# txd_bps_clk_flat

[src/rtl/txd_bps_clk_if.sv]
// Handshake bundle between the UART TX controller and the baud tick generator.
// The controller (master) issues tx_start/tx_done; the tick generator (slave)
// returns the one-cycle bps_clk strobe consumed by the TX shift register.
interface txd_bps_clk_if;
  logic tx_start;
  logic tx_done;
  logic bps_clk;

  modport master (
    output tx_start,
    output tx_done,
    input  bps_clk
  );

  modport slave (
    input  tx_start,
    input  tx_done,
    output bps_clk
  );
endinterface

[src/rtl/txd_bps_clk.sv]
// UART transmit-side baud-rate tick generator.
// Divides clk by BPS_CNT and emits a registered one-cycle bps_clk strobe while
// a frame is running. tx_start (re)starts bit timing, tx_done stops it; start
// wins when both arrive together so back-to-back frames need no idle cycle.
module txd_bps_clk #(
  parameter int unsigned CLK_FRE   = 50_000_000,
  parameter int unsigned BAUD_RATE = 9600
) (
  input  logic               clk,
  input  logic               rst_n,
  txd_bps_clk_if.slave       bus
);

  localparam int unsigned BPS_CNT = CLK_FRE / BAUD_RATE;
  localparam int unsigned CW      = $clog2(BPS_CNT);
  // Keep a legal vector width even for a rejected BPS_CNT so elaboration
  // reaches the parameter check below instead of failing on a zero-width range.
  localparam int unsigned CntW    = (CW < 1) ? 1 : CW;

  localparam logic [CntW-1:0] CntMax = CntW'(BPS_CNT - 1);
  localparam logic [CntW-1:0] CntOne = CntW'(1);

  // A divider of 1 would hold bps_clk high permanently; reject it.
  if (BPS_CNT < 2) begin : g_bps_cnt_check
    $error("txd_bps_clk: CLK_FRE / BAUD_RATE must be at least 2");
  end

  typedef enum logic {
    StIdle,
    StRun
  } state_e;

  state_e          state_q, state_d;
  logic [CntW-1:0] cnt_q, cnt_d;
  logic            bps_q, bps_d;

  // Next-state and strobe decode; start has priority over done.
  always_comb begin
    state_d = state_q;
    cnt_d   = '0;
    bps_d   = 1'b0;
    if (bus.tx_start) begin
      // Held start keeps the counter parked at zero, so the first pulse
      // comes one cycle after start is released.
      state_d = StRun;
    end else if (bus.tx_done) begin
      // Cuts any pulse in flight; done while idle is harmless.
      state_d = StIdle;
    end else if (state_q == StRun) begin
      cnt_d = (cnt_q == CntMax) ? '0 : cnt_q + CntOne;
      bps_d = (cnt_q == '0);
    end
  end

  // State, counter and registered strobe; reset drops everything at once.
  always_ff @(posedge clk or negedge rst_n) begin
    if (!rst_n) begin
      state_q <= StIdle;
      cnt_q   <= '0;
      bps_q   <= 1'b0;
    end else begin
      state_q <= state_d;
      cnt_q   <= cnt_d;
      bps_q   <= bps_d;
    end
  end

  assign bus.bps_clk = bps_q;

  // The strobe is one cycle wide because the counter always leaves zero.
  a_bps_single_cycle : assert property (
    @(posedge clk) disable iff (!rst_n) bps_q |=> !bps_q
  );

  // Counter stays inside its modulo range.
  a_cnt_in_range : assert property (
    @(posedge clk) disable iff (!rst_n) cnt_q <= CntMax
  );

  // Idle means counter and strobe both parked at zero.
  a_idle_quiet : assert property (
    @(posedge clk) disable iff (!rst_n) (state_q == StIdle) |-> (cnt_q == '0 && !bps_q)
  );

endmodule

[src/flat_wrapper.sv]
// flat-port wrapper written by rule: the top's interface ports become plain ports
module txd_bps_clk_flat 
#(
  parameter int unsigned CLK_FRE   = 50_000_000,
  parameter int unsigned BAUD_RATE = 9600
)
  (clk, rst_n, bus_tx_start, bus_tx_done, bus_bps_clk);
  txd_bps_clk_if bus_i ();
  input  logic clk;
  input  logic rst_n;
  input wire logic [$bits(bus_i.tx_start)-1:0] bus_tx_start;
  input wire logic [$bits(bus_i.tx_done)-1:0] bus_tx_done;
  output wire logic [$bits(bus_i.bps_clk)-1:0] bus_bps_clk;
  assign bus_i.tx_start = bus_tx_start;
  assign bus_i.tx_done = bus_tx_done;
  assign bus_bps_clk = bus_i.bps_clk;
  txd_bps_clk #(.CLK_FRE(CLK_FRE), .BAUD_RATE(BAUD_RATE)) u_core (.clk(clk), .rst_n(rst_n), .bus(bus_i));
endmodule
[config.mk]
export PLATFORM = sky130hd
export DESIGN_NAME = txd_bps_clk_flat
export DESIGN_NICKNAME = d
export VERILOG_FILES = /design/src/rtl/txd_bps_clk_if.sv /design/src/rtl/txd_bps_clk.sv /design/src/flat_wrapper.sv
export SDC_FILE = /design/constraint.sdc
export NUM_CORES = 1
export LEC_CHECK = 0
export ABC_AREA = 0
export ABC_CLOCK_PERIOD_IN_PS = 3100
export CORE_MARGIN = 2
export CORE_UTILIZATION = 32
export CTS_CLUSTER_DIAMETER = 120
export DETAILED_ROUTE_END_ITERATION = 10
export DONT_BUFFER_PORTS = 1
export GPL_TIMING_DRIVEN = 0
export MAX_ROUTING_LAYER = met4
export PLACE_DENSITY = 0.56
export REMOVE_ABC_BUFFERS = 1
export SYNTH_ARGS = -nofsm -noshare
export SYNTH_HDL_FRONTEND = slang
export SYNTH_SLANG_ARGS = --single-unit
export TNS_END_PERCENT = 5
[constraint.sdc]
create_clock -name clk -period 3.1 [get_ports clk]
set_input_delay 0.465 -clock clk [delete_from_list [all_inputs] [get_ports clk]]
set_output_delay 0.465 -clock clk [all_outputs]
set_load 0.05 [all_outputs]
# testcore_nios2_gen2_f_oci_dct_packer_flat

--- config.mk ---
export PLATFORM = sky130hd
export DESIGN_NAME = testcore_nios2_gen2_f_oci_dct_packer_flat
export DESIGN_NICKNAME = d
export VERILOG_FILES = /design/src/rtl/testcore_nios2_gen2_f_oci_pkg.sv /design/src/rtl/testcore_nios2_gen2_f_oci_dct_packer_if.sv /design/src/rtl/testcore_nios2_gen2_f_oci_dct_frame_reg.sv /design/src/rtl/testcore_nios2_gen2_f_oci_dct_packer.sv /design/src/flat_wrapper.sv
export SDC_FILE = /design/constraint.sdc
export NUM_CORES = 1
export LEC_CHECK = 0
export ABC_AREA = 1
export CAP_MARGIN = 0
export CORE_MARGIN = 2
export CORE_UTILIZATION = 45
export DETAILED_ROUTE_END_ITERATION = 6
export PLACE_DENSITY = 0.86
export SYNTH_ARGS = -nofsm -noshare
export SYNTH_HDL_FRONTEND = slang
export SYNTH_SLANG_ARGS = --single-unit
--- constraint.sdc ---
create_clock -name clk -period 5.1 [get_ports clk]
set_input_delay 1.53 -clock clk [delete_from_list [all_inputs] [get_ports clk]]
set_output_delay 1.53 -clock clk [all_outputs]
set_load 0.03 [all_outputs]
--- src/rtl/testcore_nios2_gen2_f_oci_pkg.sv ---
// +----------------------------------------------------------------------------+
// | testcore_nios2_gen2_f_oci_pkg                                              |
// | Shared constants for the OCI trace DCT packer. Optional macro:             |
// | NIOS2_OCI_DCT_TIMESTAMP_EN widens address payloads by a 16-bit timestamp.  |
// | Revision: 1.0                                                              |
// +----------------------------------------------------------------------------+
`default_nettype none

package testcore_nios2_gen2_f_oci_pkg;
  localparam int DCT_BUF_W = 30;
  localparam int DCT_CNT_W = 4;

  localparam logic [1:0] TAKEN     = 2'b01;
  localparam logic [1:0] NOT_TAKEN = 2'b10;

  localparam logic FRM_DCT  = 1'b0;
  localparam logic FRM_ADDR = 1'b1;

  localparam logic [1:0] ST_ACC       = 2'd0;
  localparam logic [1:0] ST_EMIT_DCT  = 2'd1;
  localparam logic [1:0] ST_EMIT_ADDR = 2'd2;

`ifdef NIOS2_OCI_DCT_TIMESTAMP_EN
  localparam int TS_W = 16;
`else
  localparam int TS_W = 0;
`endif

  function automatic logic is_legal_code(input logic [1:0] code);
    return (code == TAKEN) || (code == NOT_TAKEN);
  endfunction
endpackage

`default_nettype wire

--- src/rtl/testcore_nios2_gen2_f_oci_dct_packer_if.sv ---
// +----------------------------------------------------------------------------+
// | testcore_nios2_gen2_f_oci_dct_packer_if                                    |
// | Frame bus from the DCT packer to the trace FIFO (valid/ready handshake).   |
// | Revision: 1.0                                                              |
// +----------------------------------------------------------------------------+
`default_nettype none

interface testcore_nios2_gen2_f_oci_dct_packer_if #(
  parameter int ADDR_W = 32
);
  import testcore_nios2_gen2_f_oci_pkg::*;

  localparam int FRM_ADDR_W = ADDR_W + TS_W;

  logic                  frm_valid;
  logic                  frm_ready;
  logic                  frm_type;
  logic [DCT_BUF_W-1:0]  frm_dct_buffer;
  logic [DCT_CNT_W-1:0]  frm_dct_count;
  logic [FRM_ADDR_W-1:0] frm_addr;

  modport master (
    output frm_valid, frm_type, frm_dct_buffer, frm_dct_count, frm_addr,
    input  frm_ready
  );

  modport slave (
    input  frm_valid, frm_type, frm_dct_buffer, frm_dct_count, frm_addr,
    output frm_ready
  );
endinterface

`default_nettype wire

--- src/rtl/testcore_nios2_gen2_f_oci_dct_frame_reg.sv ---
// +----------------------------------------------------------------------------+
// | testcore_nios2_gen2_f_oci_dct_frame_reg                                    |
// | One-entry valid/ready output register holding a frame until accepted.      |
// | Revision: 1.0                                                              |
// +----------------------------------------------------------------------------+
`default_nettype none

module testcore_nios2_gen2_f_oci_dct_frame_reg
  import testcore_nios2_gen2_f_oci_pkg::*;
#(
  parameter int PAY_W = 32
) (
  input  wire                  clk,
  input  wire                  reset,
  input  wire                  i_load,
  input  wire                  i_type,
  input  wire [DCT_BUF_W-1:0]  i_buffer,
  input  wire [DCT_CNT_W-1:0]  i_count,
  input  wire [PAY_W-1:0]      i_addr,
  input  wire                  i_ready,
  output logic                 o_valid,
  output logic                 o_type,
  output logic [DCT_BUF_W-1:0] o_buffer,
  output logic [DCT_CNT_W-1:0] o_count,
  output logic [PAY_W-1:0]     o_addr
);
  logic                 valid_q, valid_d;
  logic                 type_q, type_d;
  logic [DCT_BUF_W-1:0] buffer_q, buffer_d;
  logic [DCT_CNT_W-1:0] count_q, count_d;
  logic [PAY_W-1:0]     addr_q, addr_d;

  // A load on the handshake edge keeps valid high with the new payload.
  always_comb begin
    valid_d  = valid_q;
    type_d   = type_q;
    buffer_d = buffer_q;
    count_d  = count_q;
    addr_d   = addr_q;
    if (i_load) begin
      valid_d  = 1'b1;
      type_d   = i_type;
      buffer_d = i_buffer;
      count_d  = i_count;
      addr_d   = i_addr;
    end else if (valid_q && i_ready) begin
      valid_d = 1'b0;
    end
  end

  always_ff @(posedge clk or posedge reset) begin
    if (reset) begin
      valid_q  <= 1'b0;
      type_q   <= 1'b0;
      buffer_q <= '0;
      count_q  <= '0;
      addr_q   <= '0;
    end else begin
      valid_q  <= valid_d;
      type_q   <= type_d;
      buffer_q <= buffer_d;
      count_q  <= count_d;
      addr_q   <= addr_d;
    end
  end

  assign o_valid  = valid_q;
  assign o_type   = type_q;
  assign o_buffer = buffer_q;
  assign o_count  = count_q;
  assign o_addr   = addr_q;
endmodule

`default_nettype wire

--- src/rtl/testcore_nios2_gen2_f_oci_dct_packer.sv ---
// +----------------------------------------------------------------------------+
// | testcore_nios2_gen2_f_oci_dct_packer                                       |
// | Packs 2-bit branch codes into DCT frames and emits DCT/address frames.     |
// | Optional macro: NIOS2_OCI_DCT_TIMESTAMP_EN (timestamp in address frames).  |
// | Revision: 1.0                                                              |
// +----------------------------------------------------------------------------+
`default_nettype none

module testcore_nios2_gen2_f_oci_dct_packer
  import testcore_nios2_gen2_f_oci_pkg::*;
#(
  parameter int DCT_DEPTH = 15,
  parameter int ADDR_W    = 32
) (
  input  wire                  clk,
  input  wire                  reset,
  input  wire                  trc_on,
  input  wire                  cti_valid,
  input  wire [1:0]            cti_code,
  input  wire                  ind_valid,
  input  wire [ADDR_W-1:0]     ind_addr,
  input  wire                  flush,
  testcore_nios2_gen2_f_oci_dct_packer_if.master frm,
  output logic [DCT_BUF_W-1:0] dct_buffer,
  output logic [DCT_CNT_W-1:0] dct_count,
  output logic                 overflow
);
  localparam int                   PAY_W   = ADDR_W + TS_W;
  localparam logic [DCT_CNT_W-1:0] DEPTH_C = DCT_CNT_W'(DCT_DEPTH);

  logic [1:0]           state_q, state_d;
  logic [DCT_BUF_W-1:0] acc_buf_q, acc_buf_d, acc_buf_pk;
  logic [DCT_CNT_W-1:0] acc_cnt_q, acc_cnt_d, acc_cnt_pk;
  logic                 hold_valid_q, hold_valid_d;
  logic [PAY_W-1:0]     hold_q, hold_d, ind_payload;
  logic                 overflow_q, overflow_d;

  logic                 frm_hs, cti_ok, stalled, cti_acc, ind_ev, addr_pend;
  logic                 ld, ld_type, live_clr, hold_take, ind_direct, ind_drop;
  logic [DCT_BUF_W-1:0] ld_buf;
  logic [DCT_CNT_W-1:0] ld_cnt;
  logic [PAY_W-1:0]     ld_pay;

`ifdef NIOS2_OCI_DCT_TIMESTAMP_EN
  logic [15:0] ts_q, ts_d;
  assign ts_d        = ts_q + 16'd1;
  assign ind_payload = {ts_q, ind_addr};
  always_ff @(posedge clk or posedge reset) begin
    if (reset) ts_q <= '0;
    else       ts_q <= ts_d;
  end
`else
  assign ind_payload = ind_addr;
`endif

  assign frm_hs     = frm.frm_valid & frm.frm_ready;
  assign cti_ok     = trc_on & cti_valid & is_legal_code(cti_code);
  assign stalled    = (acc_cnt_q == DEPTH_C);
  assign cti_acc    = cti_ok & ~stalled;
  assign ind_ev     = trc_on & ind_valid;
  assign addr_pend  = hold_valid_q | ind_ev;
  // The same-cycle code is packed before any frame decision is taken.
  assign acc_buf_pk = cti_acc ? {acc_buf_q[DCT_BUF_W-3:0], cti_code} : acc_buf_q;
  assign acc_cnt_pk = acc_cnt_q + DCT_CNT_W'(cti_acc);

  always_ff @(posedge clk or posedge reset) begin
    if (reset) state_q <= ST_ACC;
    else       state_q <= state_d;
  end

  always_comb begin
    state_d = state_q;
    case (state_q)
      ST_ACC: begin
        if ((acc_cnt_pk == DEPTH_C) ||
            ((acc_cnt_pk != '0) && (flush || addr_pend)))
          state_d = ST_EMIT_DCT;
        else if (addr_pend)
          state_d = ST_EMIT_ADDR;
      end
      // Codes gathered after the emitted frame must go out before the address.
      ST_EMIT_DCT:  if (frm_hs) state_d = (hold_valid_q && acc_cnt_pk == '0) ? ST_EMIT_ADDR : ST_ACC;
      ST_EMIT_ADDR: if (frm_hs) state_d = ST_ACC;
      default:      state_d = ST_ACC;
    endcase
  end

  always_comb begin
    ld         = 1'b0;
    ld_type    = FRM_DCT;
    ld_buf     = acc_buf_pk;
    ld_cnt     = acc_cnt_pk;
    ld_pay     = '0;
    live_clr   = 1'b0;
    hold_take  = 1'b0;
    ind_direct = 1'b0;
    if (state_q != ST_EMIT_DCT && state_d == ST_EMIT_DCT) begin
      ld       = 1'b1;
      live_clr = 1'b1;
    end else if (state_q != ST_EMIT_ADDR && state_d == ST_EMIT_ADDR) begin
      ld         = 1'b1;
      ld_type    = FRM_ADDR;
      ld_buf     = '0;
      ld_cnt     = '0;
      ld_pay     = hold_valid_q ? hold_q : ind_payload;
      hold_take  = hold_valid_q;
      ind_direct = ~hold_valid_q;
    end
  end

  assign ind_drop = ind_ev & hold_valid_q & ~hold_take;

  always_comb begin
    hold_valid_d = hold_valid_q & ~hold_take;
    hold_d       = hold_q;
    if (ind_ev && !ind_direct && (!hold_valid_q || hold_take)) begin
      hold_valid_d = 1'b1;
      hold_d       = ind_payload;
    end
    acc_buf_d  = live_clr ? '0 : acc_buf_pk;
    acc_cnt_d  = live_clr ? '0 : acc_cnt_pk;
    overflow_d = overflow_q | (cti_ok & stalled) | ind_drop;
  end

  always_ff @(posedge clk or posedge reset) begin
    if (reset) begin
      acc_buf_q    <= '0;
      acc_cnt_q    <= '0;
      hold_valid_q <= 1'b0;
      hold_q       <= '0;
      overflow_q   <= 1'b0;
    end else begin
      acc_buf_q    <= acc_buf_d;
      acc_cnt_q    <= acc_cnt_d;
      hold_valid_q <= hold_valid_d;
      hold_q       <= hold_d;
      overflow_q   <= overflow_d;
    end
  end

  testcore_nios2_gen2_f_oci_dct_frame_reg #(
    .PAY_W (PAY_W)
  ) u_frame_reg (
    .clk      (clk),
    .reset    (reset),
    .i_load   (ld),
    .i_type   (ld_type),
    .i_buffer (ld_buf),
    .i_count  (ld_cnt),
    .i_addr   (ld_pay),
    .i_ready  (frm.frm_ready),
    .o_valid  (frm.frm_valid),
    .o_type   (frm.frm_type),
    .o_buffer (frm.frm_dct_buffer),
    .o_count  (frm.frm_dct_count),
    .o_addr   (frm.frm_addr)
  );

  assign dct_buffer = acc_buf_q;
  assign dct_count  = acc_cnt_q;
  assign overflow   = overflow_q;
endmodule

`default_nettype wire

--- src/flat_wrapper.sv ---
// flat-port wrapper written by rule: the top's interface ports become plain ports
module testcore_nios2_gen2_f_oci_dct_packer_flat import testcore_nios2_gen2_f_oci_pkg::*;
#(
  parameter int DCT_DEPTH = 15,
  parameter int ADDR_W    = 32
)
  (clk, reset, trc_on, cti_valid, cti_code, ind_valid, ind_addr, flush, dct_buffer, dct_count, overflow, frm_frm_valid, frm_frm_type, frm_frm_dct_buffer, frm_frm_dct_count, frm_frm_addr, frm_frm_ready);
  testcore_nios2_gen2_f_oci_dct_packer_if #(.ADDR_W(ADDR_W)) frm_i ();
  input  wire clk;
  input  wire reset;
  input  wire trc_on;
  input  wire cti_valid;
  input  wire [1:0] cti_code;
  input  wire ind_valid;
  input  wire [ADDR_W-1:0] ind_addr;
  input  wire flush;
  output logic [DCT_BUF_W-1:0] dct_buffer;
  output logic [DCT_CNT_W-1:0] dct_count;
  output logic overflow;
  output wire logic [$bits(frm_i.frm_valid)-1:0] frm_frm_valid;
  output wire logic [$bits(frm_i.frm_type)-1:0] frm_frm_type;
  output wire logic [$bits(frm_i.frm_dct_buffer)-1:0] frm_frm_dct_buffer;
  output wire logic [$bits(frm_i.frm_dct_count)-1:0] frm_frm_dct_count;
  output wire logic [$bits(frm_i.frm_addr)-1:0] frm_frm_addr;
  input wire logic [$bits(frm_i.frm_ready)-1:0] frm_frm_ready;
  assign frm_frm_valid = frm_i.frm_valid;
  assign frm_frm_type = frm_i.frm_type;
  assign frm_frm_dct_buffer = frm_i.frm_dct_buffer;
  assign frm_frm_dct_count = frm_i.frm_dct_count;
  assign frm_frm_addr = frm_i.frm_addr;
  assign frm_i.frm_ready = frm_frm_ready;
  testcore_nios2_gen2_f_oci_dct_packer #(.DCT_DEPTH(DCT_DEPTH), .ADDR_W(ADDR_W)) u_core (.clk(clk), .reset(reset), .trc_on(trc_on), .cti_valid(cti_valid), .cti_code(cti_code), .ind_valid(ind_valid), .ind_addr(ind_addr), .flush(flush), .frm(frm_i), .dct_buffer(dct_buffer), .dct_count(dct_count), .overflow(overflow));
endmodule
# pool_window_gen

`src/rtl/pool_window_gen.sv`:
```
// pool_window_gen: builds non-overlapping 2x2 (stride 2) pooling windows from a
// raster-order pixel stream. Even rows are captured in a one-row line buffer;
// on odd rows the even-column pixel is held, and the odd-column pixel completes
// a window that is presented as a registered 4-element vector plus its
// output-map coordinates.
//
// Window element order: [0]=top-left, [1]=top-right, [2]=bottom-left,
// [3]=bottom-right. POOL_SIZE must stay at 4.
module pool_window_gen #(
   parameter int DATA_WIDTH = 8,
   parameter int IMG_WIDTH  = 28,
   parameter int IMG_HEIGHT = 28,
   parameter int POOL_SIZE  = 4,
   // Output-map coordinate widths; kept at least 1 bit for 2- or 3-pixel dimensions.
   localparam int ROW_W = ((IMG_HEIGHT / 2) > 1) ? $clog2(IMG_HEIGHT / 2) : 1,
   localparam int COL_W = ((IMG_WIDTH / 2) > 1) ? $clog2(IMG_WIDTH / 2) : 1
) (
   input  logic                         clk,
   input  logic                         rst,
   input  logic signed [DATA_WIDTH-1:0] pix_in,
   input  logic                         pix_valid,
   output logic signed [DATA_WIDTH-1:0] win_out [POOL_SIZE-1:0],
   output logic                         win_valid,
   output logic [ROW_W-1:0]             win_row,
   output logic [COL_W-1:0]             win_col,
   output logic                         frame_done
);

   // Input-raster counter widths.
   localparam int CNT_CW = $clog2(IMG_WIDTH);
   localparam int CNT_RW = $clog2(IMG_HEIGHT);

   localparam logic [CNT_CW-1:0] COL_LAST = CNT_CW'(IMG_WIDTH - 1);
   localparam logic [CNT_RW-1:0] ROW_LAST = CNT_RW'(IMG_HEIGHT - 1);

   // Position of the next pixel to be accepted.
   logic [CNT_CW-1:0] col_cnt;
   logic [CNT_RW-1:0] row_cnt;

   // One even row of pixels; entries are only read on the following odd row.
   logic signed [DATA_WIDTH-1:0] line_buf [0:IMG_WIDTH-1];

   // Bottom-left pixel of the window currently being assembled.
   logic signed [DATA_WIDTH-1:0] held_bl;

   // Decoded per-pixel actions.
   logic              take;       // pixel accepted this cycle (reset has priority)
   logic              col_last;
   logic              row_last;
   logic              buf_wr;     // even row: store into line buffer
   logic              bl_wr;      // odd row, even column: hold bottom-left
   logic              emit;       // odd row, odd column: window complete
   logic [CNT_CW-1:0] col_left;   // column of the top-left element (col_cnt with bit 0 cleared)

   // Decode what the current pixel does based on its raster position.
   always_comb begin
      // NOTE: every output of this block gets a default first, so no path leaves
      // a signal unassigned and no latch is inferred.
      take     = 1'b0;
      col_last = 1'b0;
      row_last = 1'b0;
      buf_wr   = 1'b0;
      bl_wr    = 1'b0;
      emit     = 1'b0;
      col_left = col_cnt & ~CNT_CW'(1);

      take     = pix_valid && !rst;
      col_last = (col_cnt == COL_LAST);
      row_last = (row_cnt == ROW_LAST);

      if (take) begin
         if (!row_cnt[0]) begin
            buf_wr = 1'b1;
         end else if (!col_cnt[0]) begin
            bl_wr = 1'b1;
         end else begin
            // With an odd IMG_WIDTH the last column is even, so it never lands here.
            emit = 1'b1;
         end
      end
   end

   // Raster position counters: advance only on accepted pixels, wrap per row and frame.
   always_ff @(posedge clk) begin
      // NOTE: sequential state uses non-blocking assignments so every register
      // samples pre-edge values regardless of statement order.
      if (rst) begin
         col_cnt <= '0;
         row_cnt <= '0;
      end else if (pix_valid) begin
         if (col_last) begin
            col_cnt <= '0;
            row_cnt <= row_last ? '0 : row_cnt + 1'b1;
         end else begin
            col_cnt <= col_cnt + 1'b1;
         end
      end
   end

   // Pixel storage: line buffer for even rows and the held bottom-left pixel.
   always_ff @(posedge clk) begin
      // NOTE: storage is deliberately not reset; its contents are always written
      // before they are read, and leaving it out of reset lets it map to RAM.
      if (buf_wr) begin
         line_buf[col_cnt] <= pix_in;
      end
      if (bl_wr) begin
         held_bl <= pix_in;
      end
   end

   // Registered window outputs and end-of-frame pulse.
   always_ff @(posedge clk) begin
      if (rst) begin
         for (int i = 0; i < POOL_SIZE; i++) begin
            win_out[i] <= '0;
         end
         win_valid  <= 1'b0;
         win_row    <= '0;
         win_col    <= '0;
         frame_done <= 1'b0;
      end else begin
         win_valid  <= emit;
         frame_done <= take && col_last && row_last;
         // win_out and coordinates hold their last window between emissions.
         if (emit) begin
            win_out[0] <= line_buf[col_left];
            win_out[1] <= line_buf[col_cnt];
            win_out[2] <= held_bl;
            win_out[3] <= pix_in;
            win_row    <= ROW_W'(row_cnt >> 1);
            win_col    <= COL_W'(col_cnt >> 1);
         end
      end
   end

endmodule

```
`config.mk`:
```
export PLATFORM = sky130hd
export DESIGN_NAME = pool_window_gen
export DESIGN_NICKNAME = d
export VERILOG_FILES = /design/src/rtl/pool_window_gen.sv
export SDC_FILE = /design/constraint.sdc
export NUM_CORES = 1
export LEC_CHECK = 0
export CORE_UTILIZATION = 54
export DETAILED_ROUTE_END_ITERATION = 8
export GPL_TIMING_DRIVEN = 0
export PLACE_DENSITY = 0.78
export RECOVER_POWER = 50
export SYNTH_ARGS = -nofsm -noshare
export SYNTH_HDL_FRONTEND = slang
export SYNTH_SLANG_ARGS = --single-unit
export TNS_END_PERCENT = 100
```
`constraint.sdc`:
```
create_clock -name clk -period 2.04 [get_ports clk]
set_input_delay 0.306 -clock clk [delete_from_list [all_inputs] [get_ports clk]]
set_output_delay 0.306 -clock clk [all_outputs]
set_load 0.05 [all_outputs]
```
# seq_det_ctrl

### src/rtl/seq_det_pkg.sv
// Shared state encoding and default widths for the sequence-detector frame controller.
package seq_det_pkg;

   localparam int unsigned DefDataW = 16;
   localparam int unsigned DefPatW  = 5;
   localparam int unsigned DefCntW  = 4;

   typedef enum logic [1:0] {
      StIdle  = 2'd0,
      StShift = 2'd1,
      StDone  = 2'd2
   } state_e;

endpackage

### src/rtl/seq_det_core.sv
// Programmable Mealy serial pattern detector (PAT_W >= 2).
// SEQ_DET_OVERLAP_EN selects overlapping detection; default is non-overlapping.
module seq_det_core
   import seq_det_pkg::*;
#(
   parameter int unsigned PAT_W = DefPatW
) (
   input  logic             clk,
   input  logic             rst,
   input  logic             clear,
   input  logic             en,
   input  logic             in_bit,
   input  logic [PAT_W-1:0] pattern,
   output logic             det
);

   localparam int unsigned HistW = PAT_W - 1;
   localparam int unsigned VldW  = $clog2(PAT_W);
`ifdef SEQ_DET_OVERLAP_EN
   localparam bit Overlap = 1'b1;
`else
   localparam bit Overlap = 1'b0;
`endif

   logic [HistW-1:0] hist_q, hist_d;
   logic [VldW-1:0]  vld_q, vld_d;
   logic             full;

   // vld_q counts history bits received since the last clear, saturating at HistW
   assign full = (vld_q == VldW'(HistW));
   assign det  = en && full && ({hist_q, in_bit} == pattern);

   always_comb begin
      hist_d = hist_q;
      vld_d  = vld_q;
      if (clear) begin
         hist_d = '0;
         vld_d  = '0;
      end else if (en) begin
         if (det && !Overlap) begin
            hist_d = '0;
            vld_d  = '0;
         end else begin
            hist_d = HistW'({hist_q, in_bit});
            vld_d  = full ? vld_q : vld_q + 1'b1;
         end
      end
   end

   always_ff @(posedge clk) begin
      if (!rst) begin
         hist_q <= '0;
         vld_q  <= '0;
      end else begin
         hist_q <= hist_d;
         vld_q  <= vld_d;
      end
   end

endmodule

### src/rtl/seq_det_ctrl.sv
// Frame controller: captures a word and pattern, serializes the word MSB-first into
// seq_det_core and tallies matches. Overlap mode is set by SEQ_DET_OVERLAP_EN in the core.
module seq_det_ctrl
   import seq_det_pkg::*;
#(
   parameter int unsigned DATA_W = DefDataW,
   parameter int unsigned PAT_W  = DefPatW,
   parameter int unsigned CNT_W  = DefCntW
) (
   input  logic                      clk,
   input  logic                      rst,
   input  logic                      start,
   input  logic [DATA_W-1:0]         data_in,
   input  logic [PAT_W-1:0]          pattern,
   output logic                      ready,
   output logic                      busy,
   output logic                      ser_bit,
   output logic                      det_pulse,
   output logic                      done,
   output logic [CNT_W-1:0]          det_count,
   output logic                      found,
   output logic [$clog2(DATA_W)-1:0] first_pos
);

   localparam int unsigned IdxW = $clog2(DATA_W);
   localparam logic [IdxW-1:0] LastIdx = IdxW'(DATA_W - 1);

   state_e              state_q, state_d;
   logic [DATA_W-1:0]   data_q, data_d;
   logic [PAT_W-1:0]    pat_q, pat_d;
   logic [IdxW-1:0]     idx_q, idx_d;
   logic [CNT_W-1:0]    cnt_q, cnt_d;
   logic                found_q, found_d;
   logic [IdxW-1:0]     pos_q, pos_d;
   logic                accept;
   logic                in_shift;

   assign in_shift = (state_q == StShift);

   always_comb begin
      state_d = state_q;
      data_d  = data_q;
      pat_d   = pat_q;
      idx_d   = idx_q;
      cnt_d   = cnt_q;
      found_d = found_q;
      pos_d   = pos_q;
      accept  = 1'b0;
      case (state_q)
         StIdle: begin
            if (start) begin
               accept  = 1'b1;
               data_d  = data_in;
               pat_d   = pattern;
               idx_d   = '0;
               cnt_d   = '0;
               found_d = 1'b0;
               pos_d   = '0;
               state_d = StShift;
            end
         end
         StShift: begin
            // data_q MSB is always the bit on the wire
            data_d = data_q << 1;
            idx_d  = idx_q + 1'b1;
            if (det_pulse) begin
               if (cnt_q != '1) cnt_d = cnt_q + 1'b1;
               if (!found_q) begin
                  found_d = 1'b1;
                  pos_d   = idx_q;
               end
            end
            if (idx_q == LastIdx) state_d = StDone;
         end
         StDone:  state_d = StIdle;
         default: state_d = StIdle;
      endcase
   end

   always_ff @(posedge clk) begin
      if (!rst) begin
         state_q <= StIdle;
         data_q  <= '0;
         pat_q   <= '0;
         idx_q   <= '0;
         cnt_q   <= '0;
         found_q <= 1'b0;
         pos_q   <= '0;
      end else begin
         state_q <= state_d;
         data_q  <= data_d;
         pat_q   <= pat_d;
         idx_q   <= idx_d;
         cnt_q   <= cnt_d;
         found_q <= found_d;
         pos_q   <= pos_d;
      end
   end

   assign ready     = (state_q == StIdle);
   assign busy      = in_shift;
   assign done      = (state_q == StDone);
   assign ser_bit   = in_shift & data_q[DATA_W-1];
   assign det_count = cnt_q;
   assign found     = found_q;
   assign first_pos = pos_q;

   seq_det_core #(
      .PAT_W (PAT_W)
   ) u_core (
      .clk     (clk),
      .rst     (rst),
      .clear   (accept),
      .en      (in_shift),
      .in_bit  (ser_bit),
      .pattern (pat_q),
      .det     (det_pulse)
   );

endmodule

### config.mk
export PLATFORM = sky130hd
export DESIGN_NAME = seq_det_ctrl
export DESIGN_NICKNAME = d
export VERILOG_FILES = /design/src/rtl/seq_det_pkg.sv /design/src/rtl/seq_det_core.sv /design/src/rtl/seq_det_ctrl.sv
export SDC_FILE = /design/constraint.sdc
export NUM_CORES = 1
export LEC_CHECK = 0
export CAP_MARGIN = 20
export CORE_UTILIZATION = 58
export CTS_BUF_LIST = sky130_fd_sc_hd__clkbuf_4 sky130_fd_sc_hd__clkbuf_8
export CTS_CLUSTER_SIZE = 40
export DETAILED_ROUTE_END_ITERATION = 12
export HOLD_SLACK_MARGIN = 0.06
export PLACE_DENSITY = 0.87
export SETUP_SLACK_MARGIN = 0.5
export SLEW_MARGIN = 20
export SYNTH_ARGS = -nofsm -noshare
export SYNTH_HDL_FRONTEND = slang
export SYNTH_SLANG_ARGS = --single-unit
### constraint.sdc
create_clock -name clk -period 3.88 [get_ports clk]
set_input_delay 0.776 -clock clk [delete_from_list [all_inputs] [get_ports clk]]
set_output_delay 0.776 -clock clk [all_outputs]
set_load 0.02 [all_outputs]
Figure 1. Clock wires, drivers and flops (pool_window_gen).
Bar = 50 um.
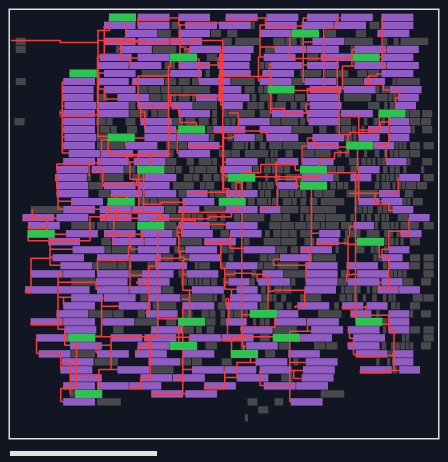
legend:
  cells driving clock nets:
    colour: green
    count: 27
  clock wires:
    colour: red
    length: 3030 um
  flip-flops:
    colour: purple
    count: 284
flops lie: widely spread
routed clock nets: 28

==> flow_metrics.env, pool_window_gen <==
# implementation run metrics
export IMPL_post_place_cells=1012
export IMPL_vdd_ir_drop_worst_uv=782
export IMPL_total_leakage_power_nw=4.23
export IMPL_failed_checks="negative setup slack"
export IMPL_crit_cells=8
export IMPL_worst_pin_slew_ns=1.34
export IMPL_grt_overflow_total=0
export IMPL_finalWorstSetupSlack_ns=-0.0259
export IMPL_setup_violations=16
export IMPL_yosys_warnings=0
export IMPL_reg2reg_to="line_buf[17][3]"
export IMPL_wl_met3_um=2940
export IMPL_achievable_frequency_mhz=484
export IMPL_cp_buffers_inverters=5
export IMPL_largest_register="line_buf"
export IMPL_finalMaxSlewViolations=0
export IMPL_setup_tns_ns=-0.332
export IMPL_switching_share_pct=20.6
export IMPL_place_detailed_hpwl_um=17300
export IMPL_status="finished, violations left"
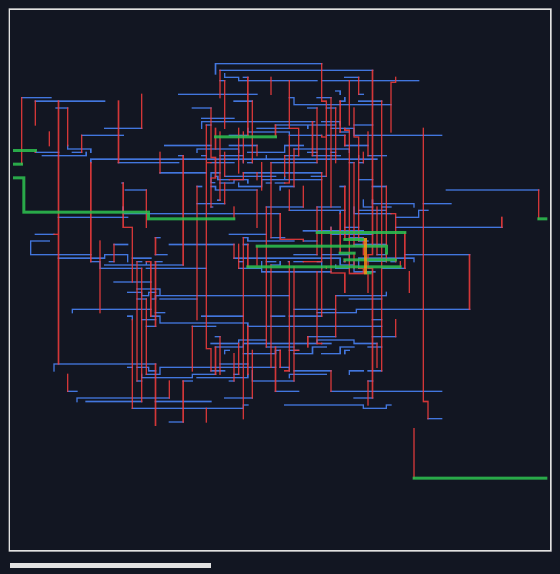
Figure 2: txd_bps_clk_flat, metal layers overlaid.
Bar = 20 um.
legend:
  met3:
    colour: green
    wire_length: 94.8 um
  met2:
    colour: red
    wire_length: 701 um
  met1:
    colour: blue
    wire_length: 793 um
  met4:
    colour: orange
    wire_length: 3.30 um

==> flow_metrics.env, txd_bps_clk_flat <==
# implementation run metrics
export IMPL_largest_area_cell="sky130_fd_sc_hd__dfrtp_1"
export IMPL_power_clock_fraction_pct=33.8
export IMPL_status="complete, no violations"
export IMPL_intPower_w=0.000252
export IMPL_synthDistinctLibCells=28
export IMPL_antenna_violating_nets_post_route=0
export IMPL_worstPathRequired_ns=3.24
export IMPL_relative_area_of_clock_buffers_and_inverters_in_the_final_design_pct=3.07
export IMPL_yosysChipArea_um2=793
export IMPL_worst_pin_slew_ns=0.664
export IMPL_first_global_vias=605
export IMPL_finalMaxSlewViolations=0
export IMPL_largestClassByArea="logic gates"
export IMPL_drt_first_pass_iters=4
export IMPL_post_synth_instance_area_um2=793
export IMPL_worst_clock_skew_ns=0.00314
export IMPL_cp_top_family="simple AND/OR/NAND/NOR gates"
Figure 3. Placed cells, one colour a class (testcore_nios2_gen2_f_oci_dct_packer_flat).
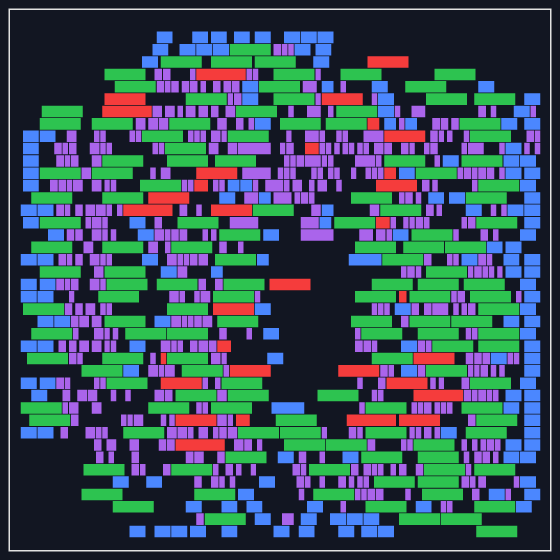
legend:
  other buffers and delay cells:
    colour: blue
    cells: 155
  flip-flops:
    colour: green
    cells: 138
  all other logic:
    colour: purple
    cells: 467
  clock drivers and dummy loads:
    colour: red
    cells: 32
share of the core filled with cells in the final layout: 63.6%
floorplan core area: 12800 um2
Site Rows: 41
fraction of area in registers: 42.5%

Figure 4. Floorplan with the power grid (testcore_nios2_gen2_f_oci_dct_packer_flat).
Bar = 20 um. Pins as bars on the die edge.
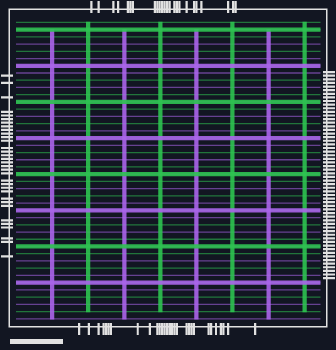
legend:
  VSS:
    colour: purple
  VDD:
    colour: green
met4 straps: 8
signal pins: 144
met1 rails: 42
met5 straps: 8
rows: 41

==> flow_metrics.env, testcore_nios2_gen2_f_oci_dct_packer_flat <==
# implementation run metrics
export IMPL_setup_violations=0
export IMPL_wire_length_of_the_first_global_routing_pass_um=24200
export IMPL_layout_min_cycle_time_ns=4.21
export IMPL_status="complete, no violations"
export IMPL_achievable_frequency_mhz=238
export IMPL_grt_overflow_total=0
export IMPL_log_warning_count=26
export IMPL_synth_avg_cell_area_um2=9.20
export IMPL_ys_seq_share_pct=58.1
export IMPL_worst_ep_arrival_time_ns=4.49
export IMPL_routed_wire_length_per_instance_um=15.0
export IMPL_reg2reg_to="u_core.hold_q[30]"
export IMPL_finalWorstSetupSlack_ns=0.895
export IMPL_synth_top_cell_area_share_pct=58.1
export IMPL_placed_cell_area_um2=7460
export IMPL_h_tree_depth=4
export IMPL_wl_met3_um=859
export IMPL_total_i_o_pin_count=144
export IMPL_worstPathRequired_ns=5.39
export IMPL_crit_cells=19
export IMPL_antenna_cells=0
export IMPL_fa_ha_area_share_pct=0.421
export IMPL_mux_area_share_pct=0.337
export IMPL_worst_skew_pair_late_latency_ns=0.41
export IMPL_synth_xor_xnor_area_share_pct=0
export IMPL_relative_area_of_clock_buffers_and_inverters_in_the_final_design_pct=8.28
export IMPL_ys_ff=138
export IMPL_setup_tns_ns=0
export IMPL_synth_logic_top_family="simple AND/OR/NAND/NOR gates"
Figure 5. Placed cells, one colour a class (seq_det_ctrl).
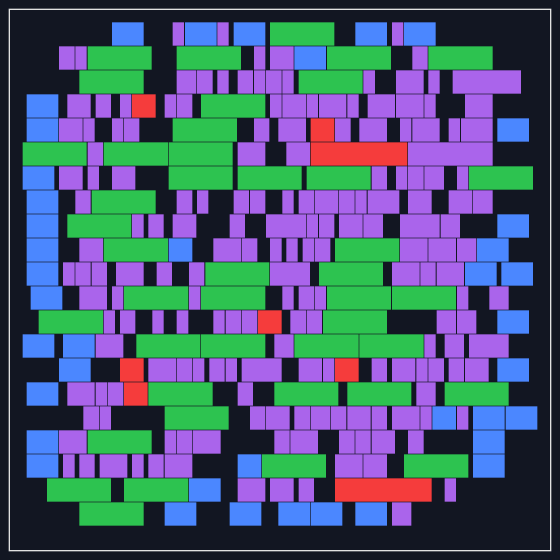
legend:
  flip-flops:
    colour: green
    cells: 43
  clock drivers and dummy loads:
    colour: red
    cells: 8
  all other logic:
    colour: purple
    cells: 180
  other buffers and delay cells:
    colour: blue
    cells: 40

Figure 6. Floorplan with the power grid (seq_det_ctrl).
Bar = 20 um. Pins as bars on the die edge.
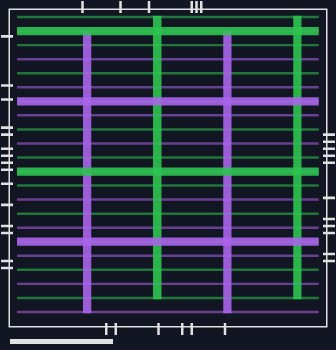
legend:
  VSS:
    colour: purple
  VDD:
    colour: green
signal pins: 38
met1 rails: 22

==> flow_metrics.env, seq_det_ctrl <==
# implementation run metrics
export IMPL_grt_util_met3_pct=7.35
export IMPL_hold_slack_ns=0.472
export IMPL_endpoint="det_pulse"
export IMPL_h_tree_depth=2
export IMPL_antenna_cells=0
export IMPL_multi_input_gate_area_um2=1070
export IMPL_min_delay_path_depth=2
export IMPL_wl_met3_um=212
export IMPL_area_growth_synth_to_final_pct=23.3
export IMPL_vdd_ir_drop_worst_uv=259
export IMPL_busiest_layer="met2"
export IMPL_slowest_stage="sky130_fd_sc_hd__clkdlybuf4s50_1"
export IMPL_post_synth_instance_area_um2=2030
export IMPL_hold_path_endpoint="data_q[10]"
export IMPL_rsz0062_at_grt="false"
export IMPL_cell_count_after_synthesis=241
export IMPL_vias_per_cell=5.99
export IMPL_drt_first_pass_iters=4
export IMPL_place_detailed_hpwl_um=3000
export IMPL_log_warning_count=27
export IMPL_numSequentialCells=43
export IMPL_worst_pin_slew_ns=1.02
export IMPL_edff_count_synth=0
export IMPL_total_leakage_power_nw=0.890
export IMPL_drive_gt1_share_pct=6.27
export IMPL_status="complete, no violations"
export IMPL_post_place_cells=309
export IMPL_first_global_vias=1598
export IMPL_cts_buffers_inserted=5

# parity_frame_gen

Figure 7. Clock nets (parity_frame_gen).
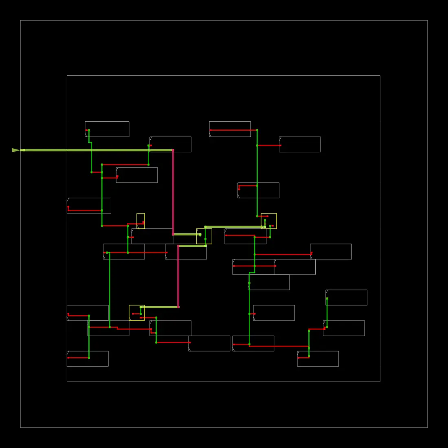

<file path="config.mk">
export PLATFORM = sky130hd
export DESIGN_NAME = parity_frame_gen
export DESIGN_NICKNAME = d
export VERILOG_FILES = /design/src/rtl/parity_pkg.sv /design/src/rtl/parity_calc.sv /design/src/rtl/parity_frame_gen.sv
export SDC_FILE = /design/constraint.sdc
export NUM_CORES = 1
export LEC_CHECK = 0
export ABC_AREA = 1
export ABC_CLOCK_PERIOD_IN_PS = 1600
export CAP_MARGIN = 20
export CORE_MARGIN = 8
export CORE_UTILIZATION = 47
export DETAILED_ROUTE_END_ITERATION = 12
export PLACE_DENSITY = 0.75
export SLEW_MARGIN = 20
export SYNTH_ARGS = -nofsm -noshare
export SYNTH_HDL_FRONTEND = slang
export SYNTH_HIERARCHICAL = 1
export SYNTH_SLANG_ARGS = --single-unit
</file>
<file path="constraint.sdc">
create_clock -name clk -period 1.6 [get_ports clk]
set_clock_uncertainty 0.05 [all_clocks]
set_input_delay 0.16 -clock clk [delete_from_list [all_inputs] [get_ports clk]]
set_output_delay 0.16 -clock clk [all_outputs]
set_load 0.02 [all_outputs]
</file>
<file path="src/rtl/parity_pkg.sv">
// Shared types for the streaming parity frame generator.
package parity_pkg;

    typedef enum logic {
        S_DATA  = 1'b0,
        S_TRAIL = 1'b1
    } state_t;

    localparam logic PAR_EVEN = 1'b0;
    localparam logic PAR_ODD  = 1'b1;

endpackage : parity_pkg

</file>
<file path="src/rtl/parity_calc.sv">
// Combinational parity of a W-bit word; odd=1 selects odd parity.
module parity_calc #(
    parameter int unsigned W = 8
) (
    input  logic [W-1:0] data,
    input  logic         odd,
    output logic         parity
);

    assign parity = (^data) ^ odd;

endmodule : parity_calc

</file>
<file path="src/rtl/parity_frame_gen.sv">
// Streaming per-word parity encoder with a longitudinal parity trailer every FRAME_LEN words.
// Optional completed-frame counter enabled by defining PARITY_FRAME_CNT_EN.
module parity_frame_gen
    import parity_pkg::*;
#(
    parameter int unsigned DATA_W    = 8,
    parameter int unsigned FRAME_LEN = 16
`ifdef PARITY_FRAME_CNT_EN
    ,
    parameter int unsigned CNT_W     = 16
`endif
) (
    input  logic              clk,
    input  logic              rst_n,
    input  logic              odd_mode,
    input  logic              s_valid,
    output logic              s_ready,
    input  logic [DATA_W-1:0] s_data,
    output logic              m_valid,
    input  logic              m_ready,
    output logic [DATA_W:0]   m_data,
    output logic              m_last
`ifdef PARITY_FRAME_CNT_EN
    ,
    output logic [CNT_W-1:0]  frame_cnt
`endif
);

    localparam int unsigned WC_W = $clog2(FRAME_LEN);
    localparam logic [WC_W-1:0] WC_LAST = WC_W'(FRAME_LEN - 1);

    state_t            state, state_d;
    logic [WC_W-1:0]   word_cnt, word_cnt_d;
    logic [DATA_W-1:0] lrc, lrc_d;
    logic              odd_q, odd_d;
    logic              m_valid_d, m_last_d;
    logic [DATA_W:0]   m_data_d;

    logic free_c;
    logic mode_c;
    logic data_par_c;
    logic lrc_par_c;

    assign free_c = !m_valid || m_ready;
    // Mode is latched at word 0 and held for the rest of the frame and its trailer
    assign mode_c = (word_cnt == '0) ? (odd_mode ? PAR_ODD : PAR_EVEN) : odd_q;

    parity_calc #(.W(DATA_W)) u_data_par (
        .data   (s_data),
        .odd    (mode_c),
        .parity (data_par_c)
    );

    parity_calc #(.W(DATA_W)) u_lrc_par (
        .data   (lrc),
        .odd    (odd_q),
        .parity (lrc_par_c)
    );

    // Next-state and output-register logic
    always_comb begin
        state_d    = state;
        word_cnt_d = word_cnt;
        lrc_d      = lrc;
        odd_d      = odd_q;
        m_valid_d  = m_valid;
        m_data_d   = m_data;
        m_last_d   = m_last;
        s_ready    = 1'b0;

        if (free_c) begin
            m_valid_d = 1'b0;
            m_last_d  = 1'b0;
        end

        case (state)
            S_DATA: begin
                s_ready = free_c;
                if (s_valid && free_c) begin
                    m_data_d  = {s_data, data_par_c};
                    m_valid_d = 1'b1;
                    m_last_d  = 1'b0;
                    lrc_d     = lrc ^ s_data;
                    odd_d     = mode_c;
                    if (word_cnt == WC_LAST) begin
                        word_cnt_d = '0;
                        state_d    = S_TRAIL;
                    end else begin
                        word_cnt_d = word_cnt + WC_W'(1);
                    end
                end
            end
            S_TRAIL: begin
                if (free_c) begin
                    m_data_d  = {lrc, lrc_par_c};
                    m_valid_d = 1'b1;
                    m_last_d  = 1'b1;
                    lrc_d     = '0;
                    state_d   = S_DATA;
                end
            end
            default: state_d = S_DATA;
        endcase
    end

    always_ff @(posedge clk) begin
        if (!rst_n) begin
            state    <= S_DATA;
            word_cnt <= '0;
            lrc      <= '0;
            odd_q    <= PAR_EVEN;
            m_valid  <= 1'b0;
            m_data   <= '0;
            m_last   <= 1'b0;
        end else begin
            state    <= state_d;
            word_cnt <= word_cnt_d;
            lrc      <= lrc_d;
            odd_q    <= odd_d;
            m_valid  <= m_valid_d;
            m_data   <= m_data_d;
            m_last   <= m_last_d;
        end
    end

`ifdef PARITY_FRAME_CNT_EN
    // Counts trailer handshakes, wrapping naturally
    always_ff @(posedge clk) begin
        if (!rst_n) begin
            frame_cnt <= '0;
        end else if (m_valid && m_ready && m_last) begin
            frame_cnt <= frame_cnt + CNT_W'(1);
        end
    end
`endif

endmodule : parity_frame_gen
</file>
# water_state_ctrl

`config.mk`:
```
export PLATFORM = sky130hd
export DESIGN_NAME = water_state_ctrl
export DESIGN_NICKNAME = d
export VERILOG_FILES = /design/src/rtl/water_state_ctrl_pkg.sv /design/src/rtl/water_state_ctrl_debounce.sv /design/src/rtl/water_state_ctrl.sv
export SDC_FILE = /design/constraint.sdc
export NUM_CORES = 1
export LEC_CHECK = 0
export CAP_MARGIN = 30
export CORE_ASPECT_RATIO = 1.2
export CORE_MARGIN = 8
export CORE_UTILIZATION = 35
export DETAILED_ROUTE_END_ITERATION = 6
export GPL_TIMING_DRIVEN = 0
export SLEW_MARGIN = 5
export SYNTH_ARGS = -nofsm -noshare
export SYNTH_HDL_FRONTEND = slang
export SYNTH_SLANG_ARGS = --single-unit
```
`constraint.sdc`:
```
create_clock -name clk -period 2.7 [get_ports clk]
set_clock_uncertainty 0.2 [all_clocks]
set_input_delay 0.54 -clock clk [delete_from_list [all_inputs] [get_ports clk]]
set_output_delay 0.54 -clock clk [all_outputs]
set_load 0.01 [all_outputs]
```
`src/rtl/water_state_ctrl_pkg.sv`:
```
// Shared definitions for the water level controller and its display consumer.
// Holds the state encoding, the state width and the probe-to-level mapping.
package water_state_ctrl_pkg;

   localparam int STATE_W = 3;

   typedef enum logic [STATE_W-1:0] {
      ST_OFF      = 3'b000,
      ST_EMPTY    = 3'b001,
      ST_LOW      = 3'b010,
      ST_MID      = 3'b011,
      ST_HIGH     = 3'b100,
      ST_FULL     = 3'b101,
      ST_SELFTEST = 3'b110,
      ST_ALARM    = 3'b111
   } state_t;

   // Probe contacts fill from bit0 upward; only these thermometer codes are legal.
   localparam logic [3:0] PROBE_EMPTY = 4'b0000;
   localparam logic [3:0] PROBE_LOW   = 4'b0001;
   localparam logic [3:0] PROBE_MID   = 4'b0011;
   localparam logic [3:0] PROBE_HIGH  = 4'b0111;
   localparam logic [3:0] PROBE_FULL  = 4'b1111;

   typedef struct packed {
      logic   valid;
      state_t level;
   } level_t;

   // Map a debounced probe pattern to its level state; valid=0 for broken patterns.
   function automatic level_t map_level(input logic [3:0] probe);
      level_t r;
      r.valid = 1'b1;
      case (probe)
         PROBE_EMPTY: r.level = ST_EMPTY;
         PROBE_LOW:   r.level = ST_LOW;
         PROBE_MID:   r.level = ST_MID;
         PROBE_HIGH:  r.level = ST_HIGH;
         PROBE_FULL:  r.level = ST_FULL;
         default: begin
            r.valid = 1'b0;
            r.level = ST_ALARM;
         end
      endcase
      return r;
   endfunction

endpackage

```
`src/rtl/water_state_ctrl_debounce.sv`:
```
// Two-flop synchronizer, stability counter and press (rise) pulse for one raw input.
// The rise pulse is only armed once a released input has been seen after reset,
// so a contact held through reset never produces a pulse until pressed again.
module debounce #(
   parameter int DEB_CYCLES = 20
) (
   input  logic clk,
   input  logic rst_n,
   input  logic raw,
   output logic level,
   output logic rise
);

   localparam int            CW       = $clog2(DEB_CYCLES + 1);
   localparam logic [CW-1:0] CNT_LAST = CW'(DEB_CYCLES - 1);

   logic          sync1;
   logic          sync2;
   logic [1:0]    primed;
   logic          prev;
   logic          armed;
   logic [CW-1:0] cnt;

   // Synchronize, count consecutive mismatching cycles, and track arming.
   always_ff @(posedge clk) begin
      if (!rst_n) begin
         sync1  <= 1'b0;
         sync2  <= 1'b0;
         primed <= 2'b00;
         prev   <= 1'b0;
         armed  <= 1'b0;
         level  <= 1'b0;
         cnt    <= '0;
      end else begin
         sync1  <= raw;
         sync2  <= sync1;
         primed <= {primed[0], 1'b1};
         prev   <= level;
         // sync2 only carries a real sample once both flops have refilled
         if (primed[1] && !sync2 && !level)
            armed <= 1'b1;
         if (sync2 != level) begin
            if (cnt == CNT_LAST) begin
               level <= sync2;
               cnt   <= '0;
            end else begin
               cnt <= cnt + 1'b1;
            end
         end else begin
            cnt <= '0;
         end
      end
   end

   assign rise = armed & level & ~prev;

endmodule

```
`src/rtl/water_state_ctrl.sv`:
```
// Water tank level controller: debounces the probe and buttons, runs a power-up
// self-test, tracks the tank level and raises an alarm on broken probe patterns
// or on a tank that stays full too long.
module water_state_ctrl
   import water_state_ctrl_pkg::*;
#(
   parameter int DEB_CYCLES      = 20,
   parameter int SELFTEST_CYCLES = 1000,
   parameter int FULL_HOLD       = 50
) (
   input  logic               clk,
   input  logic               rst_n,
   input  logic [3:0]         probe,
   input  logic               btn_pwr,
   input  logic               btn7,
   output logic [STATE_W-1:0] state,
   output logic               fault
);

   localparam int              ST_W    = $clog2(SELFTEST_CYCLES + 1);
   localparam int              FH_W    = $clog2(FULL_HOLD + 1);
   localparam logic [ST_W-1:0] ST_LAST = ST_W'(SELFTEST_CYCLES - 1);
   localparam logic [FH_W-1:0] FH_LAST = FH_W'(FULL_HOLD - 1);

   logic [3:0]      probe_db;
   logic [3:0]      probe_rise_unused;
   logic            pwr_press;
   logic            btn7_press;
   logic            pwr_level_unused;
   logic            btn7_level_unused;
   level_t          lvl;
   state_t          st;
   logic [ST_W-1:0] st_cnt;
   logic [FH_W-1:0] full_cnt;

   for (genvar i = 0; i < 4; i++) begin : g_probe
      debounce #(.DEB_CYCLES(DEB_CYCLES)) u_db (
         .clk   (clk),
         .rst_n (rst_n),
         .raw   (probe[i]),
         .level (probe_db[i]),
         .rise  (probe_rise_unused[i])
      );
   end

   debounce #(.DEB_CYCLES(DEB_CYCLES)) u_db_pwr (
      .clk   (clk),
      .rst_n (rst_n),
      .raw   (btn_pwr),
      .level (pwr_level_unused),
      .rise  (pwr_press)
   );

   debounce #(.DEB_CYCLES(DEB_CYCLES)) u_db_btn7 (
      .clk   (clk),
      .rst_n (rst_n),
      .raw   (btn7),
      .level (btn7_level_unused),
      .rise  (btn7_press)
   );

   assign lvl   = map_level(probe_db);
   assign state = st;

   // Main controller: power toggling, self-test, level tracking and alarm handling.
   always_ff @(posedge clk) begin
      if (!rst_n) begin
         st       <= ST_OFF;
         fault    <= 1'b0;
         st_cnt   <= '0;
         full_cnt <= '0;
      end else if (pwr_press) begin
         // power wins over everything else on the same cycle
         st       <= (st == ST_OFF) ? ST_SELFTEST : ST_OFF;
         fault    <= 1'b0;
         st_cnt   <= '0;
         full_cnt <= '0;
      end else begin
         case (st)
            ST_OFF: begin
               st_cnt   <= '0;
               full_cnt <= '0;
            end
            ST_SELFTEST: begin
               if (st_cnt == ST_LAST) begin
                  st_cnt <= '0;
                  if (lvl.valid) begin
                     st <= lvl.level;
                  end else begin
                     st    <= ST_ALARM;
                     fault <= 1'b1;
                  end
               end else begin
                  st_cnt <= st_cnt + 1'b1;
               end
            end
            ST_ALARM: begin
               // fault stays frozen here; acknowledge is refused while the tank is full
               if (btn7_press && lvl.valid && (lvl.level != ST_FULL)) begin
                  st    <= lvl.level;
                  fault <= 1'b0;
               end
            end
            default: begin
               if (!lvl.valid) begin
                  st       <= ST_ALARM;
                  fault    <= 1'b1;
                  full_cnt <= '0;
               end else if ((st == ST_FULL) && (full_cnt == FH_LAST)) begin
                  st       <= ST_ALARM;
                  fault    <= 1'b0;
                  full_cnt <= '0;
               end else begin
                  st <= lvl.level;
                  if ((st == ST_FULL) && (lvl.level == ST_FULL))
                     full_cnt <= full_cnt + 1'b1;
                  else
                     full_cnt <= '0;
               end
            end
         endcase
      end
   end

endmodule
```
# vga_timing

===== src/rtl/vga_timing_pkg.sv =====
// Shared VGA timing constants for the 640x480 @ 60 Hz pixel pipeline.
// The frame size used by img_generator (FRAME_WIDTH/FRAME_HEIGHT) lives here
// next to the porch/sync values so the two sides of the pixel interface
// cannot drift apart.
// Optional feature macro: VGA_TEST_PATTERN_EN (built-in colour bars).
package vga_timing_pkg;

  localparam int unsigned CNT_W   = 10;  // wide enough for 0..799
  localparam int unsigned COORD_W = 12;  // x/y width toward img_generator
  localparam int unsigned COLOR_W = 3;

  // Horizontal timing, in pixels.
  localparam int unsigned H_ACTIVE_DEF = 640;
  localparam int unsigned H_FRONT_DEF  = 16;
  localparam int unsigned H_SYNC_DEF   = 96;
  localparam int unsigned H_BACK_DEF   = 48;

  // Vertical timing, in lines.
  localparam int unsigned V_ACTIVE_DEF = 480;
  localparam int unsigned V_FRONT_DEF  = 10;
  localparam int unsigned V_SYNC_DEF   = 2;
  localparam int unsigned V_BACK_DEF   = 33;

  // Visible frame seen by the image generator; equals the active region.
  localparam int unsigned FRAME_WIDTH  = H_ACTIVE_DEF;
  localparam int unsigned FRAME_HEIGHT = V_ACTIVE_DEF;

  typedef logic [COLOR_W-1:0] color_t;

  // Full period of one axis (active + front porch + sync + back porch).
  function automatic int unsigned axis_total(input int unsigned active,
                                             input int unsigned front,
                                             input int unsigned sync,
                                             input int unsigned back);
    return active + front + sync + back;
  endfunction

endpackage


===== src/rtl/vga_axis_counter.sv =====
// One VGA axis: a wrapping position counter with active-region and
// active-low sync decodes. Used once per line (horizontal) and once per
// frame (vertical, advanced by the horizontal wrap).
module vga_axis_counter
  import vga_timing_pkg::*;
#(
  parameter int unsigned TOTAL  = 800,
  parameter int unsigned ACTIVE = 640,
  parameter int unsigned FRONT  = 16,
  parameter int unsigned SYNC   = 96
) (
  input  logic             CLOCK_25,
  input  logic             reset,
  input  logic             inc,
  output logic [CNT_W-1:0] cnt,
  output logic             active,
  output logic             sync_n,
  output logic             wrap
);

  localparam logic [CNT_W-1:0] LAST       = CNT_W'(TOTAL - 1);
  localparam logic [CNT_W-1:0] ACT_END    = CNT_W'(ACTIVE);
  localparam logic [CNT_W-1:0] SYNC_START = CNT_W'(ACTIVE + FRONT);
  localparam logic [CNT_W-1:0] SYNC_END   = CNT_W'(ACTIVE + FRONT + SYNC);

  // Position counter: advances on inc, wraps from TOTAL-1 back to 0.
  // NOTE: state registers use non-blocking assignments so every flop samples
  // pre-edge values; blocking here would create order-dependent simulation.
  always_ff @(posedge CLOCK_25 or posedge reset) begin
    if (reset) begin
      cnt <= '0;
    end else if (inc) begin
      cnt <= (cnt == LAST) ? '0 : cnt + CNT_W'(1);
    end
  end

  assign wrap   = inc && (cnt == LAST);
  assign active = (cnt < ACT_END);
  assign sync_n = !((cnt >= SYNC_START) && (cnt < SYNC_END));

endmodule


===== src/rtl/vga_timing.sv =====
// VGA 640x480 @ 60 Hz timing generator and pixel-interface consumer.
// Stage 0: h/v counters plus combinational x/y toward img_generator.
// Stage 1: sync, de, rgb and frame_start registered together so they leave
// the block mutually aligned, one cycle after the x/y they belong to.
// Optional feature macro: VGA_TEST_PATTERN_EN -- when defined, test_pattern=1
// replaces color with eight 64-pixel colour bars taken from h_cnt[8:6].
module vga_timing
  import vga_timing_pkg::*;
#(
  parameter int unsigned H_ACTIVE = H_ACTIVE_DEF,
  parameter int unsigned H_FRONT  = H_FRONT_DEF,
  parameter int unsigned H_SYNC   = H_SYNC_DEF,
  parameter int unsigned H_BACK   = H_BACK_DEF,
  parameter int unsigned V_ACTIVE = V_ACTIVE_DEF,
  parameter int unsigned V_FRONT  = V_FRONT_DEF,
  parameter int unsigned V_SYNC   = V_SYNC_DEF,
  parameter int unsigned V_BACK   = V_BACK_DEF
) (
  input  logic               CLOCK_25,
  input  logic               reset,
  input  logic [COLOR_W-1:0] color,
  input  logic               test_pattern,
  output logic [COORD_W-1:0] x,
  output logic [COORD_W-1:0] y,
  output logic               hsync,
  output logic               vsync,
  output logic               de,
  output logic [COLOR_W-1:0] rgb,
  output logic               frame_start
);

  localparam int unsigned H_TOTAL = axis_total(H_ACTIVE, H_FRONT, H_SYNC, H_BACK);
  localparam int unsigned V_TOTAL = axis_total(V_ACTIVE, V_FRONT, V_SYNC, V_BACK);

  logic [CNT_W-1:0] h_cnt, v_cnt;
  logic             h_act, v_act, hs0, vs0, h_wrap, v_wrap_unused;
  logic             act0;
  color_t           pix_color;

  vga_axis_counter #(
    .TOTAL (H_TOTAL),
    .ACTIVE(H_ACTIVE),
    .FRONT (H_FRONT),
    .SYNC  (H_SYNC)
  ) u_h_axis (
    .CLOCK_25(CLOCK_25),
    .reset   (reset),
    .inc     (1'b1),
    .cnt     (h_cnt),
    .active  (h_act),
    .sync_n  (hs0),
    .wrap    (h_wrap)
  );

  // The vertical axis steps once per line, on the edge the line wraps.
  vga_axis_counter #(
    .TOTAL (V_TOTAL),
    .ACTIVE(V_ACTIVE),
    .FRONT (V_FRONT),
    .SYNC  (V_SYNC)
  ) u_v_axis (
    .CLOCK_25(CLOCK_25),
    .reset   (reset),
    .inc     (h_wrap),
    .cnt     (v_cnt),
    .active  (v_act),
    .sync_n  (vs0),
    .wrap    (v_wrap_unused)
  );

  assign act0 = h_act && v_act;

  // 1-based coordinates during active video, 0 in blanking.
  assign x = act0 ? COORD_W'(h_cnt) + COORD_W'(1) : '0;
  assign y = act0 ? COORD_W'(v_cnt) + COORD_W'(1) : '0;

`ifdef VGA_TEST_PATTERN_EN
  assign pix_color = test_pattern ? color_t'(h_cnt[8:6]) : color;
`else
  logic unused_test_pattern;
  assign unused_test_pattern = test_pattern;
  assign pix_color           = color;
`endif

  // Stage-1 output register: everything leaving the block is captured here
  // together; reset parks the syncs inactive and blanks the pixel path.
  always_ff @(posedge CLOCK_25 or posedge reset) begin
    if (reset) begin
      hsync       <= 1'b1;
      vsync       <= 1'b1;
      de          <= 1'b0;
      rgb         <= '0;
      frame_start <= 1'b0;
    end else begin
      hsync       <= hs0;
      vsync       <= vs0;
      de          <= act0;
      rgb         <= act0 ? pix_color : '0;
      frame_start <= (h_cnt == '0) && (v_cnt == '0);
    end
  end

endmodule


===== config.mk =====
export PLATFORM = sky130hd
export DESIGN_NAME = vga_timing
export DESIGN_NICKNAME = d
export VERILOG_FILES = /design/src/rtl/vga_timing_pkg.sv /design/src/rtl/vga_axis_counter.sv /design/src/rtl/vga_timing.sv
export SDC_FILE = /design/constraint.sdc
export NUM_CORES = 1
export LEC_CHECK = 0
export ABC_CLOCK_PERIOD_IN_PS = 2200
export CAP_MARGIN = 10
export CORE_UTILIZATION = 49
export DETAILED_ROUTE_END_ITERATION = 10
export PLACE_DENSITY = 0.89
export SYNTH_ARGS = -nofsm -noshare
export SYNTH_HDL_FRONTEND = slang
export SYNTH_SLANG_ARGS = --single-unit

===== constraint.sdc =====
create_clock -name CLOCK_25 -period 2.2 [get_ports CLOCK_25]
set_input_delay 0.66 -clock CLOCK_25 [delete_from_list [all_inputs] [get_ports CLOCK_25]]
set_output_delay 0.66 -clock CLOCK_25 [all_outputs]
set_load 0.03 [all_outputs]

# regfile_dump_sequencer

===== src/rtl/regfile_dump_sequencer.sv =====
// Purpose : walks a register index range on the register file debug read port
//           (Debug_Source_select / Debug_out) and streams {index, data} beats.
// Latency : first beat valid 2 cycles after start is raised; at most 1 beat per 2 cycles.
// Backpr. : a beat is held stable in HOLD until out_valid & out_ready; nothing is dropped except on abort.
//
// Ports
//   clk, reset            : system clock, synchronous active-high reset
//   start, abort          : begin a dump (IDLE only) / cancel immediately (beats dropped)
//   first_idx, last_idx   : inclusive index range, sampled on an accepted start
//   dbg_sel, dbg_data     : register file debug select / combinational read data
//   out_valid/ready/index/data : {index, data} beat stream toward the debug formatter
//   busy, done            : dump in progress / one-cycle pulse on normal completion
module regfile_dump_sequencer #(
    parameter int WIDTH = 32
) (
    input  logic             clk,
    input  logic             reset,
    input  logic             start,
    input  logic             abort,
    input  logic [4:0]       first_idx,
    input  logic [4:0]       last_idx,
    output logic [4:0]       dbg_sel,
    input  logic [WIDTH-1:0] dbg_data,
    output logic             out_valid,
    input  logic             out_ready,
    output logic [4:0]       out_index,
    output logic [WIDTH-1:0] out_data,
    output logic             busy,
    output logic             done
);

    typedef enum logic [1:0] {
        S_IDLE   = 2'd0,
        S_SELECT = 2'd1,
        S_HOLD   = 2'd2
    } state_t;

    state_t           r_state;
    logic [4:0]       r_dbg_sel;
    logic [4:0]       r_last;
    logic             r_out_valid;
    logic [4:0]       r_out_index;
    logic [WIDTH-1:0] r_out_data;
    logic             r_done;

    state_t           w_state;
    logic [4:0]       w_dbg_sel;
    logic [4:0]       w_last;
    logic             w_out_valid;
    logic [4:0]       w_out_index;
    logic [WIDTH-1:0] w_out_data;
    logic             w_done;
    logic             w_handshake;

    assign w_handshake = r_out_valid & out_ready;

    always_comb begin
        w_state     = r_state;
        w_dbg_sel   = r_dbg_sel;
        w_last      = r_last;
        w_out_valid = r_out_valid;
        w_out_index = r_out_index;
        w_out_data  = r_out_data;
        w_done      = 1'b0;

        if (abort) begin
            // Cancel from any state: drop a pending beat, no done pulse.
            w_state     = S_IDLE;
            w_out_valid = 1'b0;
            w_dbg_sel   = 5'd0;
        end else begin
            case (r_state)
                S_IDLE: begin
                    if (start) begin
                        w_last = last_idx;
                        if (first_idx <= last_idx) begin
                            w_dbg_sel = first_idx;
                            w_state   = S_SELECT;
                        end else begin
                            // Empty range: complete immediately without beats.
                            w_done = 1'b1;
                        end
                    end
                end
                S_SELECT: begin
                    // dbg_sel has been stable all cycle and the read is
                    // combinational, so dbg_data is settled here. Capturing it
                    // makes the beat immune to later writes of that register.
                    w_out_data  = dbg_data;
                    w_out_index = r_dbg_sel;
                    w_out_valid = 1'b1;
                    w_state     = S_HOLD;
                end
                S_HOLD: begin
                    if (w_handshake) begin
                        w_out_valid = 1'b0;
                        if (r_out_index == r_last) begin
                            // Stop on equality so 31 never wraps to 0.
                            w_done  = 1'b1;
                            w_state = S_IDLE;
                        end else begin
                            w_dbg_sel = r_dbg_sel + 5'd1;
                            w_state   = S_SELECT;
                        end
                    end
                end
                default: begin
                    w_state     = S_IDLE;
                    w_out_valid = 1'b0;
                end
            endcase
        end
    end

    always_ff @(posedge clk) begin
        if (reset) begin
            r_state     <= S_IDLE;
            r_dbg_sel   <= 5'd0;
            r_last      <= 5'd0;
            r_out_valid <= 1'b0;
            r_out_index <= 5'd0;
            r_out_data  <= '0;
            r_done      <= 1'b0;
        end else begin
            r_state     <= w_state;
            r_dbg_sel   <= w_dbg_sel;
            r_last      <= w_last;
            r_out_valid <= w_out_valid;
            r_out_index <= w_out_index;
            r_out_data  <= w_out_data;
            r_done      <= w_done;
        end
    end

    assign dbg_sel   = r_dbg_sel;
    assign out_valid = r_out_valid;
    assign out_index = r_out_index;
    assign out_data  = r_out_data;
    assign done      = r_done;
    assign busy      = (r_state == S_SELECT) || (r_state == S_HOLD);

endmodule


===== config.mk =====
export PLATFORM = sky130hd
export DESIGN_NAME = regfile_dump_sequencer
export DESIGN_NICKNAME = d
export VERILOG_FILES = /design/src/rtl/regfile_dump_sequencer.sv
export SDC_FILE = /design/constraint.sdc
export NUM_CORES = 1
export LEC_CHECK = 0
export ABC_CLOCK_PERIOD_IN_PS = 2600
export CAP_MARGIN = 20
export CORE_MARGIN = 8
export CORE_UTILIZATION = 44
export CTS_BUF_LIST = sky130_fd_sc_hd__clkbuf_2
export DETAILED_ROUTE_END_ITERATION = 8
export MAX_ROUTING_LAYER = met4
export PLACE_DENSITY = 0.77
export SKIP_CTS_REPAIR_TIMING = 1
export SLEW_MARGIN = 10
export SYNTH_ARGS = -nofsm -noshare
export SYNTH_HDL_FRONTEND = slang
export SYNTH_SLANG_ARGS = --single-unit

===== constraint.sdc =====
create_clock -name clk -period 2.6 [get_ports clk]
set_clock_uncertainty 0.15 [all_clocks]
set_input_delay 0.52 -clock clk [delete_from_list [all_inputs] [get_ports clk]]
set_output_delay 0.52 -clock clk [all_outputs]
set_load 0.1 [all_outputs]

Figure 8. Floorplan with the power grid (water_state_ctrl).
Bar = 20 um. Pins as bars on the die edge.
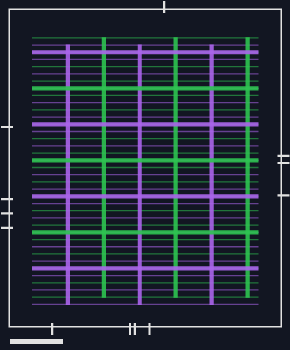
legend:
  VDD:
    colour: green
  VSS:
    colour: purple
met1 rails: 38
met4 straps: 6
signal pins: 12
met5 straps: 7
floorplan core area: 8610 um2
width of the chip: 102 um
Max VDD drop: 211 uV
Die Y: 119 um

==> flow_metrics.env, water_state_ctrl <==
# implementation run metrics
export IMPL_status="complete, no violations"
export IMPL_cts_setup_buffers=0
export IMPL_p_comb_w=0.0000430
export IMPL_timing_critical_path_cells="ha_1, nand4b_1, o31ai_1, a31oi_1, a21o_1"
export IMPL_setup_reg_to_reg_worst_slack_ns=0.57
export IMPL_seq_power_w=0.00111
export IMPL_dominant_logic_cell_types_in_the_final_layout="74 x sky130_fd_sc_hd__dfxtp_1, 47 x sky130_fd_sc_hd__nor2_1, 30 x sky130_fd_sc_hd__nand3_1"
export IMPL_vias_per_cell=4.77
export IMPL_met1_usage_pct=12.1
export IMPL_place_detailed_hpwl_um=3850
export IMPL_worst_skew_pair_late_latency_ns=0.35
export IMPL_beginning_of_the_worst_hold_path="g_probe[0].u_db.sync1"
export IMPL_dr_total_vias=2268
export IMPL_port_buffers=11
export IMPL_reg_top3="g_probe.u_db.cnt x20, st_cnt x10, full_cnt x6"
export IMPL_relative_area_of_clock_buffers_and_inverters_in_the_final_design_pct=6.07
export IMPL_worst_pin_slew_ns=0.628
export IMPL_m1WireLength_um=2700
export IMPL_ys_seq_share_pct=47.6
export IMPL_pwr_density_cell_nw_per_um2=584
export IMPL_intPower_w=0.00165
export IMPL_post_place_cells=459
export IMPL_clock_tree_from_tritoncts="built"
export IMPL_antenna_cells=0
export IMPL_layout_cell_area_non_filler_um2=3590
export IMPL_setup_crit_path_kind="reg2reg"
export IMPL_yosys_warnings=0
export IMPL_top_power_group="sequential cells"
export IMPL_inverter_tally_of_the_final_layout_excluding_the_clock_network=8
export IMPL_yosysChipArea_um2=3110
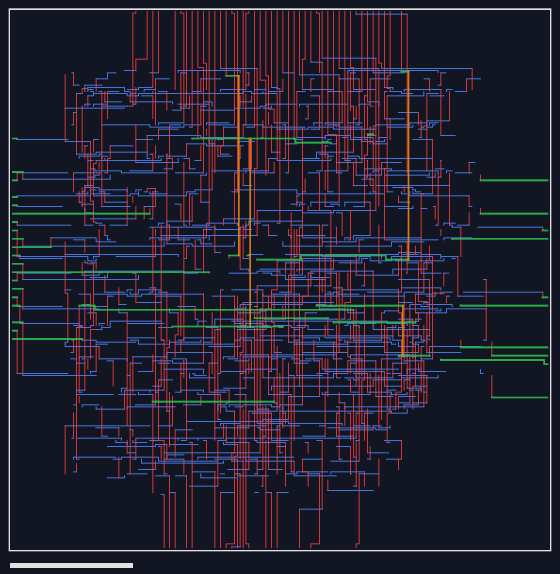
Figure 9: regfile_dump_sequencer, metal layers overlaid.
Bar = 20 um.
legend:
  met1:
    colour: blue
    wire_length: 2920 um
  met4:
    colour: orange
    wire_length: 98.6 um
  met3:
    colour: green
    wire_length: 374 um
  met2:
    colour: red
    wire_length: 3360 um

==> flow_metrics.env, regfile_dump_sequencer <==
# implementation run metrics
export IMPL_total_i_o_pin_count=92
export IMPL_status="complete, no violations"
export IMPL_clock_tree_root_cell="sky130_fd_sc_hd__clkbuf_2"
export IMPL_post_synth_aoi_oai_area_pct=19.9
export IMPL_top_cell="sky130_fd_sc_hd__nand2_1"
export IMPL_vias_per_cell=4.98
export IMPL_power_clock_fraction_pct=20.8
export IMPL_netlist_top_cells_area="sky130_fd_sc_hd__dfxtp_1 45%, sky130_fd_sc_hd__nand2_1 14%, sky130_fd_sc_hd__a21oi_1 9.9%"
export IMPL_hold_path_endpoint="out_data[3]"
export IMPL_h_tree_depth=2
export IMPL_met1_usage_pct=22.8
export IMPL_yosys_warnings=0
export IMPL_seq_area_share_pct=31.4
export IMPL_place_detailed_hpwl_um=5120
export IMPL_fin_nets=443
export IMPL_grt_total_usage_pct=18.7
export IMPL_well_tap_count=70
export IMPL_antenna_violating_nets_post_route=0
export IMPL_seq_power_share_pct=53.0
export IMPL_grt_util_met2_pct=29.4
export IMPL_worstPathRequired_ns=2.81
export IMPL_flop_cell="sky130_fd_sc_hd__dfxtp_1"
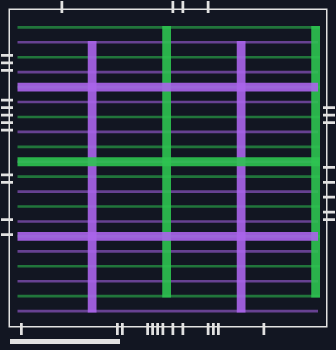
Figure 10: vga_timing, floorplan with the power grid.
Bar = 20 um. Pins as bars on the die edge.
legend:
  VDD:
    colour: green
  VSS:
    colour: purple
met4 straps: 4
met1 rails: 20
signal pins: 37
met5 straps: 3
floorplan core area: 2830 um2
Die Y: 57.6 um
width of the chip: 57.6 um

==> flow_metrics.env, vga_timing <==
# implementation run metrics
export IMPL_placement_setup_worst_slack_ns=0.0724
export IMPL_synth_xor_xnor_area_share_pct=8.11
export IMPL_cts_hold_fix_buffers=0
export IMPL_dominant_logic_cell_types_in_the_final_layout="40 x sky130_fd_sc_hd__buf_4, 24 x sky130_fd_sc_hd__buf_6, 20 x sky130_fd_sc_hd__dfrtp_1"
export IMPL_cts_buffers_inserted=3
export IMPL_seqCellArea_um2=684
export IMPL_setup_crit_path_kind="reg2out"
export IMPL_first_global_vias=1583
export IMPL_std_cell_rows=19
export IMPL_timing_critical_path_cells="inv_1, or4_4, a21oi_2, buf_6"
export IMPL_switching_share_pct=24.6
export IMPL_failed_checks="design-rule violations, negative setup slack"
export IMPL_vias_per_cell=5.98
export IMPL_log_warning_count=32
export IMPL_remaining_drc_errors=1
export IMPL_switchingPower_w=0.000191
export IMPL_grt_overflow_total=0
export IMPL_setup_violations=20
export IMPL_ys_ff=27
export IMPL_fa_ha_area_share_pct=3.31
export IMPL_fin_nets=250
export IMPL_setup_reg_to_reg_worst_slack_ns=0
export IMPL_finalWorstSetupSlack_ns=-0.274
export IMPL_status="finished, violations left"
Figure 11. Floorplan with the power grid (parity_frame_gen).
Bar = 20 um. Pins as bars on the die edge.
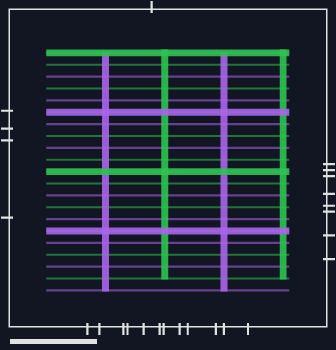
legend:
  VDD:
    colour: green
  VSS:
    colour: purple
signal pins: 25
met1 rails: 21
met4 straps: 4

Figure 12. Clock wires, drivers and flops (parity_frame_gen).
Bar = 20 um.
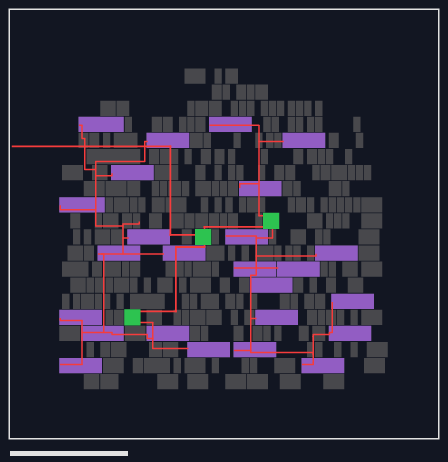
legend:
  flip-flops:
    colour: purple
    count: 25
  clock wires:
    colour: red
    length: 323 um
  cells driving clock nets:
    colour: green
    count: 3
routed clock nets: 4
Worst-Skew Late Latency: 0.33 ns
clock distribution power: 0.000291 W
Clock power frac: 20.3%

Notes on Figure 7 above:
number of sequential cells in the layout: 25
number of sinks handled by clock tree synthesis: 25

==> flow_metrics.env, parity_frame_gen <==
# implementation run metrics
export IMPL_status="complete, no violations"
export IMPL_dieArea_um2=5240
export IMPL_beginning_of_the_worst_hold_path="word_cnt[1]"
export IMPL_die_y_um=72.4
export IMPL_total_i_o_pin_count=25
export IMPL_min_delay_path_depth=2
export IMPL_dominant_logic_cell_types_in_the_final_layout="68 x sky130_fd_sc_hd__nand2_1, 27 x sky130_fd_sc_hd__nor2_1, 25 x sky130_fd_sc_hd__inv_1"
export IMPL_drt_total_wl_um=3500
export IMPL_final_common_cell="sky130_fd_sc_hd__nand2_1"
export IMPL_wl_met3_um=173
export IMPL_buffers=45
export IMPL_well_tap_count=44
export IMPL_synth_xor_xnor_area_share_pct=2.93
export IMPL_die_width_um=72.4
export IMPL_cts_hold_fix_buffers=0
export IMPL_worst_ep_arrival_time_ns=1.77
export IMPL_highest_signal_layer="met4"
export IMPL_post_place_cells=320
export IMPL_fin_nets=298
export IMPL_seq_power_share_pct=48.9
export IMPL_relSlewSlack_pct=66.7


==> notes/layouts.md <==
Pictures saved along the way, in no particular order.

Placed cells, one colour a class.
shot_01.png
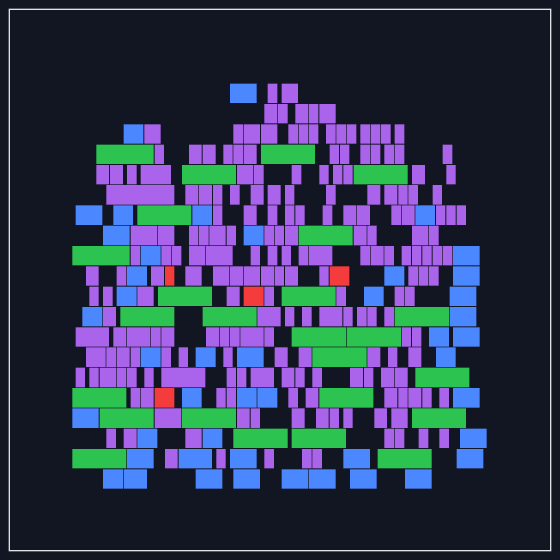
shot_02.png
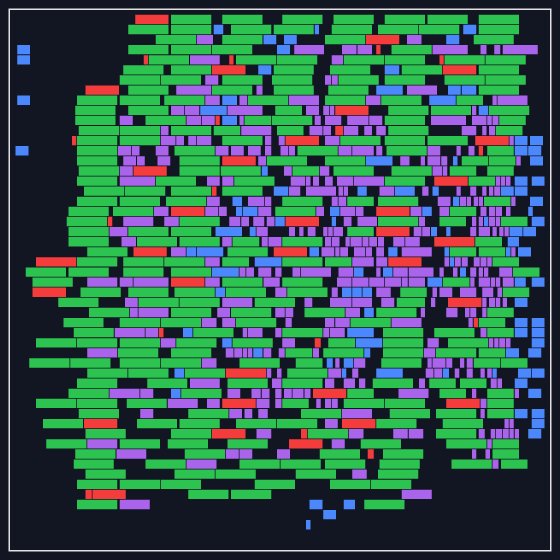
shot_03.png
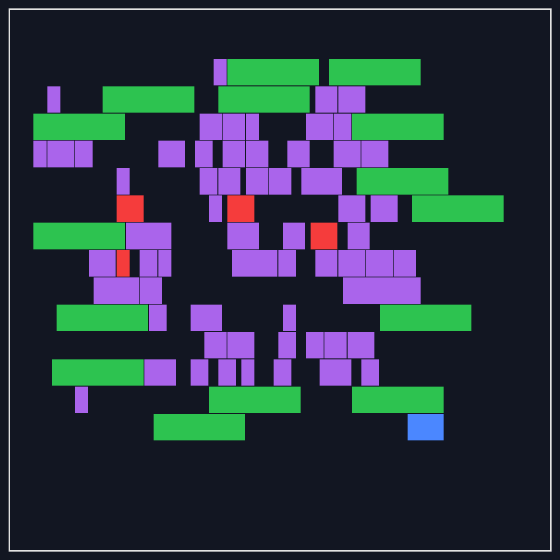
shot_04.png
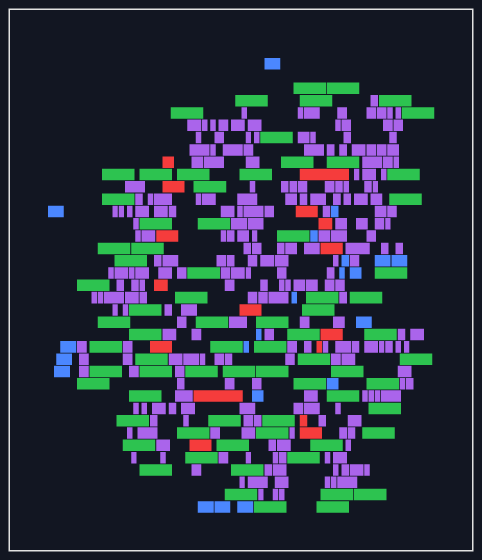
shot_05.png
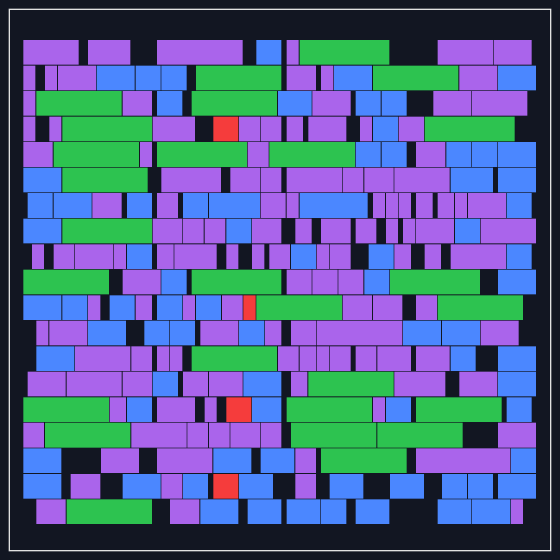
shot_06.png
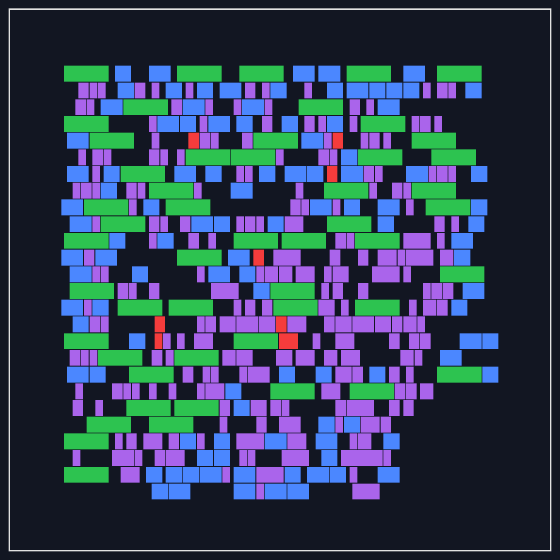
water_state_ctrl: shot_04.png
regfile_dump_sequencer: shot_06.png
parity_frame_gen: shot_01.png
pool_window_gen: shot_02.png
txd_bps_clk_flat: shot_03.png
vga_timing: shot_05.png
- highest utilization: shot_05.png


==> screenshots <==
Floorplan with the power grid.
picture 1
Bar = 50 um. Pins as bars on the die edge.
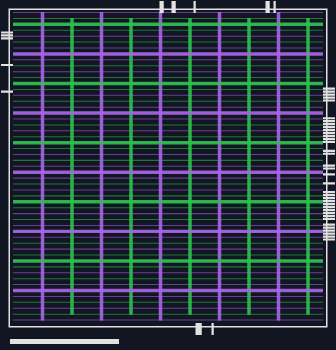
picture 2
Bar = 20 um. Pins as bars on the die edge.
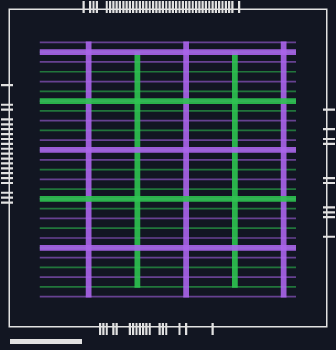
picture 3
Bar = 20 um. Pins as bars on the die edge.
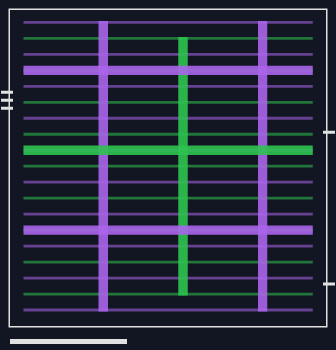
| picture | from |
|---|---|
| picture 3 | txd_bps_clk_flat |
| picture 1 | pool_window_gen |
| picture 2 | regfile_dump_sequencer |
The one with the largest die is picture 1.
The one with the smallest die is picture 3.

Key to picture 3:
legend:
  VDD:
    colour: green
  VSS:
    colour: purple
rows: 18
signal pins: 5

Power figures rest on the tool's default switching activity, not on a simulated workload.
